######## block 1 ########
### Cells colored by class, block 1

Fill, decap, tap and diode cells in gray.
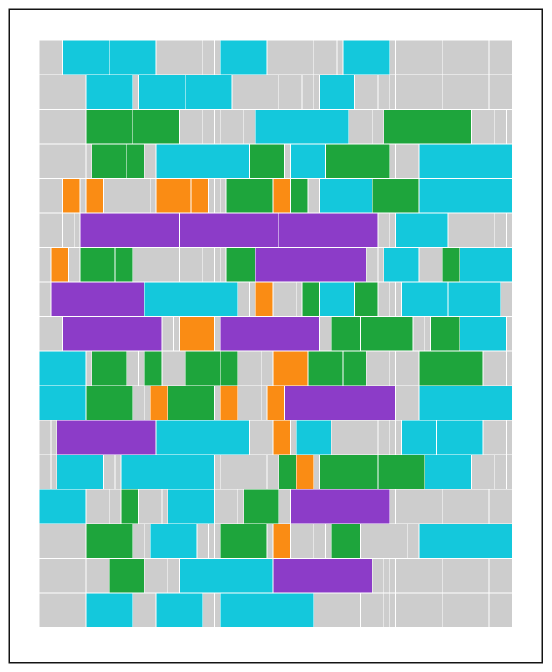

$ cat src/rtl/shared_reg_arbiter.sv
// Two-requester, round-robin arbitrated write port onto one shared register; all state on the falling clock edge.
// Optional SHARED_REG_QBAR_EN adds a registered complement output qbar.
module shared_reg_arbiter #(
    parameter int WIDTH = 8
) (
    input  logic             clock,
    input  logic             clear,
    input  logic             req0,
    input  logic             req1,
    input  logic [WIDTH-1:0] d0,
    input  logic [WIDTH-1:0] d1,
    output logic             gnt0,
    output logic             gnt1,
    output logic             ack0,
    output logic             ack1,
    output logic [WIDTH-1:0] q,
`ifdef SHARED_REG_QBAR_EN
    output logic [WIDTH-1:0] qbar,
`endif
    output logic             busy
);

    typedef enum logic [1:0] {
        IDLE  = 2'd0,
        GRANT = 2'd1,
        ACK   = 2'd2
    } state_t;

    state_t state, state_nx;

    // Requester owning the current transaction; after it completes it doubles
    // as the last-served pointer for the next tie-break.
    logic owner, owner_nx;
    logic load_q;

    // NOTE: every signal assigned in always_comb gets a default first, so no path leaves it unassigned and no latch is inferred.
    always_comb begin
        state_nx = state;
        owner_nx = owner;
        load_q   = 1'b0;
        case (state)
            IDLE: begin
                if (req0 || req1) begin
                    state_nx = GRANT;
                    if (req0 && req1) owner_nx = ~owner;
                    else              owner_nx = req1;
                end
            end
            GRANT: begin
                state_nx = ACK;
                load_q   = 1'b1;
            end
            ACK:     state_nx = IDLE;
            default: state_nx = IDLE;
        endcase
    end

    // Outputs decode straight from registered state, so they change only on the falling edge.
    always_comb begin
        busy = (state != IDLE);
        gnt0 = busy & ~owner;
        gnt1 = busy &  owner;
        ack0 = (state == ACK) & ~owner;
        ack1 = (state == ACK) &  owner;
    end

    // NOTE: sequential state uses non-blocking assignments so every register samples pre-edge values.
    always_ff @(negedge clock) begin
        if (clear) begin
            state <= IDLE;
            owner <= 1'b1;
            q     <= '0;
        end else begin
            state <= state_nx;
            owner <= owner_nx;
            if (load_q) q <= owner ? d1 : d0;
        end
    end

`ifdef SHARED_REG_QBAR_EN
    always_ff @(negedge clock) begin
        if (clear)       qbar <= '1;
        else if (load_q) qbar <= owner ? ~d1 : ~d0;
    end
`endif

endmodule
$ cat config.mk
export PLATFORM = sky130hd
export DESIGN_NAME = shared_reg_arbiter
export DESIGN_NICKNAME = d
export VERILOG_FILES = /design/src/rtl/shared_reg_arbiter.sv
export SDC_FILE = /design/constraint.sdc
export NUM_CORES = 1
export LEC_CHECK = 0
export ABC_CLOCK_PERIOD_IN_PS = 3100
export CORE_ASPECT_RATIO = 1.25
export CORE_MARGIN = 2
export CORE_UTILIZATION = 30
export DETAILED_ROUTE_END_ITERATION = 12
export PLACE_DENSITY_LB_ADDON = 0.05
export SYNTH_ARGS = -nofsm -noshare
export SYNTH_HDL_FRONTEND = slang
export SYNTH_SLANG_ARGS = --single-unit
$ cat constraint.sdc
create_clock -name clock -period 3.1 [get_ports clock]
set_clock_uncertainty 0.05 [all_clocks]
set_input_delay 0.62 -clock clock [delete_from_list [all_inputs] [get_ports clock]]
set_output_delay 0.62 -clock clock [all_outputs]
set_load 0.05 [all_outputs]
######## block 2 ########
`src/rtl/mat_row_streamer.sv`:
```
// Captures a full ROW x COL matrix in one handshake, then streams it out
// one row per out_valid/out_ready handshake, tagging each row with its index.
module mat_row_streamer #(
    parameter int DATA_WIDTH = 16,
    parameter int ROW        = 8,
    parameter int COL        = 8,
    localparam int IDX_W     = (ROW > 1) ? $clog2(ROW) : 1
) (
    input  logic                          clk,
    input  logic                          rst_n,
    input  logic                          in_valid,
    output logic                          in_ready,
    input  logic [DATA_WIDTH*ROW*COL-1:0] in,
    output logic                          out_valid,
    input  logic                          out_ready,
    output logic [DATA_WIDTH*COL-1:0]     out_row,
    output logic [IDX_W-1:0]              out_row_idx,
    output logic                          out_last
);

    localparam int ROW_W = DATA_WIDTH * COL;

    typedef enum logic {
        IDLE,
        STREAM
    } state_t;

    state_t                          state_q, state_d;
    logic [IDX_W-1:0]                cnt_q, cnt_d;
    logic [DATA_WIDTH*ROW*COL-1:0]   buf_q, buf_d;
    logic [ROW_W-1:0]                rows_w [ROW];
    logic                            at_last_w;

    for (genvar g = 0; g < ROW; g++) begin : g_rows
        assign rows_w[g] = buf_q[g*ROW_W +: ROW_W];
    end

    assign at_last_w   = (cnt_q == IDX_W'(ROW - 1));
    assign in_ready    = (state_q == IDLE) && rst_n;
    assign out_valid   = (state_q == STREAM);
    assign out_row     = rows_w[cnt_q];
    assign out_row_idx = cnt_q;
    assign out_last    = out_valid && at_last_w;

    always_comb begin
        state_d = state_q;
        cnt_d   = cnt_q;
        buf_d   = buf_q;
        unique case (state_q)
            IDLE: begin
                if (in_valid && in_ready) begin
                    buf_d   = in;
                    cnt_d   = '0;
                    state_d = STREAM;
                end
            end
            STREAM: begin
                // Returning to IDLE here means a pending in_valid is only seen
                // on the following edge, giving the one-cycle bubble.
                if (out_ready) begin
                    if (at_last_w) begin
                        cnt_d   = '0;
                        state_d = IDLE;
                    end else begin
                        cnt_d = cnt_q + IDX_W'(1);
                    end
                end
            end
            default: state_d = IDLE;
        endcase
    end

    always_ff @(posedge clk) begin
        if (!rst_n) begin
            state_q <= IDLE;
            cnt_q   <= '0;
            buf_q   <= '0;
        end else begin
            state_q <= state_d;
            cnt_q   <= cnt_d;
            buf_q   <= buf_d;
        end
    end

endmodule

```
`config.mk`:
```
export PLATFORM = sky130hd
export DESIGN_NAME = mat_row_streamer
export DESIGN_NICKNAME = d
export VERILOG_FILES = /design/src/rtl/mat_row_streamer.sv
export SDC_FILE = /design/constraint.sdc
export NUM_CORES = 2
export LEC_CHECK = 0
export CAP_MARGIN = 25
export CORE_AREA = 2 2 447 449
export CTS_BUF_LIST = sky130_fd_sc_hd__clkbuf_8
export CTS_CLUSTER_DIAMETER = 50
export DETAILED_ROUTE_END_ITERATION = 10
export DIE_AREA = 0 0 449 451
export SYNTH_ARGS = -nofsm -noshare
export SYNTH_HDL_FRONTEND = slang
export SYNTH_SLANG_ARGS = --single-unit
```
`constraint.sdc`:
```
create_clock -name clk -period 3.1 [get_ports clk]
set_input_delay 0.93 -clock clk [delete_from_list [all_inputs] [get_ports clk]]
set_output_delay 0.93 -clock clk [all_outputs]
set_load 0.02 [all_outputs]
```
######## block 3 ########
`src/rtl/iir_dual_sched_if.sv`:
```
// Stereo FIFO handshake bundle between the demux FIFOs and the shared IIR scheduler.
interface iir_dual_sched_if #(
  parameter int DATA_SIZE = 32
);
  logic [DATA_SIZE-1:0] l_in;
  logic [DATA_SIZE-1:0] r_in;
  logic                 l_rd_en;
  logic                 r_rd_en;
  logic                 l_empty;
  logic                 r_empty;
  logic [DATA_SIZE-1:0] l_out;
  logic [DATA_SIZE-1:0] r_out;
  logic                 l_wr_en;
  logic                 r_wr_en;
  logic                 l_full;
  logic                 r_full;

  modport master (
    output l_in, r_in, l_empty, r_empty, l_full, r_full,
    input  l_rd_en, r_rd_en, l_out, r_out, l_wr_en, r_wr_en
  );

  modport slave (
    input  l_in, r_in, l_empty, r_empty, l_full, r_full,
    output l_rd_en, r_rd_en, l_out, r_out, l_wr_en, r_wr_en
  );
endinterface

```
`src/rtl/iir_dual_sched.sv`:
```
// Two-channel IIR filter sharing one multiplier: round-robin channel grant,
// one multiply-accumulate step per cycle, per-channel history and decimation.
module iir_dual_sched #(
  parameter int TAPS       = 2,
  parameter int DECIMATION = 1,
  parameter int DATA_SIZE  = 32,
  parameter logic [0:TAPS-1][DATA_SIZE-1:0] X_COEFFS = {32'h000000B2, 32'h000000B2},
  parameter logic [0:TAPS-1][DATA_SIZE-1:0] Y_COEFFS = {32'h00000000, 32'hFFFFFD66}
) (
  input logic          clock,
  input logic          reset,
  iir_dual_sched_if.slave bus
);

  localparam int unsigned KW = $clog2(2 * TAPS);
  localparam int unsigned DW = (DECIMATION > 1) ? $clog2(DECIMATION) : 1;
  localparam int unsigned PW = 2 * DATA_SIZE;

  typedef enum logic [1:0] {
    ARB   = 2'd0,
    MAC   = 2'd1,
    WRITE = 2'd2
  } state_t;

  state_t state, state_nxt;

  // Channel index 0 = left, 1 = right.
  logic [DATA_SIZE-1:0] x_hist [2][TAPS];
  logic [DATA_SIZE-1:0] y_hist [2][1:TAPS-1];
  logic [DW-1:0]        dcnt   [2];
  logic [DATA_SIZE-1:0] acc;
  logic [KW-1:0]        k;
  logic                 ch;
  logic                 rr;
  logic [DATA_SIZE-1:0] out_q  [2];
  logic                 wr_q   [2];

  logic [DATA_SIZE-1:0] in_w    [2];
  logic                 empty_w [2];
  logic                 full_w  [2];
  logic                 rd      [2];

  logic                 sel_valid;
  logic                 sel_ch;
  logic                 sel_last;

  logic [DATA_SIZE-1:0] coef;
  logic [DATA_SIZE-1:0] samp;
  logic [PW-1:0]        coef_x;
  logic [PW-1:0]        samp_x;
  logic [PW-1:0]        prod;
  logic [PW-1:0]        mag;
  logic [DATA_SIZE-1:0] trunc;
  logic [DATA_SIZE-1:0] term;

  assign in_w[0]    = bus.l_in;
  assign in_w[1]    = bus.r_in;
  assign empty_w[0] = bus.l_empty;
  assign empty_w[1] = bus.r_empty;
  assign full_w[0]  = bus.l_full;
  assign full_w[1]  = bus.r_full;

  assign bus.l_rd_en = rd[0];
  assign bus.r_rd_en = rd[1];
  assign bus.l_out   = out_q[0];
  assign bus.r_out   = out_q[1];
  assign bus.l_wr_en = wr_q[0];
  assign bus.r_wr_en = wr_q[1];

  // Round-robin pick: the pointed-to channel first, then the other one.
  always_comb begin
    sel_valid = 1'b0;
    sel_ch    = rr;
    if (!empty_w[rr]) begin
      sel_valid = 1'b1;
      sel_ch    = rr;
    end else if (!empty_w[~rr]) begin
      sel_valid = 1'b1;
      sel_ch    = ~rr;
    end
    sel_last = (dcnt[sel_ch] == DW'(DECIMATION - 1));
  end

  // Next-state and pop strobes; pops only happen in ARB.
  always_comb begin
    state_nxt = state;
    rd[0]     = 1'b0;
    rd[1]     = 1'b0;
    case (state)
      ARB: begin
        if (sel_valid) begin
          rd[sel_ch] = 1'b1;
          if (sel_last) state_nxt = MAC;
        end
      end
      MAC: begin
        if (k == KW'(2 * TAPS - 2)) state_nxt = WRITE;
      end
      WRITE: begin
        if (!full_w[ch]) state_nxt = ARB;
      end
      default: state_nxt = ARB;
    endcase
  end

  // State register.
  always_ff @(posedge clock or posedge reset) begin
    if (reset) state <= ARB;
    else       state <= state_nxt;
  end

  // Operand select for step k, then the shared product with round-toward-zero dequantisation.
  always_comb begin
    coef = '0;
    samp = '0;
    for (int unsigned i = 0; i < TAPS; i++) begin
      if (k == KW'(i)) begin
        coef = X_COEFFS[i];
        samp = x_hist[ch][i];
      end
    end
    for (int unsigned j = 1; j < TAPS; j++) begin
      if (k == KW'(TAPS + j - 1)) begin
        coef = Y_COEFFS[j];
        samp = y_hist[ch][j];
      end
    end
    coef_x = {{DATA_SIZE{coef[DATA_SIZE-1]}}, coef};
    samp_x = {{DATA_SIZE{samp[DATA_SIZE-1]}}, samp};
    prod   = coef_x * samp_x;
    mag    = prod[PW-1] ? (PW'(0) - prod) : prod;
    trunc  = DATA_SIZE'(mag >> 10);
    term   = prod[PW-1] ? (DATA_SIZE'(0) - trunc) : trunc;
  end

  // Datapath: history shifts on pop, accumulation in MAC, output push in WRITE.
  always_ff @(posedge clock or posedge reset) begin
    if (reset) begin
      for (int unsigned c = 0; c < 2; c++) begin
        for (int unsigned i = 0; i < TAPS; i++) x_hist[c][i] <= '0;
        for (int unsigned j = 1; j < TAPS; j++) y_hist[c][j] <= '0;
        dcnt[c]  <= '0;
        out_q[c] <= '0;
        wr_q[c]  <= 1'b0;
      end
      acc <= '0;
      k   <= '0;
      ch  <= 1'b0;
      rr  <= 1'b0;
    end else begin
      wr_q[0] <= 1'b0;
      wr_q[1] <= 1'b0;
      case (state)
        ARB: begin
          if (sel_valid) begin
            x_hist[sel_ch][0] <= in_w[sel_ch];
            for (int unsigned i = 1; i < TAPS; i++) x_hist[sel_ch][i] <= x_hist[sel_ch][i-1];
            ch <= sel_ch;
            rr <= ~sel_ch;
            if (sel_last) begin
              dcnt[sel_ch] <= '0;
              acc          <= '0;
              k            <= '0;
            end else begin
              dcnt[sel_ch] <= dcnt[sel_ch] + DW'(1);
            end
          end
        end
        MAC: begin
          acc <= acc + term;
          k   <= k + KW'(1);
        end
        WRITE: begin
          if (!full_w[ch]) begin
            out_q[ch]     <= acc;
            wr_q[ch]      <= 1'b1;
            y_hist[ch][1] <= acc;
            for (int unsigned j = 2; j < TAPS; j++) y_hist[ch][j] <= y_hist[ch][j-1];
          end
        end
        default: ;
      endcase
    end
  end

endmodule
```
`src/flat_wrapper.sv`:
```
// flat-port wrapper written by rule: the top's interface ports become plain ports
module iir_dual_sched_flat 
#(
  parameter int TAPS       = 2,
  parameter int DECIMATION = 1,
  parameter int DATA_SIZE  = 32,
  parameter logic [0:TAPS-1][DATA_SIZE-1:0] X_COEFFS = {32'h000000B2, 32'h000000B2},
  parameter logic [0:TAPS-1][DATA_SIZE-1:0] Y_COEFFS = {32'h00000000, 32'hFFFFFD66}
)
  (clock, reset, bus_l_in, bus_r_in, bus_l_empty, bus_r_empty, bus_l_full, bus_r_full, bus_l_rd_en, bus_r_rd_en, bus_l_out, bus_r_out, bus_l_wr_en, bus_r_wr_en);
  iir_dual_sched_if #(.DATA_SIZE(DATA_SIZE)) bus_i ();
  input logic clock;
  input logic reset;
  input wire logic [$bits(bus_i.l_in)-1:0] bus_l_in;
  input wire logic [$bits(bus_i.r_in)-1:0] bus_r_in;
  input wire logic [$bits(bus_i.l_empty)-1:0] bus_l_empty;
  input wire logic [$bits(bus_i.r_empty)-1:0] bus_r_empty;
  input wire logic [$bits(bus_i.l_full)-1:0] bus_l_full;
  input wire logic [$bits(bus_i.r_full)-1:0] bus_r_full;
  output wire logic [$bits(bus_i.l_rd_en)-1:0] bus_l_rd_en;
  output wire logic [$bits(bus_i.r_rd_en)-1:0] bus_r_rd_en;
  output wire logic [$bits(bus_i.l_out)-1:0] bus_l_out;
  output wire logic [$bits(bus_i.r_out)-1:0] bus_r_out;
  output wire logic [$bits(bus_i.l_wr_en)-1:0] bus_l_wr_en;
  output wire logic [$bits(bus_i.r_wr_en)-1:0] bus_r_wr_en;
  assign bus_i.l_in = bus_l_in;
  assign bus_i.r_in = bus_r_in;
  assign bus_i.l_empty = bus_l_empty;
  assign bus_i.r_empty = bus_r_empty;
  assign bus_i.l_full = bus_l_full;
  assign bus_i.r_full = bus_r_full;
  assign bus_l_rd_en = bus_i.l_rd_en;
  assign bus_r_rd_en = bus_i.r_rd_en;
  assign bus_l_out = bus_i.l_out;
  assign bus_r_out = bus_i.r_out;
  assign bus_l_wr_en = bus_i.l_wr_en;
  assign bus_r_wr_en = bus_i.r_wr_en;
  iir_dual_sched #(.TAPS(TAPS), .DECIMATION(DECIMATION), .DATA_SIZE(DATA_SIZE), .X_COEFFS(X_COEFFS), .Y_COEFFS(Y_COEFFS)) u_core (.clock(clock), .reset(reset), .bus(bus_i));
endmodule
```
`config.mk`:
```
export PLATFORM = sky130hd
export DESIGN_NAME = iir_dual_sched_flat
export DESIGN_NICKNAME = d
export VERILOG_FILES = /design/src/rtl/iir_dual_sched_if.sv /design/src/rtl/iir_dual_sched.sv /design/src/flat_wrapper.sv
export SDC_FILE = /design/constraint.sdc
export NUM_CORES = 2
export LEC_CHECK = 0
export CAP_MARGIN = 15
export CORE_MARGIN = 3
export CORE_UTILIZATION = 55
export DETAILED_ROUTE_END_ITERATION = 6
export PLACE_DENSITY = 0.7
export SYNTH_ARGS = -nofsm -noshare
export SYNTH_HDL_FRONTEND = slang
export SYNTH_SLANG_ARGS = --single-unit
```
`constraint.sdc`:
```
create_clock -name clock -period 15.5 [get_ports clock]
set_input_delay 2.325 -clock clock [delete_from_list [all_inputs] [get_ports clock]]
set_output_delay 2.325 -clock clock [all_outputs]
set_load 0.1 [all_outputs]
```
### Signal wires on met3, block 1

Bar = 10 um.
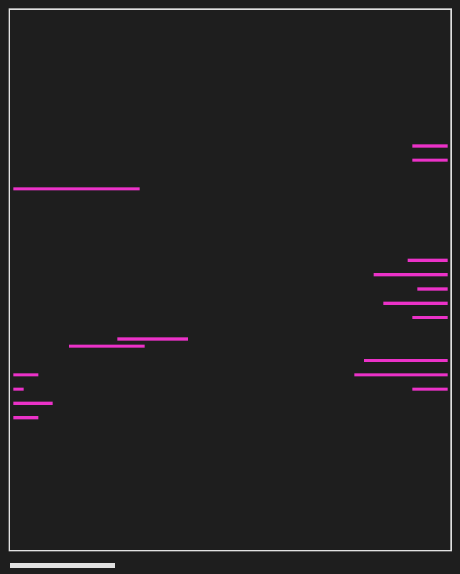
The layer holds 5.9% of the routed length. 17 nets have wire on it. The layer carries 80.6 um of wire. The longest straight run is 11.7 um.
Detailed Route WL: 1360 um
Vias: 560
routing usage on met3: 0.0671

Notes on 'Cells colored by class' of block 1 above:
Cyan shows remaining buffers and delay cells, cells 40. Purple shows sequential cells, cells 11. Green shows remaining logic cells, cells 37. Orange shows clock drivers and dummy loads, cells 15.

==> impl_report.txt, block 1 <==
=== SYNTHESIS / PLACE & ROUTE SUMMARY ===
----------------------------------------------------
[Synthesis]
  Synth async-reset ratio ........................ 0

[Run status]
  Violated checks ........................ setup timing
  Outcome ........................ finished, violations left

[Hold path]
  Type of the tightest min-delay check ........................ reg2reg

[Critical path]
  Max incr delay on CP ........................ 0.33 ns
  Critical path arrival ........................ 2.68 ns

[Global route]
  Met1 Track Usage GR ........................ 0.147
  Met2 routing resource usage after global routing ........................ 0.232

[CTS]
  Hold bufs inserted after CTS ........................ 0

[STA]
  Worst Slack Setup Final ........................ -0.249 ns
  Number of endpoints failing setup at the final stage ........................ 5

[Floorplan]
  Area of the core ........................ 1720 um^2
  Num ports ........................ 33

[Routing]
  Initial drt markers ........................ 7

[Finish]
  Area growth from synthesis to final layout ........................ 108%

----------------------------------------------------
[block 1: final timing paths]
check	from	endpoint	slack (ns)	cells past startpoint
worst max-delay path	state[0]	ack0	-0.25	3
worst min-delay path	q[5]	q[5]	0.47	2
worst max register to register	state[0]	q[6]	1.81	4
worst min register to register	q[5]	q[5]	0.47	2
[block 1: registers in the layout, summed over array words and instances (netlist names)]
signal,flops
owner,1
state,2
q,8
[block 1: what timing repair did]
action	CTS	global route
pin swaps	1	0
gates resized	11	8
setup buffers	1	0
setup endpoints to repair	5	12
cloned	0	0
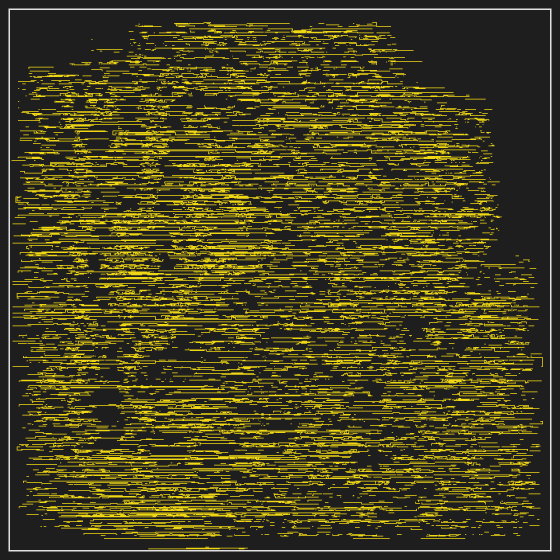
*Signal wires on met1, block 3*
The layer holds 45% of the routed length. 3471 nets have wire on it. The longest straight run is 83.7 um. The layer carries 32.4 mm of wire.
met1 Track Usage GR: 0.403
Detailed Route WL: 72500 um

==> impl_report.txt, block 3 <==
=== SYNTHESIS / PLACE & ROUTE SUMMARY ===
----------------------------------------------------
[Finish]
  Most common library cell in the layout ignoring fill and taps ........................ sky130_fd_sc_hd__inv_1
  Reg with most FFs ........................ u_core.x_hist
  Layout sequential cell count ........................ 234
  Multi-input gates ........................ 1950
  Flip-flop count of the largest register, all copies and words added ........................ 128
  Fraction of area in registers ........................ 0.191

[Critical path]
  Critical path type ........................ reg2reg
  Logic depth of the worst setup path including buffers ........................ 44
  Top cell family by delay on the critical path ........................ adder cells
  Start point of the critical path ........................ u_core.k[0]
  Count of cells along the worst register-to-register path ........................ 44

[STA]
  Headroom to the max-slew limit ........................ 0.197
  Setup repair after global routing missed its margin ........................ no

[Synthesis]
  Syn Area/Cell ........................ 9.83 um^2
  Flops after synth ........................ 234
  Area fraction in compound gates after synthesis ........................ 0.0783
  Logic family by area ........................ adder cells
  Synth async-reset ratio ........................ 1.00
  Synthesized netlist cell count ........................ 2823
  Total of warnings raised by yosys ........................ 0

[Run status]
  Outcome ........................ completed

[CTS]
  Clk ins delay skew pair ........................ 0.56 ns

[Floorplan]
  Chip Height ........................ 231 um

[Routing]
  Vias per cell ........................ 5.51

----------------------------------------------------
==> block 3: stage by stage <==
step           hold WS [ns]  setup slack [ns]
4_1_cts               0.475              1.21
3_5_place_dp          0.459              1.23
3_3_place_gp          0.454              1.41
6_report              0.472              1.20
2_1_floorplan         0.442              1.38
5_1_grt               0.490            0.0944
==> block 3: layer usage <==
layer / GRT usage / vias to the layer above / part of all wire
met2: 0.458 / 505 / 0.46
met3: 0.0507 / 108 / 0.059
met5: 0 / - / 0
met4: 0.0796 / 0 / 0.032
li1: - / 9244 / -
met1: 0.403 / 9985 / 0.45
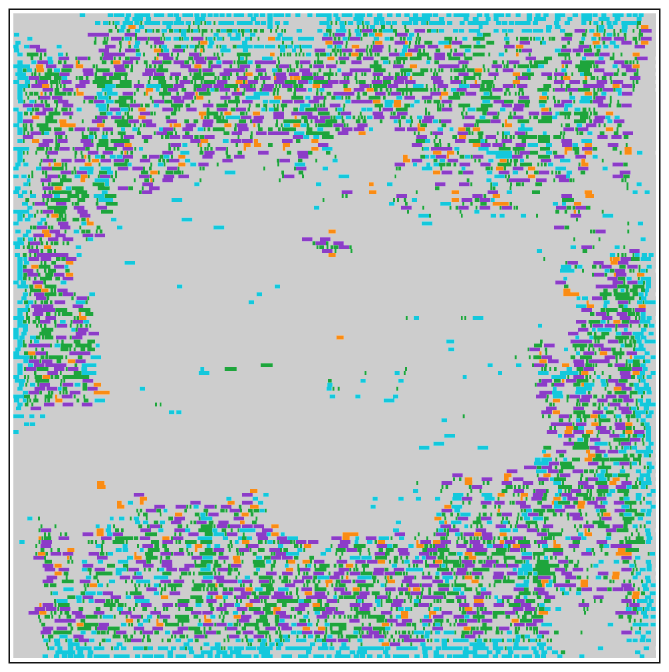
*Cells colored by class, block 2*
Fill, decap, tap and diode cells in gray.
Cyan shows remaining buffers and delay cells, cells 1428. Orange shows clock drivers and dummy loads, cells 331. Green shows remaining logic cells, cells 3474. Purple shows sequential cells, cells 1028.
fraction of area in registers: 0.322
final std cell area, no fill: 64000 um^2
final core utilization: 0.323
area of the core: 198000 um^2

==> impl_report.txt, block 2 <==
=== SYNTHESIS / PLACE & ROUTE SUMMARY ===
----------------------------------------------------
[Run status]
  Outcome ........................ finished, violations left
  Violated checks ........................ setup timing

[Critical path]
  Last element of the critical path ........................ out_row[28]
  Kind of start point of the critical path ........................ flip-flop
  Critical path type ........................ reg2out
  Start point of the critical path ........................ out_row_idx[0]
  Reg-to-reg critical path endpoint ........................ out_row_idx[0]
  Buffers plus inverters on the worst setup path ........................ 5
  Slowest cell on the critical path ........................ sky130_fd_sc_hd__mux4_2
  Worst Path Max Fanout ........................ 7
  R2r setup slk ........................ 0.63 ns

[Global route]
  GRT Total Usage ........................ 0.214
  Layer with the highest usage ........................ met2
  Met1 Track Usage GR ........................ 0.257
  Met2 routing resource usage after global routing ........................ 0.345
  First-pass GRT wire length ........................ 310000 um

[Synthesis]
  Post-synthesis chip area from yosys ........................ 43000 um^2
  Flops after synth ........................ 1028
  Synth unique cells ........................ 23
  Synthesized-area fraction occupied by adder cells ........................ 0.000581
  Largest cells by area after synthesis ........................ sky130_fd_sc_hd__dfxtp_1 (48%), sky130_fd_sc_hd__nand2_1 (18%), sky130_fd_sc_hd__nand3_1 (12%)
  Syn Area/Cell ........................ 8.75 um^2
  Mux share ........................ 0.177
  Logic family by area ........................ simple AND/OR/NAND/NOR gates
  Top-count cell post-synth ........................ sky130_fd_sc_hd__nand2_1

[Finish]
  Most common library cell in the layout ignoring fill and taps ........................ sky130_fd_sc_hd__nand2_1
  Fraction of layout cells with a size suffix above 1 ........................ 0.171

[Place]
  Routability-driven placement congestion ratio ........................ 0.977
  Placed Cells incl. Taps ........................ 8486

[Routing]
  Total DRC errors in the routed layout ........................ 0
  Met2 wirelength from detailed routing ........................ 107000 um
  Highest metal layer with signal wires ........................ met5
  Detail-routed net length per standard cell ........................ 25.3 um

[STA]
  F_max ........................ 256 MHz
  Worst Slack Setup Final ........................ -0.804 ns
  Number of endpoints failing setup at the final stage ........................ 130

[Floorplan]
  Rows ........................ 164
  Chip Height ........................ 451 um

[CTS]
  Hold bufs inserted after CTS ........................ 0
  PostCTS Resize Cnt ........................ 803

----------------------------------------------------
==> block 2: area by class of cell <==
class / count / area [um^2]
tap: 2656 / 3320
fill: 20800 / 134000
clock inverter: 91 / 634
multi-input combinational: 3474 / 20600
sequential: 1028 / 20600
timing repair buffer: 1428 / 15400
clock buffer: 240 / 3300
antenna: 53 / 133
==> block 2: sequential cells by signal (all words and copies together) (netlist names) <==
name         count
buf_q         1024
out_row_idx      3
out_valid        1

######## block 4 ########
### Cells colored by class, block 4

Fill, decap, tap and diode cells in gray.
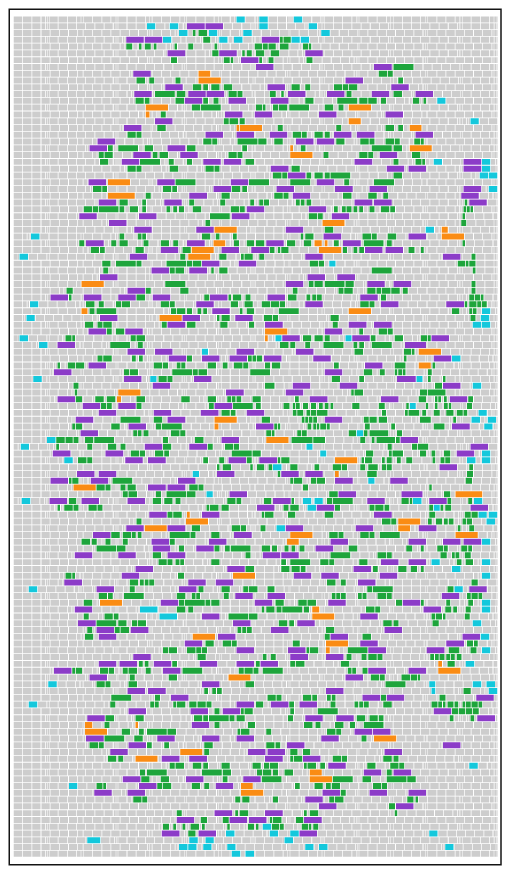

File: config.mk
export PLATFORM = sky130hd
export DESIGN_NAME = trng_req_arbiter
export DESIGN_NICKNAME = d
export VERILOG_FILES = /design/src/rtl/trng_req_arbiter.sv
export SDC_FILE = /design/constraint.sdc
export NUM_CORES = 1
export LEC_CHECK = 0
export ABC_AREA = 0
export CORE_ASPECT_RATIO = 1.75
export CORE_UTILIZATION = 25
export CTS_CLUSTER_DIAMETER = 120
export DETAILED_ROUTE_END_ITERATION = 7
export PLACE_DENSITY = 0.38
export REMOVE_ABC_BUFFERS = 1
export SLEW_MARGIN = 10
export SYNTH_ARGS = -nofsm -noshare
export SYNTH_HDL_FRONTEND = slang
export SYNTH_SLANG_ARGS = --single-unit
File: constraint.sdc
create_clock -name clk -period 7.1 [get_ports clk]
set_input_delay 1.42 -clock clk [delete_from_list [all_inputs] [get_ports clk]]
set_output_delay 1.42 -clock clk [all_outputs]
set_load 0.03 [all_outputs]
File: src/rtl/trng_req_arbiter.sv
// trng_req_arbiter: buffers health-tested random words and hands them out
// round-robin to NUM_REQ consumers, one word per one-cycle grant.
module trng_req_arbiter #(
  parameter int NUM_REQ    = 4,
  parameter int FIFO_DEPTH = 8,
  parameter int REP_LIMIT  = 3
) (
  input  logic                          clk,
  input  logic                          rst,
  input  logic                          rnd_valid,
  input  logic [31:0]                   rnd_data,
  input  logic [NUM_REQ-1:0]            req,
  output logic [NUM_REQ-1:0]            gnt,
  output logic [31:0]                   rsp_data,
  output logic                          rsp_valid,
  output logic [$clog2(FIFO_DEPTH):0]   fifo_level,
  output logic                          health_fail,
  input  logic                          health_clr,
  output logic                          retune_req,
  output logic [15:0]                   overflow_cnt
);

  localparam int AW = $clog2(FIFO_DEPTH);
  localparam int LW = AW + 1;
  localparam int IW = $clog2(NUM_REQ);

  logic [31:0]        mem_q [FIFO_DEPTH];
  logic [31:0]        mem_d [FIFO_DEPTH];
  logic [AW-1:0]      wr_ptr_q, wr_ptr_d;
  logic [AW-1:0]      rd_ptr_q, rd_ptr_d;
  logic [LW-1:0]      fifo_level_q, fifo_level_d;
  logic [31:0]        last_word_q, last_word_d;
  logic               last_valid_q, last_valid_d;
  logic [3:0]         rep_cnt_q, rep_cnt_d;
  logic               health_fail_q, health_fail_d;
  logic               retune_req_q, retune_req_d;
  logic [15:0]        overflow_cnt_q, overflow_cnt_d;
  logic [NUM_REQ-1:0] gnt_q, gnt_d;
  logic [31:0]        rsp_data_q, rsp_data_d;
  logic               rsp_valid_q, rsp_valid_d;
  logic [IW-1:0]      last_gnt_q, last_gnt_d;

  logic [3:0]         cand_cnt_s;
  logic               fail_s;
  logic               pass_s;
  logic               push_s;
  logic               drop_s;
  logic               grant_s;
  logic               found_s;
  logic [IW-1:0]      rr_idx_s;
  logic [IW-1:0]      sel_idx_s;

  // Repetition-count health test on the incoming word (count saturates at 15).
  always_comb begin
    cand_cnt_s = 4'd1;
    if (last_valid_q && (rnd_data == last_word_q)) begin
      cand_cnt_s = (rep_cnt_q == 4'hF) ? 4'hF : rep_cnt_q + 4'd1;
    end else begin
      cand_cnt_s = 4'd1;
    end
    fail_s = rnd_valid && (cand_cnt_s >= 4'(REP_LIMIT));
  end

  // Round-robin search starting just after the last granted requester.
  always_comb begin
    found_s   = 1'b0;
    sel_idx_s = last_gnt_q;
    rr_idx_s  = last_gnt_q;
    for (int i = 1; i <= NUM_REQ; i++) begin
      rr_idx_s = IW'((int'(last_gnt_q) + i) % NUM_REQ);
      if (!found_s && req[rr_idx_s]) begin
        found_s   = 1'b1;
        sel_idx_s = rr_idx_s;
      end else begin
        found_s   = found_s;
      end
    end
    grant_s = !health_fail_q && (fifo_level_q != {LW{1'b0}}) && found_s;
  end

  // Next-state for FIFO, health state, grant outputs and overflow counter.
  always_comb begin
    pass_s = rnd_valid && !fail_s && !health_fail_q;
    push_s = pass_s && ((fifo_level_q != LW'(FIFO_DEPTH)) || grant_s);
    drop_s = pass_s && !push_s;

    mem_d = mem_q;
    if (push_s) begin
      mem_d[wr_ptr_q] = rnd_data;
    end else begin
      mem_d = mem_q;
    end

    wr_ptr_d = push_s  ? wr_ptr_q + AW'(1) : wr_ptr_q;
    rd_ptr_d = grant_s ? rd_ptr_q + AW'(1) : rd_ptr_q;
    case ({push_s, grant_s})
      2'b10:   fifo_level_d = fifo_level_q + LW'(1);
      2'b01:   fifo_level_d = fifo_level_q - LW'(1);
      default: fifo_level_d = fifo_level_q;
    endcase
    // A failure empties the buffer; a grant in the same cycle still uses the head.
    if (fail_s) begin
      wr_ptr_d     = {AW{1'b0}};
      rd_ptr_d     = {AW{1'b0}};
      fifo_level_d = {LW{1'b0}};
    end else begin
      fifo_level_d = fifo_level_d;
    end

    gnt_d       = grant_s ? ({{(NUM_REQ-1){1'b0}}, 1'b1} << sel_idx_s) : {NUM_REQ{1'b0}};
    rsp_valid_d = grant_s;
    rsp_data_d  = grant_s ? mem_q[rd_ptr_q] : rsp_data_q;
    last_gnt_d  = grant_s ? sel_idx_s : last_gnt_q;

    // Failure beats a coincident clear, and retune only fires on a fresh failure.
    retune_req_d = fail_s && (!health_fail_q || health_clr);
    if (fail_s) begin
      health_fail_d = 1'b1;
    end else if (health_clr) begin
      health_fail_d = 1'b0;
    end else begin
      health_fail_d = health_fail_q;
    end

    last_word_d  = rnd_valid ? rnd_data   : last_word_q;
    last_valid_d = rnd_valid ? 1'b1       : last_valid_q;
    rep_cnt_d    = rnd_valid ? cand_cnt_s : rep_cnt_q;
    if (health_clr) begin
      last_valid_d = 1'b0;
      rep_cnt_d    = 4'd0;
    end else begin
      last_valid_d = last_valid_d;
    end

    overflow_cnt_d = (drop_s && (overflow_cnt_q != 16'hFFFF)) ? overflow_cnt_q + 16'd1
                                                             : overflow_cnt_q;
  end

  // State registers with synchronous reset; requester 0 gets first priority.
  always_ff @(posedge clk) begin
    if (rst) begin
      for (int i = 0; i < FIFO_DEPTH; i++) begin
        mem_q[i] <= 32'h0;
      end
      wr_ptr_q       <= {AW{1'b0}};
      rd_ptr_q       <= {AW{1'b0}};
      fifo_level_q   <= {LW{1'b0}};
      last_word_q    <= 32'h0;
      last_valid_q   <= 1'b0;
      rep_cnt_q      <= 4'd0;
      health_fail_q  <= 1'b0;
      retune_req_q   <= 1'b0;
      overflow_cnt_q <= 16'h0;
      gnt_q          <= {NUM_REQ{1'b0}};
      rsp_data_q     <= 32'h0;
      rsp_valid_q    <= 1'b0;
      last_gnt_q     <= IW'(NUM_REQ - 1);
    end else begin
      mem_q          <= mem_d;
      wr_ptr_q       <= wr_ptr_d;
      rd_ptr_q       <= rd_ptr_d;
      fifo_level_q   <= fifo_level_d;
      last_word_q    <= last_word_d;
      last_valid_q   <= last_valid_d;
      rep_cnt_q      <= rep_cnt_d;
      health_fail_q  <= health_fail_d;
      retune_req_q   <= retune_req_d;
      overflow_cnt_q <= overflow_cnt_d;
      gnt_q          <= gnt_d;
      rsp_data_q     <= rsp_data_d;
      rsp_valid_q    <= rsp_valid_d;
      last_gnt_q     <= last_gnt_d;
    end
  end

  assign gnt          = gnt_q;
  assign rsp_data     = rsp_data_q;
  assign rsp_valid    = rsp_valid_q;
  assign fifo_level   = fifo_level_q;
  assign health_fail  = health_fail_q;
  assign retune_req   = retune_req_q;
  assign overflow_cnt = overflow_cnt_q;

endmodule

######## block 5 ########
File: src/rtl/ram_ctrl_pkg.sv
// rtl/ram_ctrl_pkg.sv - shared state encoding and default widths for the RAM arbiter
package ram_ctrl_pkg;

  localparam int DEF_ADDRESS_SIZE = 20;
  localparam int DEF_DATA_WIDTH   = 32;

  typedef enum logic [1:0] {
    IDLE   = 2'd0,
    ACCESS = 2'd1,
    RESP   = 2'd2
  } state_t;

endpackage

File: src/rtl/rr_arbiter_2.sv
// rtl/rr_arbiter_2.sv - two-way round-robin pick producing a one-hot grant
module rr_arbiter_2 (
  input  logic [1:0] req,
  input  logic       pointer,
  output logic [1:0] grant
);

  // pointer=0 favours requester 0, pointer=1 favours requester 1
  always_comb begin
    grant = 2'b00;
    case (req)
      2'b01:   grant = 2'b01;
      2'b10:   grant = 2'b10;
      2'b11:   grant = pointer ? 2'b10 : 2'b01;
      default: grant = 2'b00;
    endcase
  end

endmodule

File: src/rtl/ram_arbiter_2p.sv
// rtl/ram_arbiter_2p.sv - two-requester single-port RAM arbiter, one transaction per three cycles
module ram_arbiter_2p
  import ram_ctrl_pkg::*;
#(
  parameter int ADDRESS_SIZE = DEF_ADDRESS_SIZE,
  parameter int DATA_WIDTH   = DEF_DATA_WIDTH
) (
  input  logic                    clk,
  input  logic                    rst,
  input  logic [1:0]              req_valid,
  input  logic [1:0]              req_we,
  input  logic [ADDRESS_SIZE-1:0] req_addr0,
  input  logic [ADDRESS_SIZE-1:0] req_addr1,
  input  logic [DATA_WIDTH-1:0]   req_wdata0,
  input  logic [DATA_WIDTH-1:0]   req_wdata1,
  output logic [1:0]              req_ready,
  output logic [1:0]              resp_valid,
  output logic [DATA_WIDTH-1:0]   resp_rdata,
  output logic [ADDRESS_SIZE-1:0] ram_addressBus,
  output logic [DATA_WIDTH-1:0]   ram_dataBus_IN,
  input  logic [DATA_WIDTH-1:0]   ram_dataBus_OUT,
  output logic                    ram_RDwr
);

  state_t                  state;
  logic                    pointer;
  logic [1:0]              grant;
  logic [1:0]              grantReg;
  logic                    capWe;
  logic [ADDRESS_SIZE-1:0] capAddr;
  logic [DATA_WIDTH-1:0]   capWdata;

  rr_arbiter_2 u_rr (
    .req     (req_valid),
    .pointer (pointer),
    .grant   (grant)
  );

  always_ff @(posedge clk or posedge rst) begin
    if (rst) begin
      state      <= IDLE;
      pointer    <= 1'b0;
      grantReg   <= 2'b00;
      capWe      <= 1'b0;
      capAddr    <= '0;
      capWdata   <= '0;
      resp_rdata <= '0;
    end else begin
      case (state)
        IDLE: begin
          if (|req_valid) begin
            state    <= ACCESS;
            grantReg <= grant;
            // the loser of this round is favoured next time
            pointer  <= grant[0];
            capWe    <= grant[1] ? req_we[1]  : req_we[0];
            capAddr  <= grant[1] ? req_addr1  : req_addr0;
            capWdata <= grant[1] ? req_wdata1 : req_wdata0;
          end
        end
        ACCESS: begin
          state <= RESP;
          if (!capWe) begin
            resp_rdata <= ram_dataBus_OUT;
          end
        end
        RESP:    state <= IDLE;
        default: state <= IDLE;
      endcase
    end
  end

  // the RAM bus is parked in read mode with zeroes outside ACCESS, so reset quiets it at once
  always_comb begin
    req_ready      = (state == IDLE && !rst) ? grant : 2'b00;
    resp_valid     = (state == RESP) ? grantReg : 2'b00;
    ram_addressBus = (state == ACCESS) ? capAddr : '0;
    ram_dataBus_IN = (state == ACCESS) ? capWdata : '0;
    ram_RDwr       = (state == ACCESS) ? !capWe : 1'b1;
  end

endmodule

File: config.mk
export PLATFORM = sky130hd
export DESIGN_NAME = ram_arbiter_2p
export DESIGN_NICKNAME = d
export VERILOG_FILES = /design/src/rtl/ram_ctrl_pkg.sv /design/src/rtl/rr_arbiter_2.sv /design/src/rtl/ram_arbiter_2p.sv
export SDC_FILE = /design/constraint.sdc
export NUM_CORES = 1
export LEC_CHECK = 0
export ABC_CLOCK_PERIOD_IN_PS = 6700
export CAP_MARGIN = 0
export CORE_ASPECT_RATIO = 0.6
export CORE_MARGIN = 2
export CORE_UTILIZATION = 43
export DETAILED_ROUTE_END_ITERATION = 6
export PLACE_DENSITY = 0.91
export SLEW_MARGIN = 30
export SYNTH_ARGS = -nofsm -noshare
export SYNTH_HDL_FRONTEND = slang
export SYNTH_SLANG_ARGS = --single-unit
File: constraint.sdc
create_clock -name clk -period 6.7 [get_ports clk]
set_clock_uncertainty 0.15 [all_clocks]
set_input_delay 1.34 -clock clk [delete_from_list [all_inputs] [get_ports clk]]
set_output_delay 1.34 -clock clk [all_outputs]
set_load 0.1 [all_outputs]
######## block 6 ########
$ cat src/rtl/stream_pkg.sv
// Shared types and helpers for the narrow-to-wide stream upsizer.
// Latency: n/a (package only).
// Backpressure: n/a (package only).
// Contents: default widths, out_w() width helper, lane_keep() thermometer
// mask, the default-shape output word struct and the hold-register states.
package stream_pkg;

  localparam int DEF_IN_W  = 8;
  localparam int DEF_RATIO = 2;
  // Upper bound on lanes that lane_keep() can describe.
  localparam int MAX_RATIO = 32;

  function automatic int out_w(input int in_w, input int ratio);
    return in_w * ratio;
  endfunction

  localparam int DEF_OUT_W = out_w(DEF_IN_W, DEF_RATIO);

  // Thermometer mask: lanes 0..idx set, nothing at or above ratio.
  function automatic logic [MAX_RATIO-1:0] lane_keep(input int idx, input int ratio);
    logic [MAX_RATIO-1:0] m;
    m = '0;
    for (int i = 0; i < MAX_RATIO; i++) begin
      if (i < ratio && i <= idx) m[i] = 1'b1;
    end
    return m;
  endfunction

  // Output word for the default 8->16 configuration. Parameterised
  // instances declare the same shape locally with their own widths.
  typedef struct packed {
    logic [DEF_OUT_W-1:0] data;
    logic [DEF_RATIO-1:0] keep;
    logic                 last;
  } stream_word_t;

  typedef enum logic {
    HOLD_EMPTY = 1'b0,
    HOLD_FULL  = 1'b1
  } hold_state_t;

endpackage

$ cat src/rtl/stream_hold_reg.sv
// Single-entry valid/ready register holding one packed output word.
// Latency: 1 cycle from load to out_vld.
// Backpressure: load_rdy = !out_vld | out_rdy, so a stalled word blocks loads.
// Ports: clk, rst_n (async active-low); load_vld/load_dat/load_rdy (write
// side); out_vld/out_dat/out_rdy (read side).
module stream_hold_reg
  import stream_pkg::*;
#(
  parameter int W = 1
) (
  input  logic         clk,
  input  logic         rst_n,
  input  logic         load_vld,
  input  logic [W-1:0] load_dat,
  output logic         load_rdy,
  output logic         out_vld,
  output logic [W-1:0] out_dat,
  input  logic         out_rdy
);

  hold_state_t state_q, state_d;
  logic        load_go;

  assign out_vld  = (state_q == HOLD_FULL);
  // Retiring and loading in the same edge is allowed, so a draining word
  // does not cost a bubble.
  assign load_rdy = ~out_vld | out_rdy;
  assign load_go  = load_vld & load_rdy;

  always_ff @(posedge clk or negedge rst_n) begin
    if (!rst_n) state_q <= HOLD_EMPTY;
    else        state_q <= state_d;
  end

  always_comb begin
    state_d = state_q;
    case (state_q)
      HOLD_EMPTY: if (load_go) state_d = HOLD_FULL;
      HOLD_FULL: begin
        if (load_go)      state_d = HOLD_FULL;
        else if (out_rdy) state_d = HOLD_EMPTY;
      end
      default: state_d = HOLD_EMPTY;
    endcase
  end

  // Payload only moves on a load, which keeps it stable while stalled.
  always_ff @(posedge clk or negedge rst_n) begin
    if (!rst_n)       out_dat <= '0;
    else if (load_go) out_dat <= load_dat;
  end

endmodule

$ cat src/rtl/stream_upsizer.sv
// Packs RATIO narrow beats (lane 0 first) into one wide word with keep/last.
// Latency: 1 cycle from the closing beat to out_valid; one beat per cycle.
// Backpressure: in_ready = !out_valid | out_ready; a stalled word stalls input.
// Ports: clk, rst_n (async active-low); in_data/in_valid/in_last/in_ready
// narrow side; out_data/out_keep/out_last/out_valid/out_ready wide side.
// Build option: define STREAM_UPSIZER_BIG_ENDIAN_EN to place the first beat
// in the most significant lane instead of the least significant one.
module stream_upsizer
  import stream_pkg::*;
#(
  parameter int IN_W  = 8,
  parameter int RATIO = 2     // must be >= 2
) (
  input  logic                    clk,
  input  logic                    rst_n,
  input  logic [IN_W-1:0]         in_data,
  input  logic                    in_valid,
  input  logic                    in_last,
  output logic                    in_ready,
  output logic [IN_W*RATIO-1:0]   out_data,
  output logic [RATIO-1:0]        out_keep,
  output logic                    out_last,
  output logic                    out_valid,
  input  logic                    out_ready
);

  localparam int OUT_W = out_w(IN_W, RATIO);
  localparam int IDX_W = $clog2(RATIO);
  localparam int WORD_W = OUT_W + RATIO + 1;

  typedef struct packed {
    logic [OUT_W-1:0] data;
    logic [RATIO-1:0] keep;
    logic             last;
  } word_t;

  logic [IDX_W-1:0] idx_q;
  logic [OUT_W-1:0] acc_q, acc_d;
  logic             hold_rdy;
  logic             in_xfer;
  logic             closing;
  logic [RATIO-1:0] keep_lin;
  logic [RATIO-1:0] keep_lane;
  int               lane;
  word_t            word_ld;
  word_t            word_out;
  logic [WORD_W-1:0] word_out_bits;

  assign in_ready = hold_rdy;
  assign in_xfer  = in_valid & hold_rdy;
  assign closing  = in_xfer & ((idx_q == IDX_W'(RATIO - 1)) | in_last);
  // Keep counted in beat order; remapped to physical lanes below.
  assign keep_lin = RATIO'(lane_keep(int'(idx_q), RATIO));

  always_comb begin
    acc_d     = acc_q;
    keep_lane = keep_lin;
`ifdef STREAM_UPSIZER_BIG_ENDIAN_EN
    lane = RATIO - 1 - int'(idx_q);
    for (int i = 0; i < RATIO; i++) keep_lane[i] = keep_lin[RATIO-1-i];
`else
    lane = int'(idx_q);
`endif
    acc_d[lane*IN_W +: IN_W] = in_data;
  end

  // The accumulator is cleared on every close, so unfilled lanes are
  // already zero; the mask makes the zero-fill explicit at the word boundary.
  always_comb begin
    word_ld      = '0;
    word_ld.keep = keep_lane;
    word_ld.last = in_last;
    for (int i = 0; i < RATIO; i++) begin
      word_ld.data[i*IN_W +: IN_W] = keep_lane[i] ? acc_d[i*IN_W +: IN_W] : '0;
    end
  end

  // idx never passes RATIO-1: that beat always closes and resets it.
  always_ff @(posedge clk or negedge rst_n) begin
    if (!rst_n) begin
      idx_q <= '0;
      acc_q <= '0;
    end else if (in_xfer) begin
      if (closing) begin
        idx_q <= '0;
        acc_q <= '0;
      end else begin
        idx_q <= idx_q + 1'b1;
        acc_q <= acc_d;
      end
    end
  end

  stream_hold_reg #(
    .W (WORD_W)
  ) u_hold (
    .clk      (clk),
    .rst_n    (rst_n),
    .load_vld (closing),
    .load_dat (word_ld),
    .load_rdy (hold_rdy),
    .out_vld  (out_valid),
    .out_dat  (word_out_bits),
    .out_rdy  (out_ready)
  );

  assign word_out = word_out_bits;
  assign out_data = word_out.data;
  assign out_keep = word_out.keep;
  assign out_last = word_out.last;

endmodule
$ cat config.mk
export PLATFORM = sky130hd
export DESIGN_NAME = stream_upsizer
export DESIGN_NICKNAME = d
export VERILOG_FILES = /design/src/rtl/stream_pkg.sv /design/src/rtl/stream_hold_reg.sv /design/src/rtl/stream_upsizer.sv
export SDC_FILE = /design/constraint.sdc
export NUM_CORES = 1
export LEC_CHECK = 0
export CELL_PAD_IN_SITES_DETAIL_PLACEMENT = 1
export CELL_PAD_IN_SITES_GLOBAL_PLACEMENT = 1
export CORE_ASPECT_RATIO = 1.75
export CORE_MARGIN = 8
export CORE_UTILIZATION = 25
export DETAILED_ROUTE_END_ITERATION = 16
export PLACE_DENSITY_LB_ADDON = 0.1
export SYNTH_ARGS = -nofsm -noshare
export SYNTH_HDL_FRONTEND = slang
export SYNTH_HIERARCHICAL = 1
export SYNTH_SLANG_ARGS = --single-unit
$ cat constraint.sdc
create_clock -name clk -period 4.7 [get_ports clk]
set_input_delay 0.705 -clock clk [delete_from_list [all_inputs] [get_ports clk]]
set_output_delay 0.705 -clock clk [all_outputs]
set_load 0.05 [all_outputs]
######## block 7 ########
File: src/rtl/mem_access.sv
// Memory-access stage of the rv32i pipeline: drives the data-memory
// request/acknowledge bus for loads and stores, formats load data and
// hands registered results to pre_wb. Execute is stalled while an access
// is outstanding.
module mem_access #(
   parameter int unsigned ACK_TIMEOUT = 16
) (
   input  logic        clk,
   input  logic        rst,
   input  logic        ex_valid,
   output logic        ex_ready,
   input  logic        ex_mem_re,
   input  logic        ex_mem_we,
   input  logic [2:0]  ex_funct3,
   input  logic [31:0] ex_alu_out,
   input  logic [31:0] ex_store_data,
   input  logic        ex_reg_we,
   input  logic [4:0]  ex_reg_addr,
   output logic        dmem_req,
   output logic        dmem_we,
   output logic [31:0] dmem_addr,
   output logic [3:0]  dmem_be,
   output logic [31:0] dmem_wdata,
   input  logic [31:0] dmem_rdata,
   input  logic        dmem_ack,
   output logic        out_valid,
   output logic        mem_re,
   output logic        reg_we,
   output logic [31:0] alu_out,
   output logic [31:0] mem_data_out,
   output logic [4:0]  reg_addr,
   output logic        misalign_err,
   output logic        bus_err
);

   typedef enum logic {
      S_IDLE = 1'b0,
      S_BUSY = 1'b1
   } state_e;

   // Result of an instruction that retires without a bus access.
   typedef struct packed {
      logic [31:0] alu;
      logic        reg_we;
      logic [4:0]  reg_addr;
      logic        misalign;
   } imm_t;

   // Last BUSY cycle index: the counter has seen ACK_TIMEOUT-1 silent cycles.
   localparam logic [7:0] TO_LAST = 8'(ACK_TIMEOUT - 1);

   state_e      state_q;
   logic [7:0]  cnt_q;
   logic [31:0] addr_q;
   logic [2:0]  f3_q;
   logic        is_load_q;
   logic        cap_reg_we_q;
   logic [4:0]  cap_reg_addr_q;
   logic        pend_q;
   imm_t        pend_rec_q;

   logic        dmem_req_q, dmem_we_q;
   logic [31:0] dmem_addr_q, dmem_wdata_q;
   logic [3:0]  dmem_be_q;
   logic        out_valid_q, mem_re_q, reg_we_q, misalign_q, bus_err_q;
   logic [31:0] alu_out_q, mem_data_out_q;
   logic [4:0]  reg_addr_q;

   logic        accept, busy_done;
   logic        acc_mem, acc_store, acc_legal;
   logic [3:0]  acc_be_d;
   logic [31:0] acc_wdata_d;
   imm_t        imm_rec_d;
   logic [31:0] lane_d, ld_data_d;

   // A BUSY access ends this cycle (ack wins over timeout); execute may hand
   // over the next instruction in that same cycle.
   assign busy_done = (state_q == S_BUSY) && (dmem_ack || (cnt_q == TO_LAST));
   assign ex_ready  = (state_q == S_IDLE) ? ~pend_q : busy_done;
   assign accept    = ex_valid && ex_ready;

   // A load with the store bit also set is treated as a plain load.
   assign acc_mem   = ex_mem_re | ex_mem_we;
   assign acc_store = ex_mem_we & ~ex_mem_re;

   // Decode legality, byte enables and lane-replicated write data at acceptance.
   always_comb begin
      // NOTE: every signal driven here is given a default first, so no path leaves it unassigned and no latch is inferred.
      acc_legal   = 1'b0;
      acc_be_d    = 4'b1111;
      acc_wdata_d = ex_store_data;
      case (ex_funct3)
         3'b000: begin
            acc_legal = 1'b1;
            if (acc_store) begin
               acc_be_d    = 4'b0001 << ex_alu_out[1:0];
               acc_wdata_d = {4{ex_store_data[7:0]}};
            end
         end
         3'b001: begin
            acc_legal = ~ex_alu_out[0];
            if (acc_store) begin
               acc_be_d    = 4'b0011 << ex_alu_out[1:0];
               acc_wdata_d = {2{ex_store_data[15:0]}};
            end
         end
         3'b010:  acc_legal = (ex_alu_out[1:0] == 2'b00);
         3'b100:  acc_legal = ~acc_store;
         3'b101:  acc_legal = ~acc_store & ~ex_alu_out[0];
         default: acc_legal = 1'b0;
      endcase

      imm_rec_d.alu      = ex_alu_out;
      imm_rec_d.reg_addr = ex_reg_addr;
      imm_rec_d.misalign = acc_mem & ~acc_legal;
      imm_rec_d.reg_we   = ex_reg_we & ~imm_rec_d.misalign;
   end

   // Select the addressed lane of the read word and extend it to 32 bits.
   always_comb begin
      lane_d = dmem_rdata >> {addr_q[1:0], 3'b000};
      case (f3_q)
         3'b000:  ld_data_d = {{24{lane_d[7]}}, lane_d[7:0]};
         3'b100:  ld_data_d = {24'd0, lane_d[7:0]};
         3'b001:  ld_data_d = {{16{lane_d[15]}}, lane_d[15:0]};
         3'b101:  ld_data_d = {16'd0, lane_d[15:0]};
         default: ld_data_d = dmem_rdata;
      endcase
   end

   // IDLE/BUSY controller with all bus and pre_wb outputs registered.
   always_ff @(posedge clk) begin
      if (rst) begin
         state_q        <= S_IDLE;
         cnt_q          <= '0;
         addr_q         <= '0;
         f3_q           <= '0;
         is_load_q      <= 1'b0;
         cap_reg_we_q   <= 1'b0;
         cap_reg_addr_q <= '0;
         pend_q         <= 1'b0;
         pend_rec_q     <= '0;
         dmem_req_q     <= 1'b0;
         dmem_we_q      <= 1'b0;
         dmem_addr_q    <= '0;
         dmem_be_q      <= '0;
         dmem_wdata_q   <= '0;
         out_valid_q    <= 1'b0;
         mem_re_q       <= 1'b0;
         reg_we_q       <= 1'b0;
         misalign_q     <= 1'b0;
         bus_err_q      <= 1'b0;
         alu_out_q      <= '0;
         mem_data_out_q <= '0;
         reg_addr_q     <= '0;
      end else begin
         // NOTE: state is updated with non-blocking assignments; a later assignment in this block overrides an earlier one for the same edge.
         out_valid_q <= 1'b0;
         mem_re_q    <= 1'b0;
         reg_we_q    <= 1'b0;
         misalign_q  <= 1'b0;
         bus_err_q   <= 1'b0;
         pend_q      <= 1'b0;

         // An instruction parked behind a retiring access goes out now.
         if (pend_q) begin
            out_valid_q <= 1'b1;
            alu_out_q   <= pend_rec_q.alu;
            reg_we_q    <= pend_rec_q.reg_we;
            reg_addr_q  <= pend_rec_q.reg_addr;
            misalign_q  <= pend_rec_q.misalign;
         end

         if (state_q == S_BUSY) begin
            if (dmem_ack) begin
               state_q     <= S_IDLE;
               dmem_req_q  <= 1'b0;
               out_valid_q <= 1'b1;
               mem_re_q    <= is_load_q;
               reg_we_q    <= cap_reg_we_q & is_load_q;
               alu_out_q   <= addr_q;
               reg_addr_q  <= cap_reg_addr_q;
               if (is_load_q) mem_data_out_q <= ld_data_d;
            end else if (cnt_q == TO_LAST) begin
               state_q     <= S_IDLE;
               dmem_req_q  <= 1'b0;
               out_valid_q <= 1'b1;
               bus_err_q   <= 1'b1;
               alu_out_q   <= addr_q;
               reg_addr_q  <= cap_reg_addr_q;
            end else begin
               cnt_q <= cnt_q + 8'd1;
            end
         end

         if (accept) begin
            if (acc_mem && acc_legal) begin
               state_q        <= S_BUSY;
               cnt_q          <= '0;
               dmem_req_q     <= 1'b1;
               dmem_we_q      <= acc_store;
               dmem_addr_q    <= {ex_alu_out[31:2], 2'b00};
               dmem_be_q      <= acc_be_d;
               dmem_wdata_q   <= acc_wdata_d;
               addr_q         <= ex_alu_out;
               f3_q           <= ex_funct3;
               is_load_q      <= ex_mem_re;
               cap_reg_we_q   <= ex_reg_we;
               cap_reg_addr_q <= ex_reg_addr;
            end else if (busy_done) begin
               // The retiring access owns next cycle's output slot.
               pend_q     <= 1'b1;
               pend_rec_q <= imm_rec_d;
            end else begin
               out_valid_q <= 1'b1;
               alu_out_q   <= imm_rec_d.alu;
               reg_we_q    <= imm_rec_d.reg_we;
               reg_addr_q  <= imm_rec_d.reg_addr;
               misalign_q  <= imm_rec_d.misalign;
            end
         end
      end
   end

   assign dmem_req     = dmem_req_q;
   assign dmem_we      = dmem_we_q;
   assign dmem_addr    = dmem_addr_q;
   assign dmem_be      = dmem_be_q;
   assign dmem_wdata   = dmem_wdata_q;
   assign out_valid    = out_valid_q;
   assign mem_re       = mem_re_q;
   assign reg_we       = reg_we_q;
   assign alu_out      = alu_out_q;
   assign mem_data_out = mem_data_out_q;
   assign reg_addr     = reg_addr_q;
   assign misalign_err = misalign_q;
   assign bus_err      = bus_err_q;

endmodule

File: config.mk
export PLATFORM = sky130hd
export DESIGN_NAME = mem_access
export DESIGN_NICKNAME = d
export VERILOG_FILES = /design/src/rtl/mem_access.sv
export SDC_FILE = /design/constraint.sdc
export NUM_CORES = 1
export LEC_CHECK = 0
export ABC_AREA = 1
export CAP_MARGIN = 20
export CELL_PAD_IN_SITES_DETAIL_PLACEMENT = 1
export CELL_PAD_IN_SITES_GLOBAL_PLACEMENT = 1
export CORE_MARGIN = 3
export CORE_UTILIZATION = 34
export CTS_CLUSTER_SIZE = 20
export DETAILED_ROUTE_END_ITERATION = 8
export GPL_TIMING_DRIVEN = 0
export PLACE_DENSITY_LB_ADDON = 0.1
export SLEW_MARGIN = 20
export SYNTH_ARGS = -nofsm -noshare
export SYNTH_HDL_FRONTEND = slang
export SYNTH_SLANG_ARGS = --single-unit
File: constraint.sdc
create_clock -name clk -period 2 [get_ports clk]
set_input_delay 0.3 -clock clk [delete_from_list [all_inputs] [get_ports clk]]
set_output_delay 0.3 -clock clk [all_outputs]
set_load 0.02 [all_outputs]
### Signal metal coverage by tile, block 4

Bar = 50 um. The die is cut into 20 by 34 equal tiles; dark blue is low, red is high, scaled to the fullest tile. Values are wire area over tile area, all layers added.
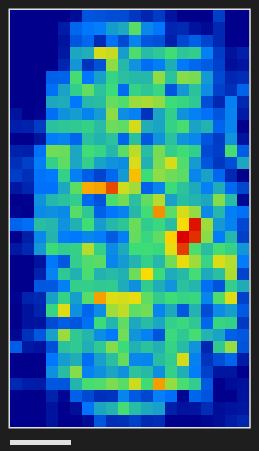
17% of the tiles are over half the peak. The fullest tile reaches 0.36. The emptiest ninth of the die: top left. 13% of the tiles are nearly empty. The mean over all tiles is 0.11.

About 'Cells colored by class' of block 4:
Purple shows sequential cells, cells 360. Orange shows clock drivers and dummy loads, cells 69. Cyan shows remaining buffers and delay cells, cells 115. Green shows remaining logic cells, cells 1049.

==> impl_report.txt, block 4 <==
=== SYNTHESIS / PLACE & ROUTE SUMMARY ===
----------------------------------------------------
[Global route]
  Met1 Track Usage GR ........................ 0.173

[Routing]
  Number of routed nets with antenna violations ........................ 0
  Total DRC errors in the routed layout ........................ 0
  Highest metal layer with signal wires ........................ met5
  Routed length on met1 ........................ 20700 um
  Detail-routed net length per standard cell ........................ 19.1 um

[Finish]
  Count of filler cells inserted in the layout ........................ 6838
  Number of buffers other than clock buffers in the final layout ........................ 115
  Inverters excl. clock ........................ 11
  Logic gate fraction of the total cell area ........................ 0.442
  Flip-flop count of the largest register, all copies and words added ........................ 256
  Non-clk buf share ........................ 0.0586
  Number of clock buffer instances in the layout ........................ 56

[Synthesis]
  Number of cell instances after yosys synthesis ........................ 1557
  Area fraction in compound gates after synthesis ........................ 0.0580
  Syn Area/Cell ........................ 10.6 um^2
  Basic Gates by Area ........................ 0.170
  Mux share ........................ 0.262
  Post-synthesis chip area from yosys ........................ 16600 um^2

[CTS]
  Clock input transition at the sequential cells of the worst setup and hold paths ........................ 0.06 ns
  CTS tree ........................ done
  Total CTS buffers ........................ 40
  Hold bufs inserted after CTS ........................ 0

[Hold path]
  Type of the tightest min-delay check ........................ reg2reg

[Place]
  Routability-driven placement congestion ratio ........................ 0.720

[Floorplan]
  Overall chip area ........................ 67300 um^2
  Area of the core ........................ 65500 um^2

[STA]
  Worst clock skew on the final layout ........................ 0.0210 ns
  Share of the cycle needed by the critical path after routing ........................ 0.634
  Fin Setup TNS ........................ 0 ns

[Critical path]
  Critical path required time ........................ 7.53 ns
  CP cell instances ........................ clkdlybuf4s50_1 > xnor2_1 > o221ai_1 > or4_4 > or4b_4 > nand2_1 > ha_1 > ha_1 > a21o_1 > a21oi_1 > xnor2_1 > nor2_1 > xnor2_1 > nor2_1
  Buffers plus inverters on the worst setup path ........................ 1

[Run status]
  Outcome ........................ completed

----------------------------------------------------
block 4: per-stage QoR:
stage	util
floorplan	-
finish	0.295
global placement	0.276
global route	0.295
CTS	0.295
detailed placement	0.276
block 4: path summary, 6_finish.rpt:
path | endpoint | cells after the start | slack, ns | startpoint
hold reg to reg | last_valid_q | 2 | 0.47 | last_valid_q
setup reg to reg | fifo_level[3] | 13 | 3.71 | last_word_q[13]
hold / removal | last_valid_q | 2 | 0.47 | last_valid_q
setup / recovery | fifo_level[3] | 14 | 2.60 | rnd_data[0]
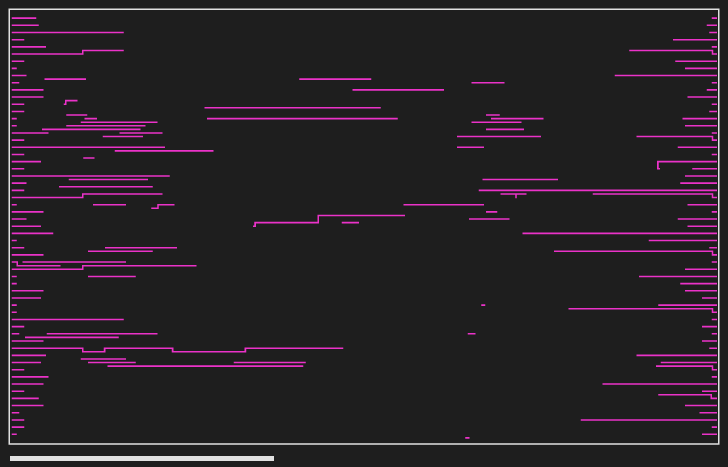
*Signal wires on met3, block 5*
Bar = 50 um.
142 nets have wire on it. The longest straight run is 44.9 um.

==> impl_report.txt, block 5 <==
=== SYNTHESIS / PLACE & ROUTE SUMMARY ===
----------------------------------------------------
[Synthesis]
  Flip-flop cell with the highest count after synthesis ........................ sky130_fd_sc_hd__dfrtp_1
  Top cell type by total area after synthesis ........................ sky130_fd_sc_hd__dfrtp_1
  Post-synthesis instance area ........................ 4370 um^2
  Dominant cell area share ........................ 0.509
  Synth async-reset ratio ........................ 1.00
  Post-synthesis chip area from yosys ........................ 4370 um^2

[Finish]
  Area growth from synthesis to final layout ........................ 61.4%
  Leading registers by flop count ........................ capWdata x32, resp_rdata x32, capAddr x20
  Multi-input gates ........................ 312

[Run status]
  Outcome ........................ completed

[Place]
  HPWL after detailed placement ........................ 9670 um

[Critical path]
  R2r setup slk ........................ 4.48 ns
  Last element of the critical path ........................ req_ready[1]
  Buffers plus inverters on the worst setup path ........................ 3

[STA]
  Count of final max-slew check failures ........................ 0

[Flow run]
  OpenROAD warning count ........................ 26

[Global route]
  First-pass GRT wire length ........................ 21500 um

[CTS]
  Hold bufs inserted after CTS ........................ 0
  Clk ins delay skew pair ........................ 0.33 ns

[Routing]
  Met2 wirelength from detailed routing ........................ 6660 um

[Floorplan]
  Rows ........................ 28

----------------------------------------------------
==> block 5: worst register-to-register path, cell delays in order (launching register included) <==
cell and delay (ns):
sky130_fd_sc_hd__dfrtp_1 0.42, sky130_fd_sc_hd__nor2b_4 0.34, sky130_fd_sc_hd__buf_16 0.23, sky130_fd_sc_hd__nor2b_2 0.17, sky130_fd_sc_hd__buf_4 0.37, sky130_fd_sc_hd__mux2_2 0.41
==> block 5: logic make-up after synthesis <==
logic type	synth area share
flops	0.509
compound gates	0.219
mux	0.0824
buf+inv	0.0538
simple gates	0.136
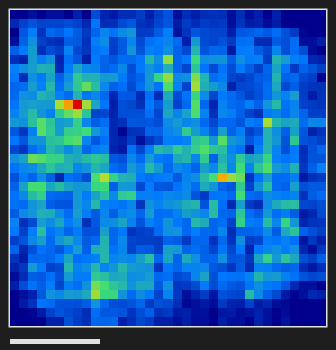
*Signal metal coverage by tile, block 7*
Bar = 50 um. The die is cut into 35 by 35 equal tiles; dark blue is low, red is high, scaled to the fullest tile. Values are wire area over tile area, all layers added.
The fullest tile reaches 0.85. The densest ninth of the die: left middle. 3.1% of the tiles are over half the peak. The mean over all tiles is 0.20. 4.3% of the tiles are nearly empty.
Vias: 10400
Detailed Route WL: 37800 um
GRT Total Usage: 0.239

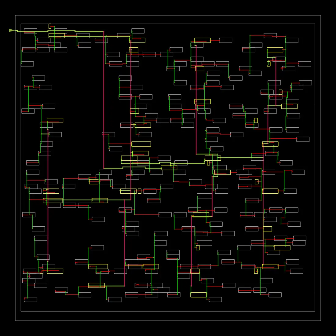
*Clock routing, block 7*
layout sequential cell count: 203
number of clock buffer instances in the layout: 33
worst clock skew on the final layout: 0.00923 ns
clk ins delay skew pair: 0.52 ns

==> impl_report.txt, block 7 <==
=== SYNTHESIS / PLACE & ROUTE SUMMARY ===
----------------------------------------------------
[Floorplan]
  Fraction of the core area occupied by cells at floorplan ........................ 0.350
  Rows ........................ 61
  Num ports ........................ 256

[CTS]
  Postcts setup bufs ........................ 4
  Number of buffers on the longest clock path ........................ 3

[STA]
  Setup repair after global routing missed its margin ........................ yes
  Worst Tran Pin Value ........................ 0.690 ns

[Run status]
  Outcome ........................ completed

[Critical path]
  Worst Path Max Fanout ........................ 3
  Critical path arrival ........................ 1.66 ns
  R2r setup slk ........................ 0.08 ns
  Count of cells along the worst register-to-register path ........................ 10
  Kind of start point of the critical path ........................ flip-flop

[Place]
  Placed instance area ........................ 12900 um^2
  Routability-driven placement congestion ratio ........................ 0.826

[Routing]
  Initial drt markers ........................ 471
  Met2 wirelength from detailed routing ........................ 18100 um
  Highest metal layer with signal wires ........................ met5

[Synthesis]
  Synthesized-area fraction occupied by adder cells ........................ 0.00634
  Post-synthesis instance area ........................ 9860 um^2

[Finish]
  Non-Filler Instances ........................ 2127
  Biggest area consumer among cell classes ........................ combinational gates

[Global route]
  Layer with the highest usage ........................ met2

----------------------------------------------------
[block 7: registers in the layout, summed over array words and instances, names as in the netlist]
| name | flops |
|---|---|
| dmem_req | 1 |
| mem_re | 1 |
| dmem_be | 4 |
| misalign_err | 1 |
| reg_addr | 5 |
| pend_rec_q | 39 |
| f3_q | 3 |
| cap_reg_we_q | 1 |
| cnt_q | 8 |
| out_valid | 1 |
| dmem_wdata | 32 |
| bus_err | 1 |
| is_load_q | 1 |
| reg_we | 1 |
| pend_q | 1 |
| mem_data_out | 32 |
| dmem_we | 1 |
| alu_out | 32 |
| cap_reg_addr_q | 5 |
| addr_q | 32 |
| state_q | 1 |
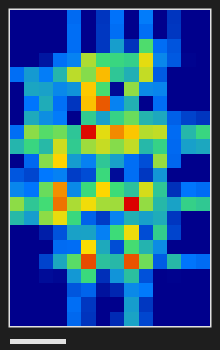
*Signal metal coverage by tile, block 6*
Bar = 20 um. The die is cut into 14 by 22 equal tiles; dark blue is low, red is high, scaled to the fullest tile. Values are wire area over tile area, all layers added.
32% of the tiles are nearly empty. The densest ninth of the die: middle. 18% of the tiles are over half the peak. The emptiest ninth of the die: bottom left. The mean over all tiles is 0.063.

==> impl_report.txt, block 6 <==
=== SYNTHESIS / PLACE & ROUTE SUMMARY ===
----------------------------------------------------
[Run status]
  Outcome ........................ completed

[Synthesis]
  Synthesized-area fraction occupied by adder cells ........................ 0
  Xor+xnor area frac ........................ 0
  Mux share ........................ 0.259
  Flip-flop cell with the highest count after synthesis ........................ sky130_fd_sc_hd__dfrtp_1

[Finish]
  Sequential cell area ........................ 726 um^2
  Final core utilization ........................ 0.343
  Count of filler cells inserted in the layout ........................ 560

[Routing]
  Total DRC errors in the routed layout ........................ 0

[STA]
  Worst Slack Setup Final ........................ 1.86 ns
  Hold Violations, Final ........................ 0
  Setup repair after global routing missed its margin ........................ no

[Critical path]
  Critical path type ........................ in2out
  Count of cells along the worst register-to-register path ........................ 4
  Critical path arrival ........................ 2.14 ns
  R2r setup slk ........................ 2.83 ns

[Floorplan]
  Overall chip area ........................ 7950 um^2

[CTS]
  Hold bufs inserted after CTS ........................ 0

----------------------------------------------------
[block 6: placed cells by master, fill, tap and decap left out, types with 2 or more instances in the layout]
cell type,netlist,final
sky130_fd_sc_hd__mux2_4,10,10
sky130_fd_sc_hd__clkinv_2,0,2
sky130_fd_sc_hd__and2_1,8,8
sky130_fd_sc_hd__clkdlybuf4s50_1,0,33
sky130_fd_sc_hd__dfrtp_1,29,29
sky130_fd_sc_hd__a22o_2,8,8
sky130_fd_sc_hd__clkbuf_8,0,5
sky130_fd_sc_hd__mux2_2,17,17

==> screenshots <==
Signal wires on met1.
Plate I
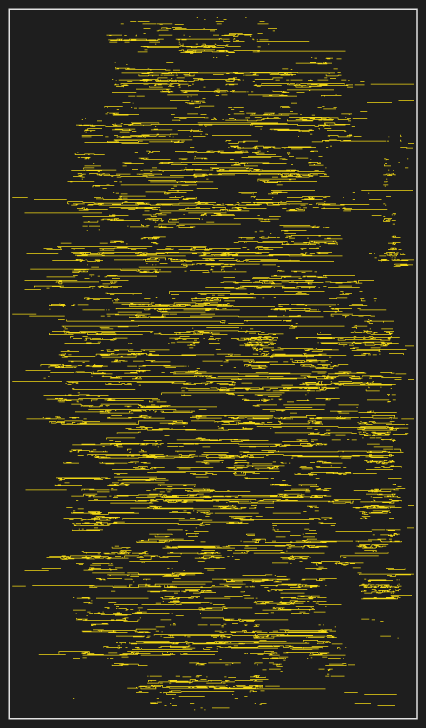
Plate II
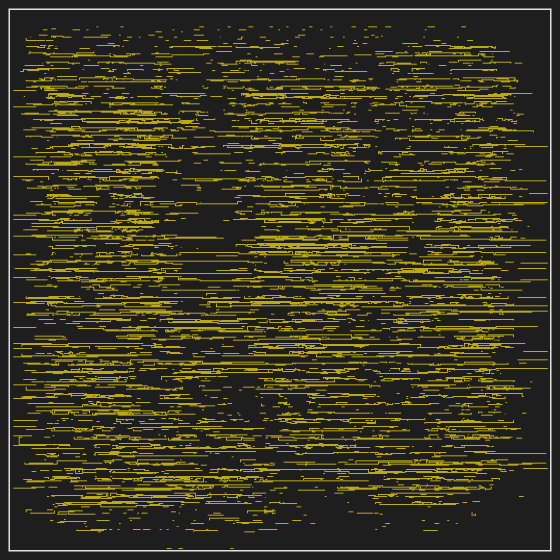
Plate III
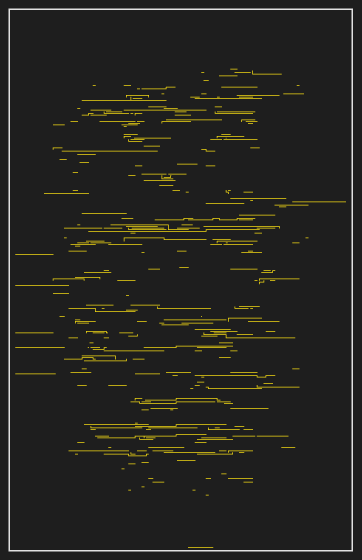
Plate IV
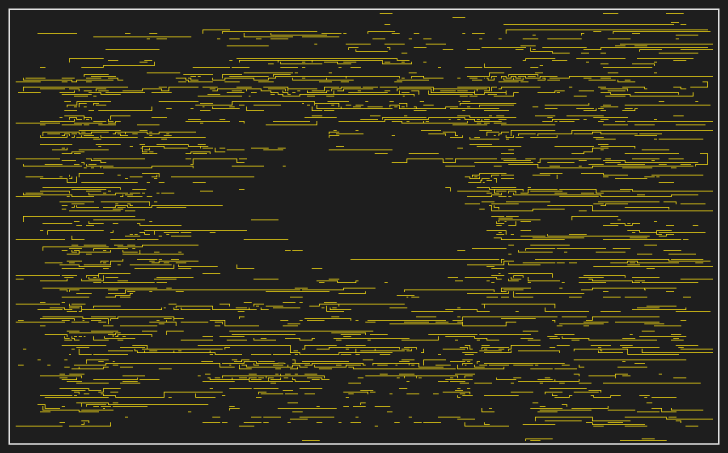
block 5 -> Plate IV
block 6 -> Plate III
block 4 -> Plate I
block 7 -> Plate II

Key to Plate III:
The layer holds 40% of the routed length. The layer carries 1270 um of wire. The longest straight run is 24.4 um.


######## block 8 ########
### Clock routing, block 8

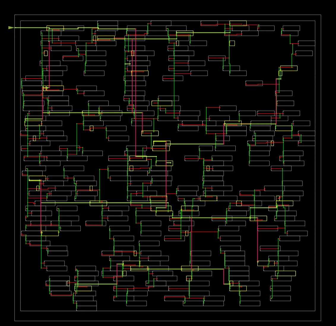

[config.mk]
export PLATFORM = sky130hd
export DESIGN_NAME = note_recorder
export DESIGN_NICKNAME = d
export VERILOG_FILES = /design/src/rtl/note_recorder_pkg.sv /design/src/rtl/note_recorder_ram_sp.sv /design/src/rtl/note_recorder.sv
export SDC_FILE = /design/constraint.sdc
export NUM_CORES = 1
export LEC_CHECK = 0
export ABC_AREA = 1
export CAP_MARGIN = 20
export CORE_MARGIN = 3
export CORE_UTILIZATION = 50
export CTS_BUF_LIST = sky130_fd_sc_hd__clkbuf_16
export DETAILED_ROUTE_END_ITERATION = 8
export PLACE_DENSITY_LB_ADDON = 0.08
export SYNTH_ARGS = -nofsm -noshare
export SYNTH_HDL_FRONTEND = slang
export SYNTH_HIERARCHICAL = 1
export SYNTH_SLANG_ARGS = --single-unit
[constraint.sdc]
create_clock -name CLK -period 6.3 [get_ports CLK]
set_input_delay 1.26 -clock CLK [delete_from_list [all_inputs] [get_ports CLK]]
set_output_delay 1.26 -clock CLK [all_outputs]
set_load 0.01 [all_outputs]
[src/rtl/note_recorder_pkg.sv]
// Shared note codes and FSM state encodings for the note recorder.
// Note codes match the keyboard decoder and tone generator mux.
package note_recorder_pkg;

   localparam int NOTE_W = 4;

   localparam logic [NOTE_W-1:0] NOTE_NONE = 4'd0;
   localparam logic [NOTE_W-1:0] NOTE_C4   = 4'd1;
   localparam logic [NOTE_W-1:0] NOTE_D    = 4'd2;
   localparam logic [NOTE_W-1:0] NOTE_E    = 4'd3;
   localparam logic [NOTE_W-1:0] NOTE_F    = 4'd4;
   localparam logic [NOTE_W-1:0] NOTE_G    = 4'd5;
   localparam logic [NOTE_W-1:0] NOTE_A    = 4'd6;
   localparam logic [NOTE_W-1:0] NOTE_B    = 4'd7;
   localparam logic [NOTE_W-1:0] NOTE_C5   = 4'd8;

   typedef enum logic [1:0] {
      ST_IDLE   = 2'd0,
      ST_RECORD = 2'd1,
      ST_PLAY   = 2'd2
   } state_t;

endpackage

[src/rtl/note_recorder_ram_sp.sv]
// note_ram_sp: DEPTH x W single-port RAM, synchronous write, registered read.
// Ports: clk, we, addr, wdata in; rdata out (mem[addr] one edge later).
module note_ram_sp #(
   parameter int DEPTH  = 64,
   parameter int ADDR_W = 6,
   parameter int W      = 4
) (
   input  logic              clk,
   input  logic              we,
   input  logic [ADDR_W-1:0] addr,
   input  logic [W-1:0]      wdata,
   output logic [W-1:0]      rdata
);

   logic [W-1:0] mem [DEPTH];

   always_ff @(posedge clk) begin
      if (we) begin
         mem[addr] <= wdata;
      end
      rdata <= mem[addr];
   end

endmodule

[src/rtl/note_recorder.sv]
// note_recorder: records live_note once per BEAT_TICK, replays it on play_note.
// Ports: CLK, RESET_N, BEAT_TICK, REC_START, PLAY_START, STOP, live_note in;
//   play_note, rec_len, recording, playing, full out.
// Option: NOTE_RECORDER_LOOP_EN makes playback loop until STOP/REC_START.
module note_recorder
   import note_recorder_pkg::*;
#(
   parameter int DEPTH  = 64,
   parameter int ADDR_W = 6
) (
   input  logic              CLK,
   input  logic              RESET_N,
   input  logic              BEAT_TICK,
   input  logic              REC_START,
   input  logic              PLAY_START,
   input  logic              STOP,
   input  logic [NOTE_W-1:0] live_note,
   output logic [NOTE_W-1:0] play_note,
   output logic [ADDR_W:0]   rec_len,
   output logic              recording,
   output logic              playing,
   output logic              full
);

   localparam int LEN_W = ADDR_W + 1;
   localparam logic [LEN_W-1:0] LEN_MAX = LEN_W'(DEPTH);
   localparam logic [LEN_W-1:0] LEN_ONE = LEN_W'(1);

   state_t state_q;
   state_t state_d;

   logic [ADDR_W-1:0] wr_ptr;
   logic [ADDR_W-1:0] rd_ptr;
   logic [ADDR_W-1:0] ram_addr;
   logic [LEN_W-1:0]  len_q;
   logic [NOTE_W-1:0] ram_rdata;

   logic cmd;
   logic tick;
   logic rec_clr;
   logic wr_en;
   logic rd_en;
   logic rd_rst;
   logic rd_last;
   logic rd_pend;
`ifndef NOTE_RECORDER_LOOP_EN
   logic end_hold;
`endif

   // Any command pulse swallows a coincident tick.
   assign cmd     = STOP | REC_START | PLAY_START;
   assign tick    = BEAT_TICK & ~cmd;
   assign rd_last = ({1'b0, rd_ptr} == (len_q - LEN_ONE));

   // Record and play never overlap, so one port is shared.
   assign ram_addr = (state_q == ST_RECORD) ? wr_ptr : rd_ptr;

   note_ram_sp #(
      .DEPTH  (DEPTH),
      .ADDR_W (ADDR_W),
      .W      (NOTE_W)
   ) u_ram (
      .clk   (CLK),
      .we    (wr_en),
      .addr  (ram_addr),
      .wdata (live_note),
      .rdata (ram_rdata)
   );

   always_comb begin
      state_d = state_q;
      rec_clr = 1'b0;
      wr_en   = 1'b0;
      rd_en   = 1'b0;
      rd_rst  = 1'b0;
      case (state_q)
         ST_IDLE: begin
            if (STOP) begin
               state_d = ST_IDLE;
            end else if (REC_START) begin
               state_d = ST_RECORD;
               rec_clr = 1'b1;
            end else if (PLAY_START && len_q != '0) begin
               state_d = ST_PLAY;
               rd_rst  = 1'b1;
            end
         end
         ST_RECORD: begin
            if (STOP) begin
               state_d = ST_IDLE;
            end else if (REC_START) begin
               rec_clr = 1'b1;
            end else if (tick) begin
               wr_en = 1'b1;
               // The write filling the last slot ends the take.
               if (len_q >= LEN_MAX - LEN_ONE) begin
                  state_d = ST_IDLE;
               end
            end
         end
         ST_PLAY: begin
            if (STOP) begin
               state_d = ST_IDLE;
            end else if (REC_START) begin
               state_d = ST_RECORD;
               rec_clr = 1'b1;
            end else if (tick) begin
`ifdef NOTE_RECORDER_LOOP_EN
               rd_en = 1'b1;
`else
               // Last note was held for a full beat; now stop.
               if (end_hold) begin
                  state_d = ST_IDLE;
               end else begin
                  rd_en = 1'b1;
               end
`endif
            end
         end
         default: begin
            state_d = ST_IDLE;
         end
      endcase
   end

   always_ff @(posedge CLK or negedge RESET_N) begin
      if (!RESET_N) begin
         state_q   <= ST_IDLE;
         wr_ptr    <= '0;
         rd_ptr    <= '0;
         len_q     <= '0;
         rd_pend   <= 1'b0;
         play_note <= NOTE_NONE;
`ifndef NOTE_RECORDER_LOOP_EN
         end_hold  <= 1'b0;
`endif
      end else begin
         state_q <= state_d;

         if (rec_clr) begin
            wr_ptr <= '0;
            len_q  <= '0;
         end else if (wr_en) begin
            wr_ptr <= wr_ptr + ADDR_W'(1);
            if (len_q != LEN_MAX) begin
               len_q <= len_q + LEN_ONE;
            end
         end

         if (rd_rst) begin
            rd_ptr <= '0;
         end else if (rd_en) begin
`ifdef NOTE_RECORDER_LOOP_EN
            rd_ptr <= rd_last ? '0 : rd_ptr + ADDR_W'(1);
`else
            rd_ptr <= rd_ptr + ADDR_W'(1);
`endif
         end

`ifndef NOTE_RECORDER_LOOP_EN
         if (rd_rst) begin
            end_hold <= 1'b0;
         end else if (rd_en) begin
            end_hold <= rd_last;
         end
`endif

         // RAM read is registered: note lands one edge after the tick.
         rd_pend <= rd_en;
         if (state_d != ST_PLAY) begin
            play_note <= NOTE_NONE;
         end else if (rd_pend) begin
            play_note <= ram_rdata;
         end
      end
   end

   assign rec_len   = len_q;
   assign recording = (state_q == ST_RECORD);
   assign playing   = (state_q == ST_PLAY);
   assign full      = (len_q == LEN_MAX);

endmodule

######## block 9 ########
`src/rtl/cam_pkg.sv`:
```
// cam_pkg: shared capture FSM states and frame-geometry helpers for the
// camera-to-frame-buffer path.
package cam_pkg;
  typedef enum logic [2:0] {
    ST_IDLE,
    ST_SKIP,
    ST_WAIT_FS,
    ST_CAPTURE,
    ST_DONE
  } cap_state_e;

  localparam int XY_W = 10;

  function automatic int frame_pixels(input int h_res, input int v_res);
    return h_res * v_res;
  endfunction

  function automatic bit addr_w_fits(input int addr_w, input int h_res, input int v_res);
    return (longint'(1) << addr_w) >= longint'(frame_pixels(h_res, v_res));
  endfunction
endpackage

```
`src/rtl/frame_addr_gen.sv`:
```
// frame_addr_gen: registered x/y to linear buffer address for scan-out
// consumers, with an in-range qualifier gated by an external enable.
module frame_addr_gen
  import cam_pkg::*;
#(
  parameter int H_RES  = 640,
  parameter int V_RES  = 480,
  parameter int ADDR_W = 19
) (
  input  logic              clk,
  input  logic              rst_n,
  input  logic              en,
  input  logic [XY_W-1:0]   x,
  input  logic [XY_W-1:0]   y,
  output logic [ADDR_W-1:0] addr_q,
  output logic              valid_q
);
  localparam logic [31:0] H_K = 32'(H_RES);
  localparam logic [31:0] V_K = 32'(V_RES);

  logic              in_range;
  logic [ADDR_W-1:0] prod;
  logic [ADDR_W-1:0] addr_d;
  logic              valid_d;

  // Constant multiply unrolled into one shifted add per set bit of H_RES.
  always_comb begin
    prod = ADDR_W'(x);
    for (int i = 0; i < 32; i++) prod = H_K[i] ? prod + (ADDR_W'(y) << i) : prod;
    in_range = (32'(x) < H_K) && (32'(y) < V_K);
    addr_d = in_range ? prod : '0;
    valid_d = en && in_range;
  end

  always_ff @(posedge clk or negedge rst_n) begin
    if (!rst_n) begin
      addr_q  <= '0;
      valid_q <= 1'b0;
    end else begin
      addr_q  <= addr_d;
      valid_q <= valid_d;
    end
  end
endmodule

```
`src/rtl/frame_capture_ctrl.sv`:
```
// frame_capture_ctrl: single-shot / continuous frame capture into the frame
// buffer with frame skipping, short-frame and overflow flags, plus scan-out read.
module frame_capture_ctrl
  import cam_pkg::*;
#(
  parameter int H_RES       = 640,
  parameter int V_RES       = 480,
  parameter int ADDR_W      = 19,
  parameter int DATA_W      = 24,
  parameter int SKIP_FRAMES = 2
) (
  input  logic              clk,
  input  logic              rst_n,
  input  logic              capture_req,
  input  logic              continuous,
  input  logic              frame_start,
  input  logic              frame_end,
  input  logic              pix_valid,
  input  logic [DATA_W-1:0] pix_data,
  input  logic [XY_W-1:0]   disp_x,
  input  logic [XY_W-1:0]   disp_y,
  output logic              wr_en,
  output logic [ADDR_W-1:0] wr_addr,
  output logic [DATA_W-1:0] wr_data,
  output logic [ADDR_W-1:0] rd_addr,
  output logic              disp_valid,
  output logic              busy,
  output logic              done,
  output logic              short_frame,
  output logic              overflow
);
  localparam int CNT_W  = ADDR_W + 1;
  localparam int SKIP_W = $clog2(SKIP_FRAMES + 1) + 1;
  localparam logic [CNT_W-1:0]  FP_C   = CNT_W'(frame_pixels(H_RES, V_RES));
  localparam logic [SKIP_W-1:0] SKIP_C = SKIP_W'(SKIP_FRAMES);

  if (!addr_w_fits(ADDR_W, H_RES, V_RES)) begin : g_addr_w_check
    $error("frame_capture_ctrl: ADDR_W too small for H_RES*V_RES");
  end

  cap_state_e        state_q, state_d;
  logic [SKIP_W-1:0] skip_q, skip_d;
  logic [CNT_W-1:0]  cnt_q, cnt_d, base;
  logic              wr_en_q, wr_en_d;
  logic [ADDR_W-1:0] wr_addr_q, wr_addr_d;
  logic [DATA_W-1:0] wr_data_q, wr_data_d;
  logic              done_q, done_d;
  logic              short_q, short_d;
  logic              ovf_q, ovf_d;
  logic              cont_q, cont_d;
  logic              arm, cap_act, wr_ok;

  // A frame_start seen while capturing (or arriving in WAIT_FS) restarts the
  // count, so the pixel sharing that cycle lands at address 0.
  always_comb begin
    arm       = capture_req && (state_q == ST_IDLE || (state_q == ST_DONE && !cont_q));
    cap_act   = (state_q == ST_CAPTURE) || (state_q == ST_WAIT_FS && frame_start);
    base      = frame_start ? '0 : cnt_q;
    wr_ok     = cap_act && pix_valid && (base < FP_C);
    cnt_d     = cap_act ? base + CNT_W'(wr_ok) : cnt_q;
    wr_en_d   = wr_ok;
    wr_addr_d = wr_ok ? base[ADDR_W-1:0] : wr_addr_q;
    wr_data_d = wr_ok ? pix_data : wr_data_q;
    ovf_d     = !arm && (ovf_q || (cap_act && pix_valid && !wr_ok));
    short_d   = !arm && (short_q || (state_q == ST_CAPTURE &&
                ((frame_start && cnt_q < FP_C) || (frame_end && cnt_d < FP_C))));
    done_d    = (done_q && !(state_q == ST_WAIT_FS && frame_start)) ||
                (state_q == ST_CAPTURE && frame_end);
    cont_d    = (state_q == ST_CAPTURE && frame_end) ? continuous : cont_q;
    skip_d    = arm ? '0 : (state_q == ST_SKIP && frame_end) ? skip_q + 1'b1 : skip_q;
    state_d   = state_q;
    if (arm) state_d = (SKIP_FRAMES > 0) ? ST_SKIP : ST_WAIT_FS;
    else if (state_q == ST_SKIP && frame_end && skip_d == SKIP_C) state_d = ST_WAIT_FS;
    else if (state_q == ST_WAIT_FS && frame_start) state_d = ST_CAPTURE;
    else if (state_q == ST_CAPTURE && frame_end) state_d = ST_DONE;
    else if (state_q == ST_DONE && cont_q) state_d = ST_WAIT_FS;
  end

  always_ff @(posedge clk or negedge rst_n) begin
    if (!rst_n) begin
      state_q   <= ST_IDLE;
      skip_q    <= '0;
      cnt_q     <= '0;
      wr_en_q   <= 1'b0;
      wr_addr_q <= '0;
      wr_data_q <= '0;
      done_q    <= 1'b0;
      short_q   <= 1'b0;
      ovf_q     <= 1'b0;
      cont_q    <= 1'b0;
    end else begin
      state_q   <= state_d;
      skip_q    <= skip_d;
      cnt_q     <= cnt_d;
      wr_en_q   <= wr_en_d;
      wr_addr_q <= wr_addr_d;
      wr_data_q <= wr_data_d;
      done_q    <= done_d;
      short_q   <= short_d;
      ovf_q     <= ovf_d;
      cont_q    <= cont_d;
    end
  end

  assign wr_en       = wr_en_q;
  assign wr_addr     = wr_addr_q;
  assign wr_data     = wr_data_q;
  assign done        = done_q;
  assign short_frame = short_q;
  assign overflow    = ovf_q;
  assign busy        = state_q inside {ST_SKIP, ST_WAIT_FS, ST_CAPTURE};

  frame_addr_gen #(
    .H_RES (H_RES),
    .V_RES (V_RES),
    .ADDR_W(ADDR_W)
  ) u_rd_addr (
    .clk    (clk),
    .rst_n  (rst_n),
    .en     (done_q),
    .x      (disp_x),
    .y      (disp_y),
    .addr_q (rd_addr),
    .valid_q(disp_valid)
  );
endmodule

```
`config.mk`:
```
export PLATFORM = sky130hd
export DESIGN_NAME = frame_capture_ctrl
export DESIGN_NICKNAME = d
export VERILOG_FILES = /design/src/rtl/cam_pkg.sv /design/src/rtl/frame_addr_gen.sv /design/src/rtl/frame_capture_ctrl.sv
export SDC_FILE = /design/constraint.sdc
export NUM_CORES = 1
export LEC_CHECK = 0
export CORE_MARGIN = 2
export CORE_UTILIZATION = 35
export CTS_CLUSTER_DIAMETER = 30
export DETAILED_ROUTE_END_ITERATION = 8
export GPL_TIMING_DRIVEN = 0
export SLEW_MARGIN = 10
export SYNTH_ARGS = -nofsm -noshare
export SYNTH_HDL_FRONTEND = slang
export SYNTH_HIERARCHICAL = 1
export SYNTH_SLANG_ARGS = --single-unit
```
`constraint.sdc`:
```
create_clock -name clk -period 4.2 [get_ports clk]
set_clock_uncertainty 0.1 [all_clocks]
set_input_delay 0.42 -clock clk [delete_from_list [all_inputs] [get_ports clk]]
set_output_delay 0.42 -clock clk [all_outputs]
set_load 0.005 [all_outputs]
```
######## block 10 ########
`config.mk`:
```
export PLATFORM = sky130hd
export DESIGN_NAME = serial_frame_rx
export DESIGN_NICKNAME = d
export VERILOG_FILES = /design/src/rtl/serial_frame_pkg.sv /design/src/rtl/serial_frame_shifter.sv /design/src/rtl/serial_frame_rx.sv
export SDC_FILE = /design/constraint.sdc
export NUM_CORES = 1
export LEC_CHECK = 0
export CAP_MARGIN = 20
export CORE_MARGIN = 10
export CORE_UTILIZATION = 43
export CTS_CLUSTER_DIAMETER = 30
export CTS_CLUSTER_SIZE = 14
export DETAILED_ROUTE_END_ITERATION = 7
export PLACE_DENSITY = 0.69
export REMOVE_ABC_BUFFERS = 1
export SKIP_CTS_REPAIR_TIMING = 1
export SLEW_MARGIN = 20
export SYNTH_ARGS = -nofsm -noshare
export SYNTH_HDL_FRONTEND = slang
export SYNTH_SLANG_ARGS = --single-unit
```
`constraint.sdc`:
```
create_clock -name clk -period 1.7 [get_ports clk]
set_input_delay 0.34 -clock clk [delete_from_list [all_inputs] [get_ports clk]]
set_output_delay 0.34 -clock clk [all_outputs]
set_load 0.03 [all_outputs]
```
`src/rtl/serial_frame_pkg.sv`:
```
// Shared encodings for the serial frame receiver: FSM states, bit-order codes and line idle level.
package serial_frame_pkg;

    localparam logic [1:0] ST_IDLE   = 2'd0;
    localparam logic [1:0] ST_DATA   = 2'd1;
    localparam logic [1:0] ST_PARITY = 2'd2;
    localparam logic [1:0] ST_STOP   = 2'd3;

    localparam logic DIR_LSB_FIRST = 1'b0;
    localparam logic DIR_MSB_FIRST = 1'b1;

    localparam logic IDLE_LEVEL = 1'b1;

    typedef enum logic [1:0] {
        IDLE   = ST_IDLE,
        DATA   = ST_DATA,
        PARITY = ST_PARITY,
        STOP   = ST_STOP
    } state_t;

endpackage

```
`src/rtl/serial_frame_shifter.sv`:
```
// WIDTH-bit shift-in register; dir selects whether the first received bit lands in bit 0 or the MSB.
module serial_frame_shifter
    import serial_frame_pkg::*;
#(
    parameter int WIDTH = 4
) (
    input  logic             clk,
    input  logic             reset,
    input  logic             shift,
    input  logic             dir,
    input  logic             s_in,
    output logic [WIDTH-1:0] q
);

    always_ff @(posedge clk) begin
        if (reset) begin
            q <= '0;
        end else if (shift) begin
            if (dir == DIR_MSB_FIRST) begin
                q <= {q[WIDTH-2:0], s_in};
            end else begin
                q <= {s_in, q[WIDTH-1:1]};
            end
        end
    end

endmodule

```
`src/rtl/serial_frame_rx.sv`:
```
// Serial frame receiver: start bit, WIDTH data bits, optional even parity, stop bit.
// Define SERIAL_FRAME_RX_PARITY_EN to add the parity bit and the parity_err output.
module serial_frame_rx
    import serial_frame_pkg::*;
#(
    parameter  int WIDTH = 4,
    localparam int CNT_W = $clog2(WIDTH) + 1
) (
    input  logic             clk,
    input  logic             reset,
    input  logic             enable,
    input  logic             s_in,
    input  logic             dir,
    output logic [WIDTH-1:0] p_out,
    output logic             valid,
    output logic             frame_err,
`ifdef SERIAL_FRAME_RX_PARITY_EN
    output logic             parity_err,
`endif
    output logic             busy
);

    state_t           state;
    logic [CNT_W-1:0] cnt;
    logic             dir_q;
    logic [WIDTH-1:0] shreg;
    logic             shift;
`ifdef SERIAL_FRAME_RX_PARITY_EN
    logic             par_q;
`endif

    assign shift = enable && (state == DATA);
    assign busy  = (state != IDLE);

    serial_frame_shifter #(
        .WIDTH(WIDTH)
    ) u_shifter (
        .clk  (clk),
        .reset(reset),
        .shift(shift),
        .dir  (dir_q),
        .s_in (s_in),
        .q    (shreg)
    );

    always_ff @(posedge clk) begin
        if (reset) begin
            state     <= IDLE;
            cnt       <= '0;
            dir_q     <= DIR_LSB_FIRST;
            p_out     <= '0;
            valid     <= 1'b0;
            frame_err <= 1'b0;
`ifdef SERIAL_FRAME_RX_PARITY_EN
            parity_err <= 1'b0;
            par_q      <= 1'b0;
`endif
        end else begin
            valid     <= 1'b0;
            frame_err <= 1'b0;
`ifdef SERIAL_FRAME_RX_PARITY_EN
            parity_err <= 1'b0;
`endif
            if (enable) begin
                case (state)
                    IDLE: begin
                        if (s_in != IDLE_LEVEL) begin
                            state <= DATA;
                            dir_q <= dir;
                            cnt   <= '0;
                        end
                    end
                    DATA: begin
                        cnt <= cnt + CNT_W'(1);
                        if (cnt == CNT_W'(WIDTH - 1)) begin
`ifdef SERIAL_FRAME_RX_PARITY_EN
                            state <= PARITY;
`else
                            state <= STOP;
`endif
                        end
                    end
`ifdef SERIAL_FRAME_RX_PARITY_EN
                    PARITY: begin
                        par_q <= s_in;
                        state <= STOP;
                    end
`endif
                    STOP: begin
                        // A low stop bit only flags the error; it never opens a new frame.
                        state <= IDLE;
                        if (s_in == IDLE_LEVEL) begin
`ifdef SERIAL_FRAME_RX_PARITY_EN
                            if ((^shreg) ^ par_q) begin
                                parity_err <= 1'b1;
                            end else begin
                                p_out <= shreg;
                                valid <= 1'b1;
                            end
`else
                            p_out <= shreg;
                            valid <= 1'b1;
`endif
                        end else begin
                            frame_err <= 1'b1;
                        end
                    end
                    default: state <= IDLE;
                endcase
            end
        end
    end

endmodule

```
### Signal wires on met1, block 8

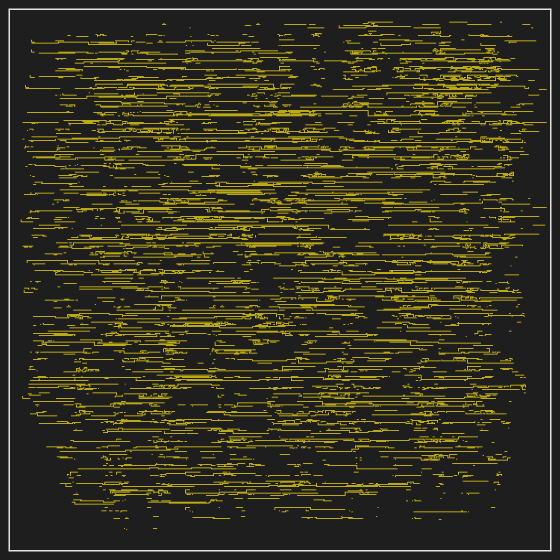
The layer carries 13200 um of wire. The wires run mostly horizontal. The longest straight run is 46.0 um. The layer holds 44% of the routed length.
Vias: 8907
met1 Track Usage GR: 0.304
Detailed Route WL: 30000 um

## Picture notes: 'Clock routing' of block 8
clk ins delay skew pair: 0.55 ns
worst clock skew on the final layout: 0.0206 ns

==> impl_report.txt, block 8 <==
=== SYNTHESIS / PLACE & ROUTE SUMMARY ===
----------------------------------------------------
[Run status]
  Outcome ........................ completed

[Pwr]
  Internal ........................ 0.00324 W
  Switch share ........................ 0.254
  Combinational group share of total power ........................ 0.120
  Share of power burned in registers ........................ 0.489
  Peak supply drop ........................ 0.000237 V

[Finish]
  Area growth from synthesis to final layout ........................ 11.2%
  Most common library cell in the layout ignoring fill and taps ........................ sky130_fd_sc_hd__nand2_1
  Layout sequential cell count ........................ 287
  Non-clk buf share ........................ 0.0210
  Count of inserted antenna diode cells ........................ 0
  Number of buffers other than clock buffers in the final layout ........................ 35

[Hold path]
  Hold Startpoint ........................ u_ram/rdata[2]
  Hold Path Depth ........................ 2

[Synthesis]
  Flip-flop cell with the highest count after synthesis ........................ sky130_fd_sc_hd__edfxtp_1
  Top-count cell post-synth ........................ sky130_fd_sc_hd__nand2_1

[CTS]
  Total CTS buffers ........................ 30
  CTS Sinks ........................ 287
  Maximum level of the CTS H-tree ........................ 1

[Global route]
  GRT Total Usage ........................ 0.218
  Via count of the first global-routing pass ........................ 8782

[Floorplan]
  Number of well taps ........................ 330
  Chip Height ........................ 166 um
  Horizontal extent of the die ........................ 166 um

[Routing]
  Highest metal layer with signal wires ........................ met4
  Wire length on met3 ........................ 1790 um
  Detail-routed net length per standard cell ........................ 17.3 um
  Vias per cell ........................ 5.13

[Critical path]
  Reg-to-reg critical path endpoint ........................ u_ram/mem[21][0]
  Buffers plus inverters on the worst setup path ........................ 2
  Kind of start point of the critical path ........................ flip-flop
  Max incr delay on CP ........................ 0.89 ns
  Count of cells along the worst register-to-register path ........................ 7
  Critical path required time ........................ 6.50 ns

[Place]
  Number of buffers inserted by port buffering ........................ 23

----------------------------------------------------
[block 8: cell families (layout without fill, tap and decap cells)]
| family | after synthesis | in the layout | synth area share |
|---|---|---|---|
| AND-OR/OR-AND | 38 | 38 | 0.0161 |
| XOR/XNOR | 4 | 4 | 0.00272 |
| adder cells (fa/ha/maj) | 4 | 4 | 0.00389 |
| buffers and inverters | 119 | 159 | 0.0410 |
| flip-flops | 287 | 287 | 0.656 |
| AND/OR/NAND/NOR | 914 | 914 | 0.280 |
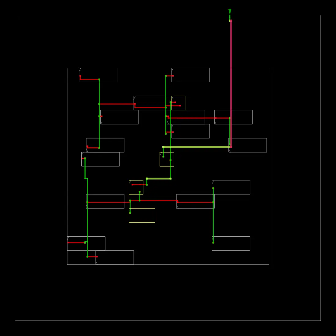
*Clock routing, block 10*
clock group power: 0.000246 W
worst clock skew on the final layout: 0.000434 ns
clk ins delay skew pair: 0.28 ns
CTS Sinks: 16

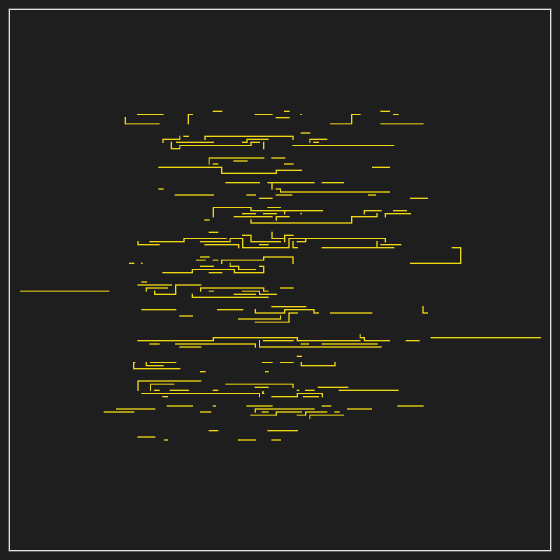
*Signal wires on met1, block 10*
The wires run mostly horizontal. The layer carries 569 um of wire. The longest straight run is 13.3 um. 84 nets have wire on it.

==> impl_report.txt, block 10 <==
=== SYNTHESIS / PLACE & ROUTE SUMMARY ===
----------------------------------------------------
[Run status]
  Outcome ........................ completed

[Global route]
  Routing usage on met3 ........................ 0.0236

[Critical path]
  Critical path required time ........................ 1.36 ns
  Critical path type ........................ reg2out
  Crit Reg-Reg Startpoint ........................ state[0]

[Synthesis]
  Flops after synth ........................ 16
  Basic Gates by Area ........................ 0.153

[STA]
  Share of the cycle needed by the critical path after routing ........................ 0.955

[Pwr]
  Peak supply drop ........................ 0.000490 V
  Total power ........................ 0.000705 W

[Routing]
  Number of routed nets with antenna violations ........................ 0
  Detailed Route WL ........................ 1180 um

[Floorplan]
  Rows ........................ 14

[Finish]
  Fraction of area in registers ........................ 0.369
  Logic gate fraction of the total cell area ........................ 0.349
  Final #Nets ........................ 92

----------------------------------------------------
[block 10: cell families after synthesis]
kind of cell | after synthesis
flops | 16
simple gates | 19
compound gates | 10
buf+inv | 8
mux | 10
fa+ha+maj | 2
[block 10: report_power, final]
group,total (W),internal (W),switching (W)
clock network,0.000246,0.000130,0.000115
logic,0.0000677,0.0000364,0.0000313
registers,0.000392,0.000384,0.00000813
total,0.000705,0.000550,0.000155
[block 10: sequential cells by signal, summed over array words and instances (netlist names)]
name         count
state            2
valid            1
p_out            4
cnt              3
frame_err        1
dir_q            1
u_shifter.q      4
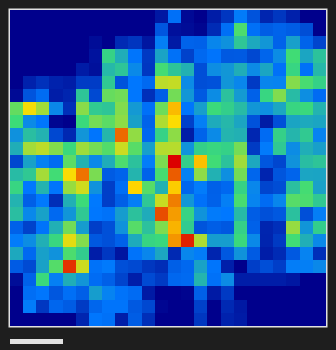
*Signal metal coverage by tile, block 9*
Bar = 20 um. The die is cut into 24 by 24 equal tiles; dark blue is low, red is high, scaled to the fullest tile. Values are wire area over tile area, all layers added.
The emptiest ninth of the die: top left. 16% of the tiles are nearly empty. The mean over all tiles is 0.13. The densest ninth of the die: middle.
Detailed Route WL: 11200 um
GRT Total Usage: 0.162
detail-routed net length per standard cell: 13.9 um

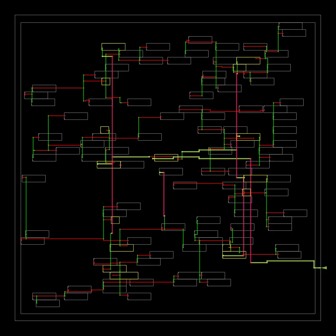
*Clock routing, block 9*
total CTS buffers: 9
CTS Sinks: 94

==> impl_report.txt, block 9 <==
=== SYNTHESIS / PLACE & ROUTE SUMMARY ===
----------------------------------------------------
[Run status]
  Outcome ........................ completed

[STA]
  Number of endpoints failing setup at the final stage ........................ 0

[Finish]
  Non-clk buf share ........................ 0.203
  Final core utilization ........................ 0.492
  Count of filler cells inserted in the layout ........................ 1231

[Critical path]
  Top cell family by delay on the critical path ........................ simple AND/OR/NAND/NOR gates
  R2r setup slk ........................ 0.46 ns
  Kind of end point of the critical path ........................ flip-flop
  Critical path required time ........................ 4.31 ns

[Synthesis]
  Top post-synthesis cells by count ........................ sky130_fd_sc_hd__nand2_1 (126), sky130_fd_sc_hd__dfrtp_1 (94), sky130_fd_sc_hd__o21ai_0 (26), sky130_fd_sc_hd__nor2_1 (24), sky130_fd_sc_hd__ha_1 (22)
  Post-synthesis instance area ........................ 4700 um^2
  Number of enable flip-flop cells ........................ 0
  Syn Area/Cell ........................ 9.54 um^2
  Flip-flop cell with the highest count after synthesis ........................ sky130_fd_sc_hd__dfrtp_1

[Global route]
  First-pass GRT wire length ........................ 18400 um
  Via count of the first global-routing pass ........................ 3933
  Initial antenna violation count ........................ 0

[Place]
  Worst slack at placement ........................ -0.585 ns

[CTS]
  Hold bufs inserted after CTS ........................ 0

[Routing]
  Total DRC errors in the routed layout ........................ 0
  Met2 wirelength from detailed routing ........................ 5100 um

----------------------------------------------------
==> block 9: state kept, by name, indices dropped and copies added (netlist names) <==
name and flops:
u_rd_addr/valid_q 1, cnt_q 20, short_frame 1, state_q 3
u_rd_addr/addr_q 19, wr_en 1, overflow 1, wr_data 24
cont_q 1, wr_addr 19, skip_q 3, done 1
==> block 9: power by group through the flow <==
stage	registers, W	logic (W)	clock network (W)
2_1_floorplan	0.00118	0.000264	0
3_3_place_gp	0.00117	0.000679	0
3_5_place_dp	0.00118	0.000692	0
4_1_cts	0.00116	0.000697	0.000886
5_1_grt	0.00118	0.000766	0.000921
6_report	0.00116	0.000684	0.000854

==> gallery <==
Cells colored by class.
Fill, decap, tap and diode cells in gray.
shot_01.png
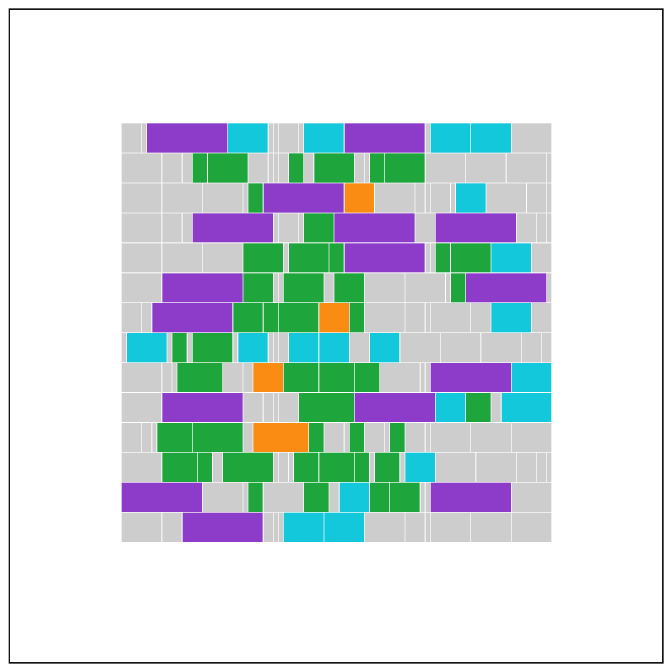
shot_02.png
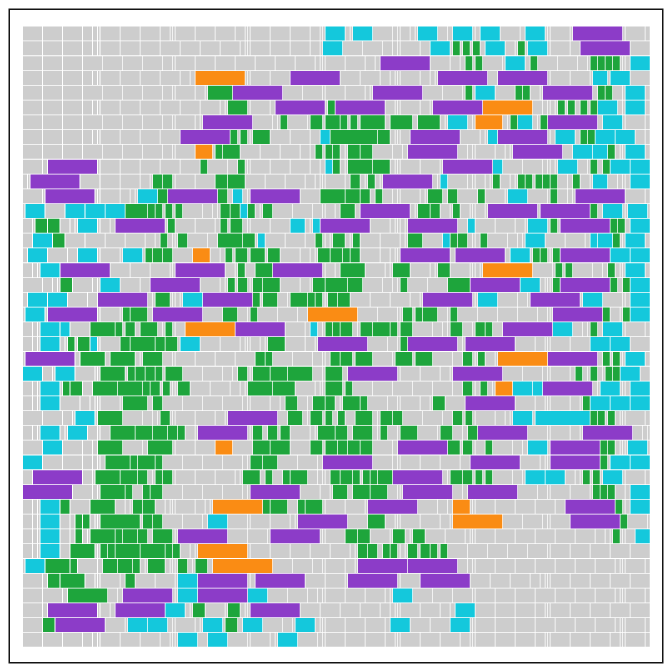
shot_03.png
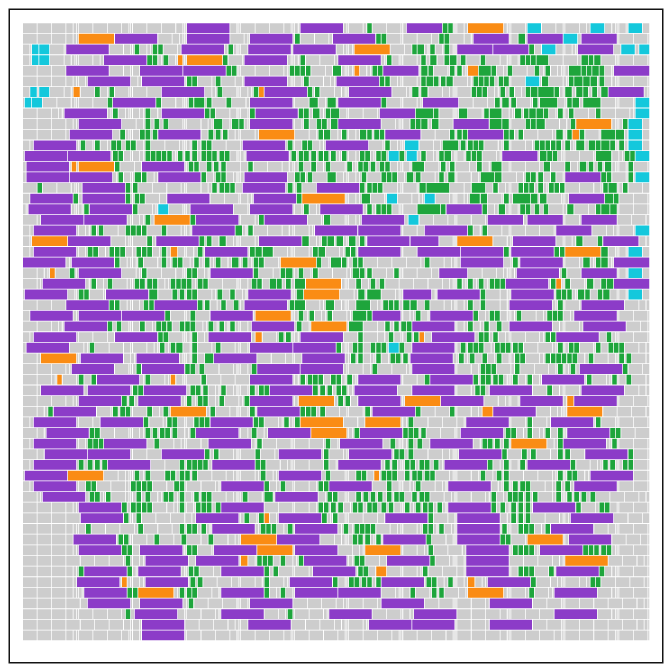
Of these, fewest sequential cells: shot_01.png
Of these, lowest utilization: shot_02.png
shot_02.png -> block 9
shot_03.png -> block 8
shot_01.png -> block 10


######## block 11 ########
[config.mk]
export PLATFORM = sky130hd
export DESIGN_NAME = stopwatch_timer_core
export DESIGN_NICKNAME = d
export VERILOG_FILES = /design/src/rtl/stopwatch_timer_core.sv
export SDC_FILE = /design/constraint.sdc
export NUM_CORES = 1
export LEC_CHECK = 0
export ABC_CLOCK_PERIOD_IN_PS = 5150
export CORE_ASPECT_RATIO = 0.5
export CORE_MARGIN = 10
export CORE_UTILIZATION = 55
export DETAILED_ROUTE_END_ITERATION = 8
export GPL_ROUTABILITY_DRIVEN = 0
export HOLD_SLACK_MARGIN = 0.05
export PLACE_DENSITY = 0.85
export SLEW_MARGIN = 20
export SYNTH_ARGS = -nofsm -noshare
export SYNTH_HDL_FRONTEND = slang
export SYNTH_SLANG_ARGS = --single-unit
[constraint.sdc]
create_clock -name clk -period 5.15 [get_ports clk]
set_input_delay 0.7725 -clock clk [delete_from_list [all_inputs] [get_ports clk]]
set_output_delay 0.7725 -clock clk [all_outputs]
set_load 0.01 [all_outputs]
[src/rtl/stopwatch_timer_core.sv]
// stopwatch_timer_core: MM:SS up/down stopwatch with tick prescaler, lap hold and preset load; define PAUSE_BLINK_EN to blink digits while paused
module stopwatch_timer_core #(
  parameter int CLK_FREQ       = 50000000,
  parameter int TICK_FREQ      = 1,
  parameter int SEG_ACTIVE_LOW = 0
) (
  input  logic        clk,
  input  logic        reset,
  input  logic        start_stop,
  input  logic        clear,
  input  logic        lap,
  input  logic        mode_down,
  input  logic        load,
  input  logic [15:0] preset,
  output logic [6:0]  seg_min_t,
  output logic [6:0]  seg_min_u,
  output logic [6:0]  seg_sec_t,
  output logic [6:0]  seg_sec_u,
  output logic        running,
  output logic        done,
  output logic        wrap
);
  localparam int DIV = CLK_FREQ / TICK_FREQ;
  localparam int PW = $clog2(DIV);
  localparam logic [6:0] INV = SEG_ACTIVE_LOW != 0 ? 7'h7f : 7'h00;
  localparam logic [6:0] LUT [16] = '{7'h3f, 7'h06, 7'h5b, 7'h4f, 7'h66, 7'h6d, 7'h7d, 7'h07,
                                      7'h7f, 7'h6f, 7'h00, 7'h00, 7'h00, 7'h00, 7'h00, 7'h00};
  typedef enum logic [1:0] {IDLE, RUN, PAUSE, DONE} state_t;
  state_t state_q, state_d;
  logic [15:0] cnt_q, cnt_d, disp_q, disp_d, inc, dec, sat, view;
  logic [PW-1:0] pre_q, pre_d;
  logic [27:0] seg_q, seg_d;
  logic ss_q, lap_q, down_q, down_d, hold_q, hold_d;
  logic wrap_q, wrap_d, running_q, done_q;
  logic tick, ss_ev, lap_ev, blank, c0, c1, c2, b0, b1, b2;

  assign ss_ev  = start_stop & ~ss_q;
  assign lap_ev = lap & ~lap_q;
  assign view   = hold_q ? disp_q : cnt_q;

  assign c0 = cnt_q[3:0] == 4'd9;
  assign c1 = c0 && cnt_q[7:4] == 4'd5;
  assign c2 = c1 && cnt_q[11:8] == 4'd9;
  assign inc = {c2 ? (cnt_q[15:12] == 4'd5 ? 4'd0 : cnt_q[15:12] + 4'd1) : cnt_q[15:12],
                c1 ? (c2 ? 4'd0 : cnt_q[11:8] + 4'd1) : cnt_q[11:8],
                c0 ? (c1 ? 4'd0 : cnt_q[7:4] + 4'd1) : cnt_q[7:4],
                c0 ? 4'd0 : cnt_q[3:0] + 4'd1};

  assign b0 = cnt_q[3:0] == 4'd0;
  assign b1 = b0 && cnt_q[7:4] == 4'd0;
  assign b2 = b1 && cnt_q[11:8] == 4'd0;
  assign dec = {b2 ? cnt_q[15:12] - 4'd1 : cnt_q[15:12],
                b1 ? (b2 ? 4'd9 : cnt_q[11:8] - 4'd1) : cnt_q[11:8],
                b0 ? (b1 ? 4'd5 : cnt_q[7:4] - 4'd1) : cnt_q[7:4],
                b0 ? 4'd9 : cnt_q[3:0] - 4'd1};

  assign sat = {preset[15:12] > 4'd5 ? 4'd5 : preset[15:12],
                preset[11:8] > 4'd9 ? 4'd9 : preset[11:8],
                preset[7:4] > 4'd5 ? 4'd5 : preset[7:4],
                preset[3:0] > 4'd9 ? 4'd9 : preset[3:0]};

`ifdef PAUSE_BLINK_EN
  localparam int BP = CLK_FREQ / 2;
  localparam int BW = BP > 1 ? $clog2(BP) : 1;
  logic [BW-1:0] bk_q, bk_d;
  // blink divider restarts on PAUSE entry so the first half-period shows digits
  always_comb bk_d = (state_d == PAUSE && state_q != PAUSE) || bk_q == BW'(BP - 1) ? '0 : bk_q + BW'(1);
  // blink divider register
  always_ff @(posedge clk or posedge reset)
    if (reset) bk_q <= '0;
    else bk_q <= bk_d;
  assign blank = state_q == PAUSE && !hold_q && bk_q >= BW'(BP / 2);
`else
  assign blank = 1'b0;
`endif

  // next state: clear > load > start_stop event > tick, plus lap latch and segment decode
  always_comb begin
    tick = state_q == RUN && pre_q == PW'(DIV - 1);
    state_d = state_q;
    cnt_d = cnt_q;
    pre_d = state_q == RUN ? (tick ? '0 : pre_q + PW'(1)) : pre_q;
    down_d = down_q;
    hold_d = lap_ev ? ~hold_q : hold_q;
    disp_d = lap_ev ? cnt_q : disp_q;
    wrap_d = 1'b0;
    if (clear) begin
      state_d = IDLE;
      cnt_d = '0;
      pre_d = '0;
      hold_d = 1'b0;
    end else if (load && (state_q == IDLE || state_q == PAUSE)) begin
      cnt_d = sat;
      pre_d = '0;
    end else begin
      if (tick) begin
        cnt_d = down_q ? (cnt_q == '0 ? cnt_q : dec) : inc;
        wrap_d = !down_q && c2 && cnt_q[15:12] == 4'd5;
        state_d = down_q && (cnt_q == 16'h0001 || cnt_q == '0) ? DONE : state_q;
      end
      if (ss_ev && state_q == RUN && state_d != DONE) state_d = PAUSE;
      if (ss_ev && state_q == PAUSE) state_d = RUN;
      if (ss_ev && state_q == IDLE) begin
        down_d = mode_down;
        pre_d = '0;
        state_d = mode_down && cnt_q == '0 ? DONE : RUN;
      end
    end
    seg_d = blank ? {4{INV}} : {LUT[view[15:12]] ^ INV, LUT[view[11:8]] ^ INV,
                                LUT[view[7:4]] ^ INV, LUT[view[3:0]] ^ INV};
  end

  // all state and registered outputs
  always_ff @(posedge clk or posedge reset)
    if (reset) begin
      state_q <= IDLE;
      cnt_q <= '0;
      disp_q <= '0;
      pre_q <= '0;
      ss_q <= 1'b0;
      lap_q <= 1'b0;
      down_q <= 1'b0;
      hold_q <= 1'b0;
      wrap_q <= 1'b0;
      running_q <= 1'b0;
      done_q <= 1'b0;
      seg_q <= {4{LUT[0] ^ INV}};
    end else begin
      state_q <= state_d;
      cnt_q <= cnt_d;
      disp_q <= disp_d;
      pre_q <= pre_d;
      ss_q <= start_stop;
      lap_q <= lap;
      down_q <= down_d;
      hold_q <= hold_d;
      wrap_q <= wrap_d;
      running_q <= state_d == RUN;
      done_q <= state_d == DONE;
      seg_q <= seg_d;
    end

  assign {seg_min_t, seg_min_u, seg_sec_t, seg_sec_u} = seg_q;
  assign running = running_q;
  assign done = done_q;
  assign wrap = wrap_q;
endmodule

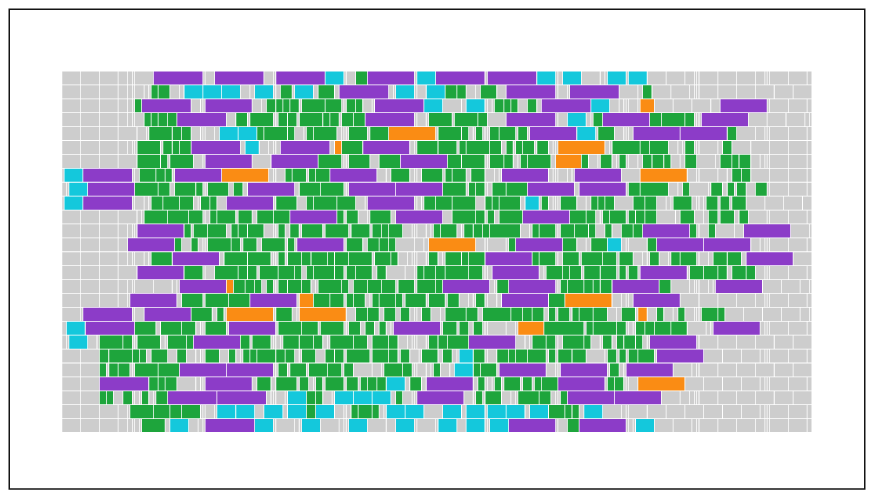
*Cells colored by class, block 11*
Fill, decap, tap and diode cells in gray.
Cyan shows remaining buffers and delay cells, cells 57. Green shows remaining logic cells, cells 493. Orange shows clock drivers and dummy loads, cells 16. Purple shows sequential cells, cells 95.
final std cell area, no fill: 6830 um^2
fraction of area in registers: 0.352

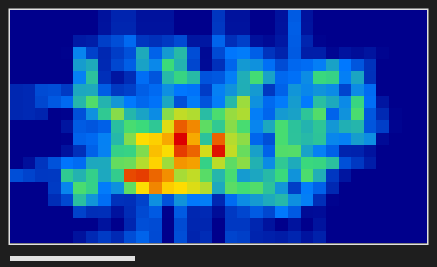
*Signal metal coverage by tile, block 11*
Bar = 50 um. The die is cut into 33 by 19 equal tiles; dark blue is low, red is high, scaled to the fullest tile. Values are wire area over tile area, all layers added.
The mean over all tiles is 0.14. The fullest tile reaches 0.71. The densest ninth of the die: middle. 11% of the tiles are over half the peak. The emptiest ninth of the die: bottom right. 32% of the tiles are nearly empty.
Vias: 4884
Detailed Route WL: 13600 um
GRT Total Usage: 0.173
detail-routed net length per standard cell: 17.0 um

==> impl_report.txt <==
=== SYNTHESIS / PLACE & ROUTE SUMMARY ===
----------------------------------------------------
[Global route]
  First-pass GRT wire length ........................ 22700 um

[Critical path]
  Worst Path Max Fanout ........................ 22
  Critical path required time ........................ 5.39 ns
  R2r setup slk ........................ 1.95 ns

[Synthesis]
  Number of cell instances after yosys synthesis ........................ 617
  Synth async-reset ratio ........................ 1.00
  Total of warnings raised by yosys ........................ 0
  Synthesized netlist cell count ........................ 617

[STA]
  Share of the cycle needed by the critical path after routing ........................ 0.622
  Hold Violations, Final ........................ 0

[CTS]
  Total CTS buffers ........................ 9
  CTS tree ........................ done
  CTS Sinks ........................ 95

[Routing]
  Number of routed nets with antenna violations ........................ 0
  Vias per cell ........................ 6.10

[Finish]
  Count of filler cells inserted in the layout ........................ 792
  Combinational cell area excluding buffers and inverters ........................ 3280 um^2

[Flow run]
  OpenROAD warning count ........................ 59
  Max-Cap Viols ........................ 0

[Place]
  Placed Cells incl. Taps ........................ 785

[Run status]
  Outcome ........................ completed

----------------------------------------------------
## state kept, by name, summed over array words and instances, names as in the netlist, 2 cells and up
name     flops
pre_q       26
cnt_q       16
state_q      2
disp_q      16
seg_q       28
## critical path, delay by kind of cell
family / cells / cell delay (ns)
buffers and inverters: 2 / 1.12
and+or+nand+nor: 2 / 1.18
AOI/OAI and AO/OA: 1 / 0.36
## report_power, final
group / switching, W / total, W / internal, W
Combinational: 0.000342 / 0.000650 / 0.000308
Clock: 0.000285 / 0.000639 / 0.000354
Sequential: 0.0000822 / 0.000969 / 0.000887


==> layout pictures side by side <==
Signal wires on met1.
image #1
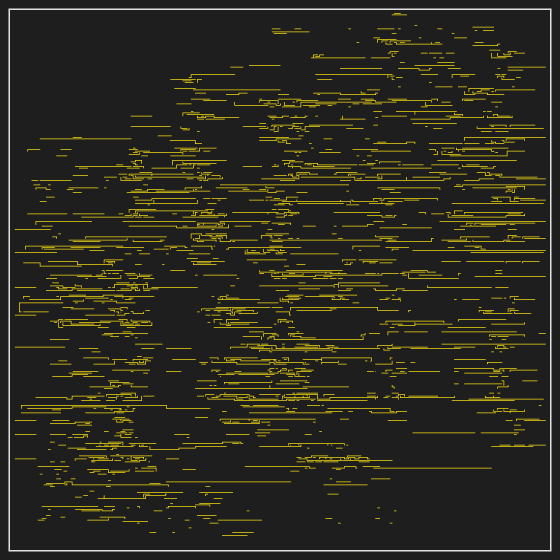
image #2
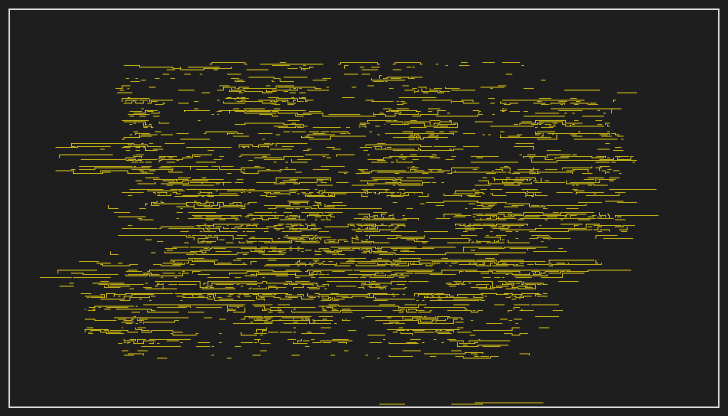
image #3
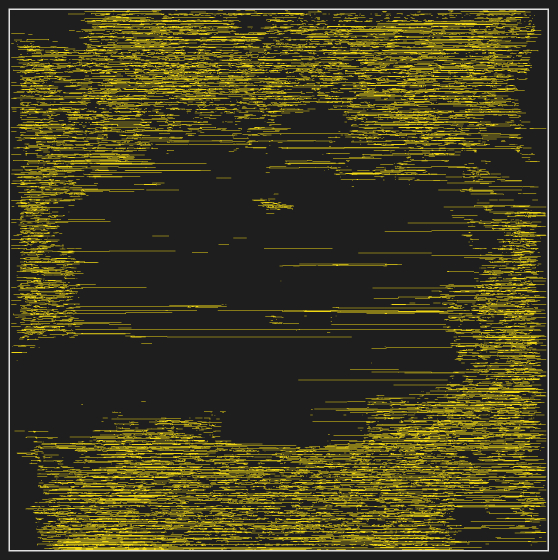
image #4
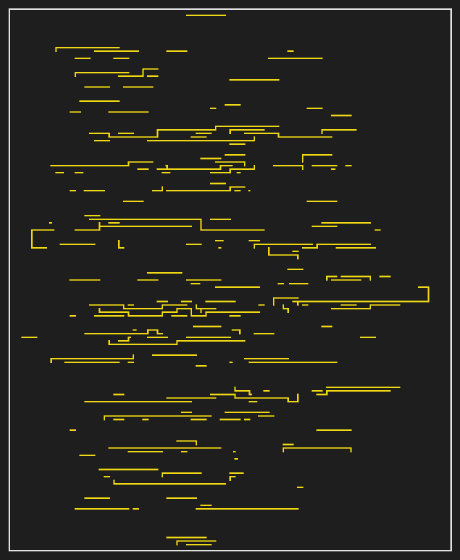
Block 9 is image #1.
Block 2 is image #3.
Block 1 is image #4.
Block 11 is image #2.

Key to image #3:
The layer carries 88.6 mm of wire. The layer holds 39% of the routed length.


==> layout pictures side by side <==
Signal wires on met3.
picture 1
Bar = 50 um.
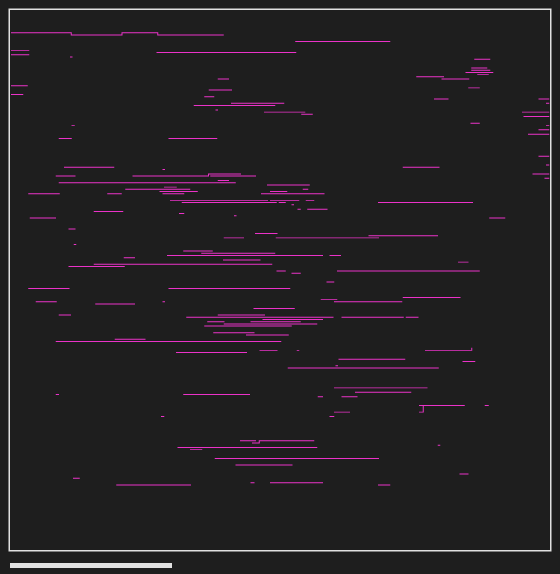
picture 2
Bar = 20 um.
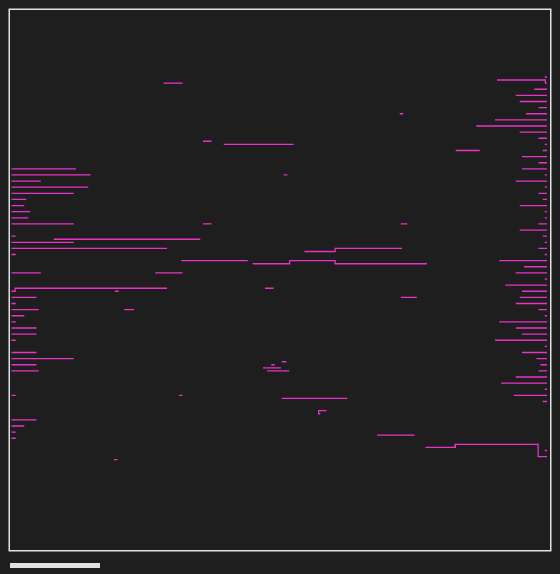
picture 3
Bar = 50 um.
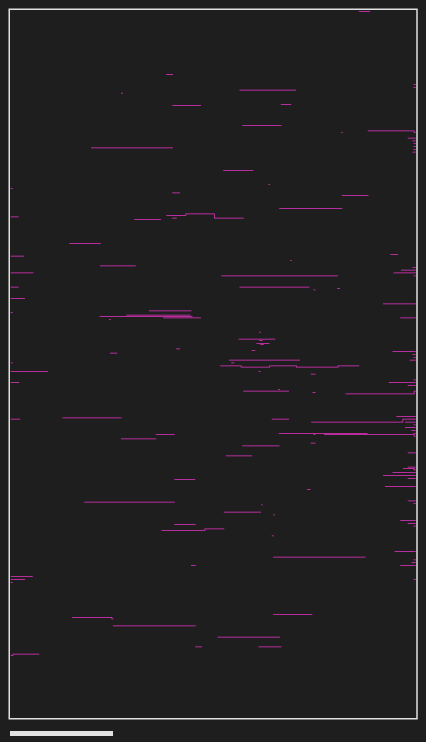
picture 4
Bar = 20 um.
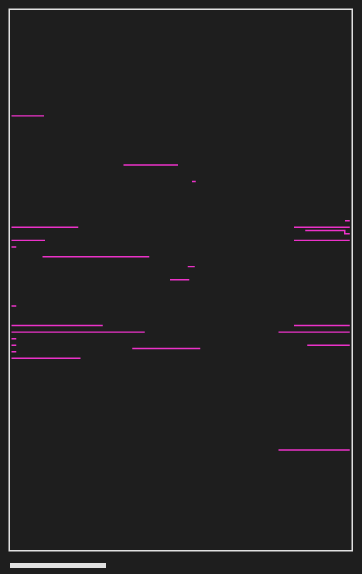
picture 5
Bar = 50 um.
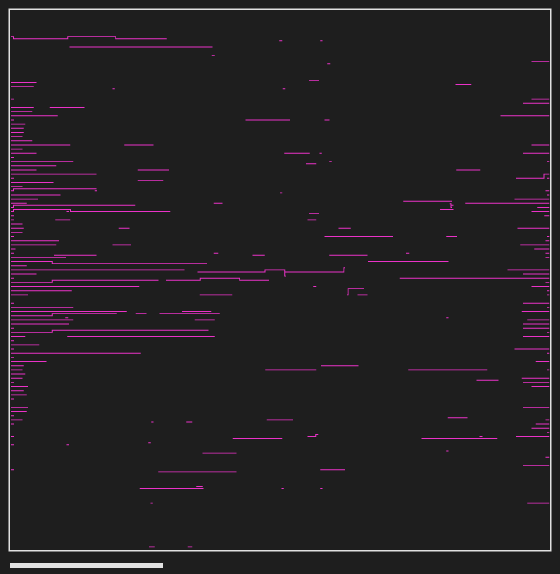
picture 6
Bar = 50 um.
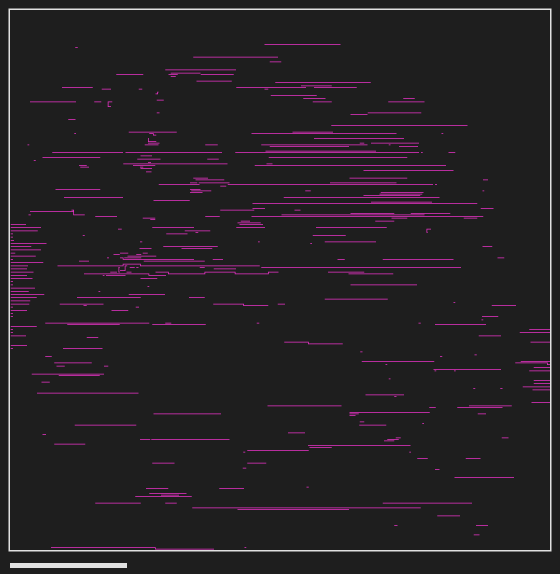
Of these, largest die: picture 3
Picture 5 comes from block 7.
Picture 1 comes from block 8.
Picture 3 comes from block 4.
Picture 4 comes from block 6.
Picture 2 comes from block 9.
Picture 6 comes from block 3.

Key to picture 2:
The longest straight run is 34.3 um. The wires run mostly horizontal. The layer carries 690 um of wire. The layer holds 6.2% of the routed length. 102 nets have wire on it.

Power and IR drop assume default switching activity.
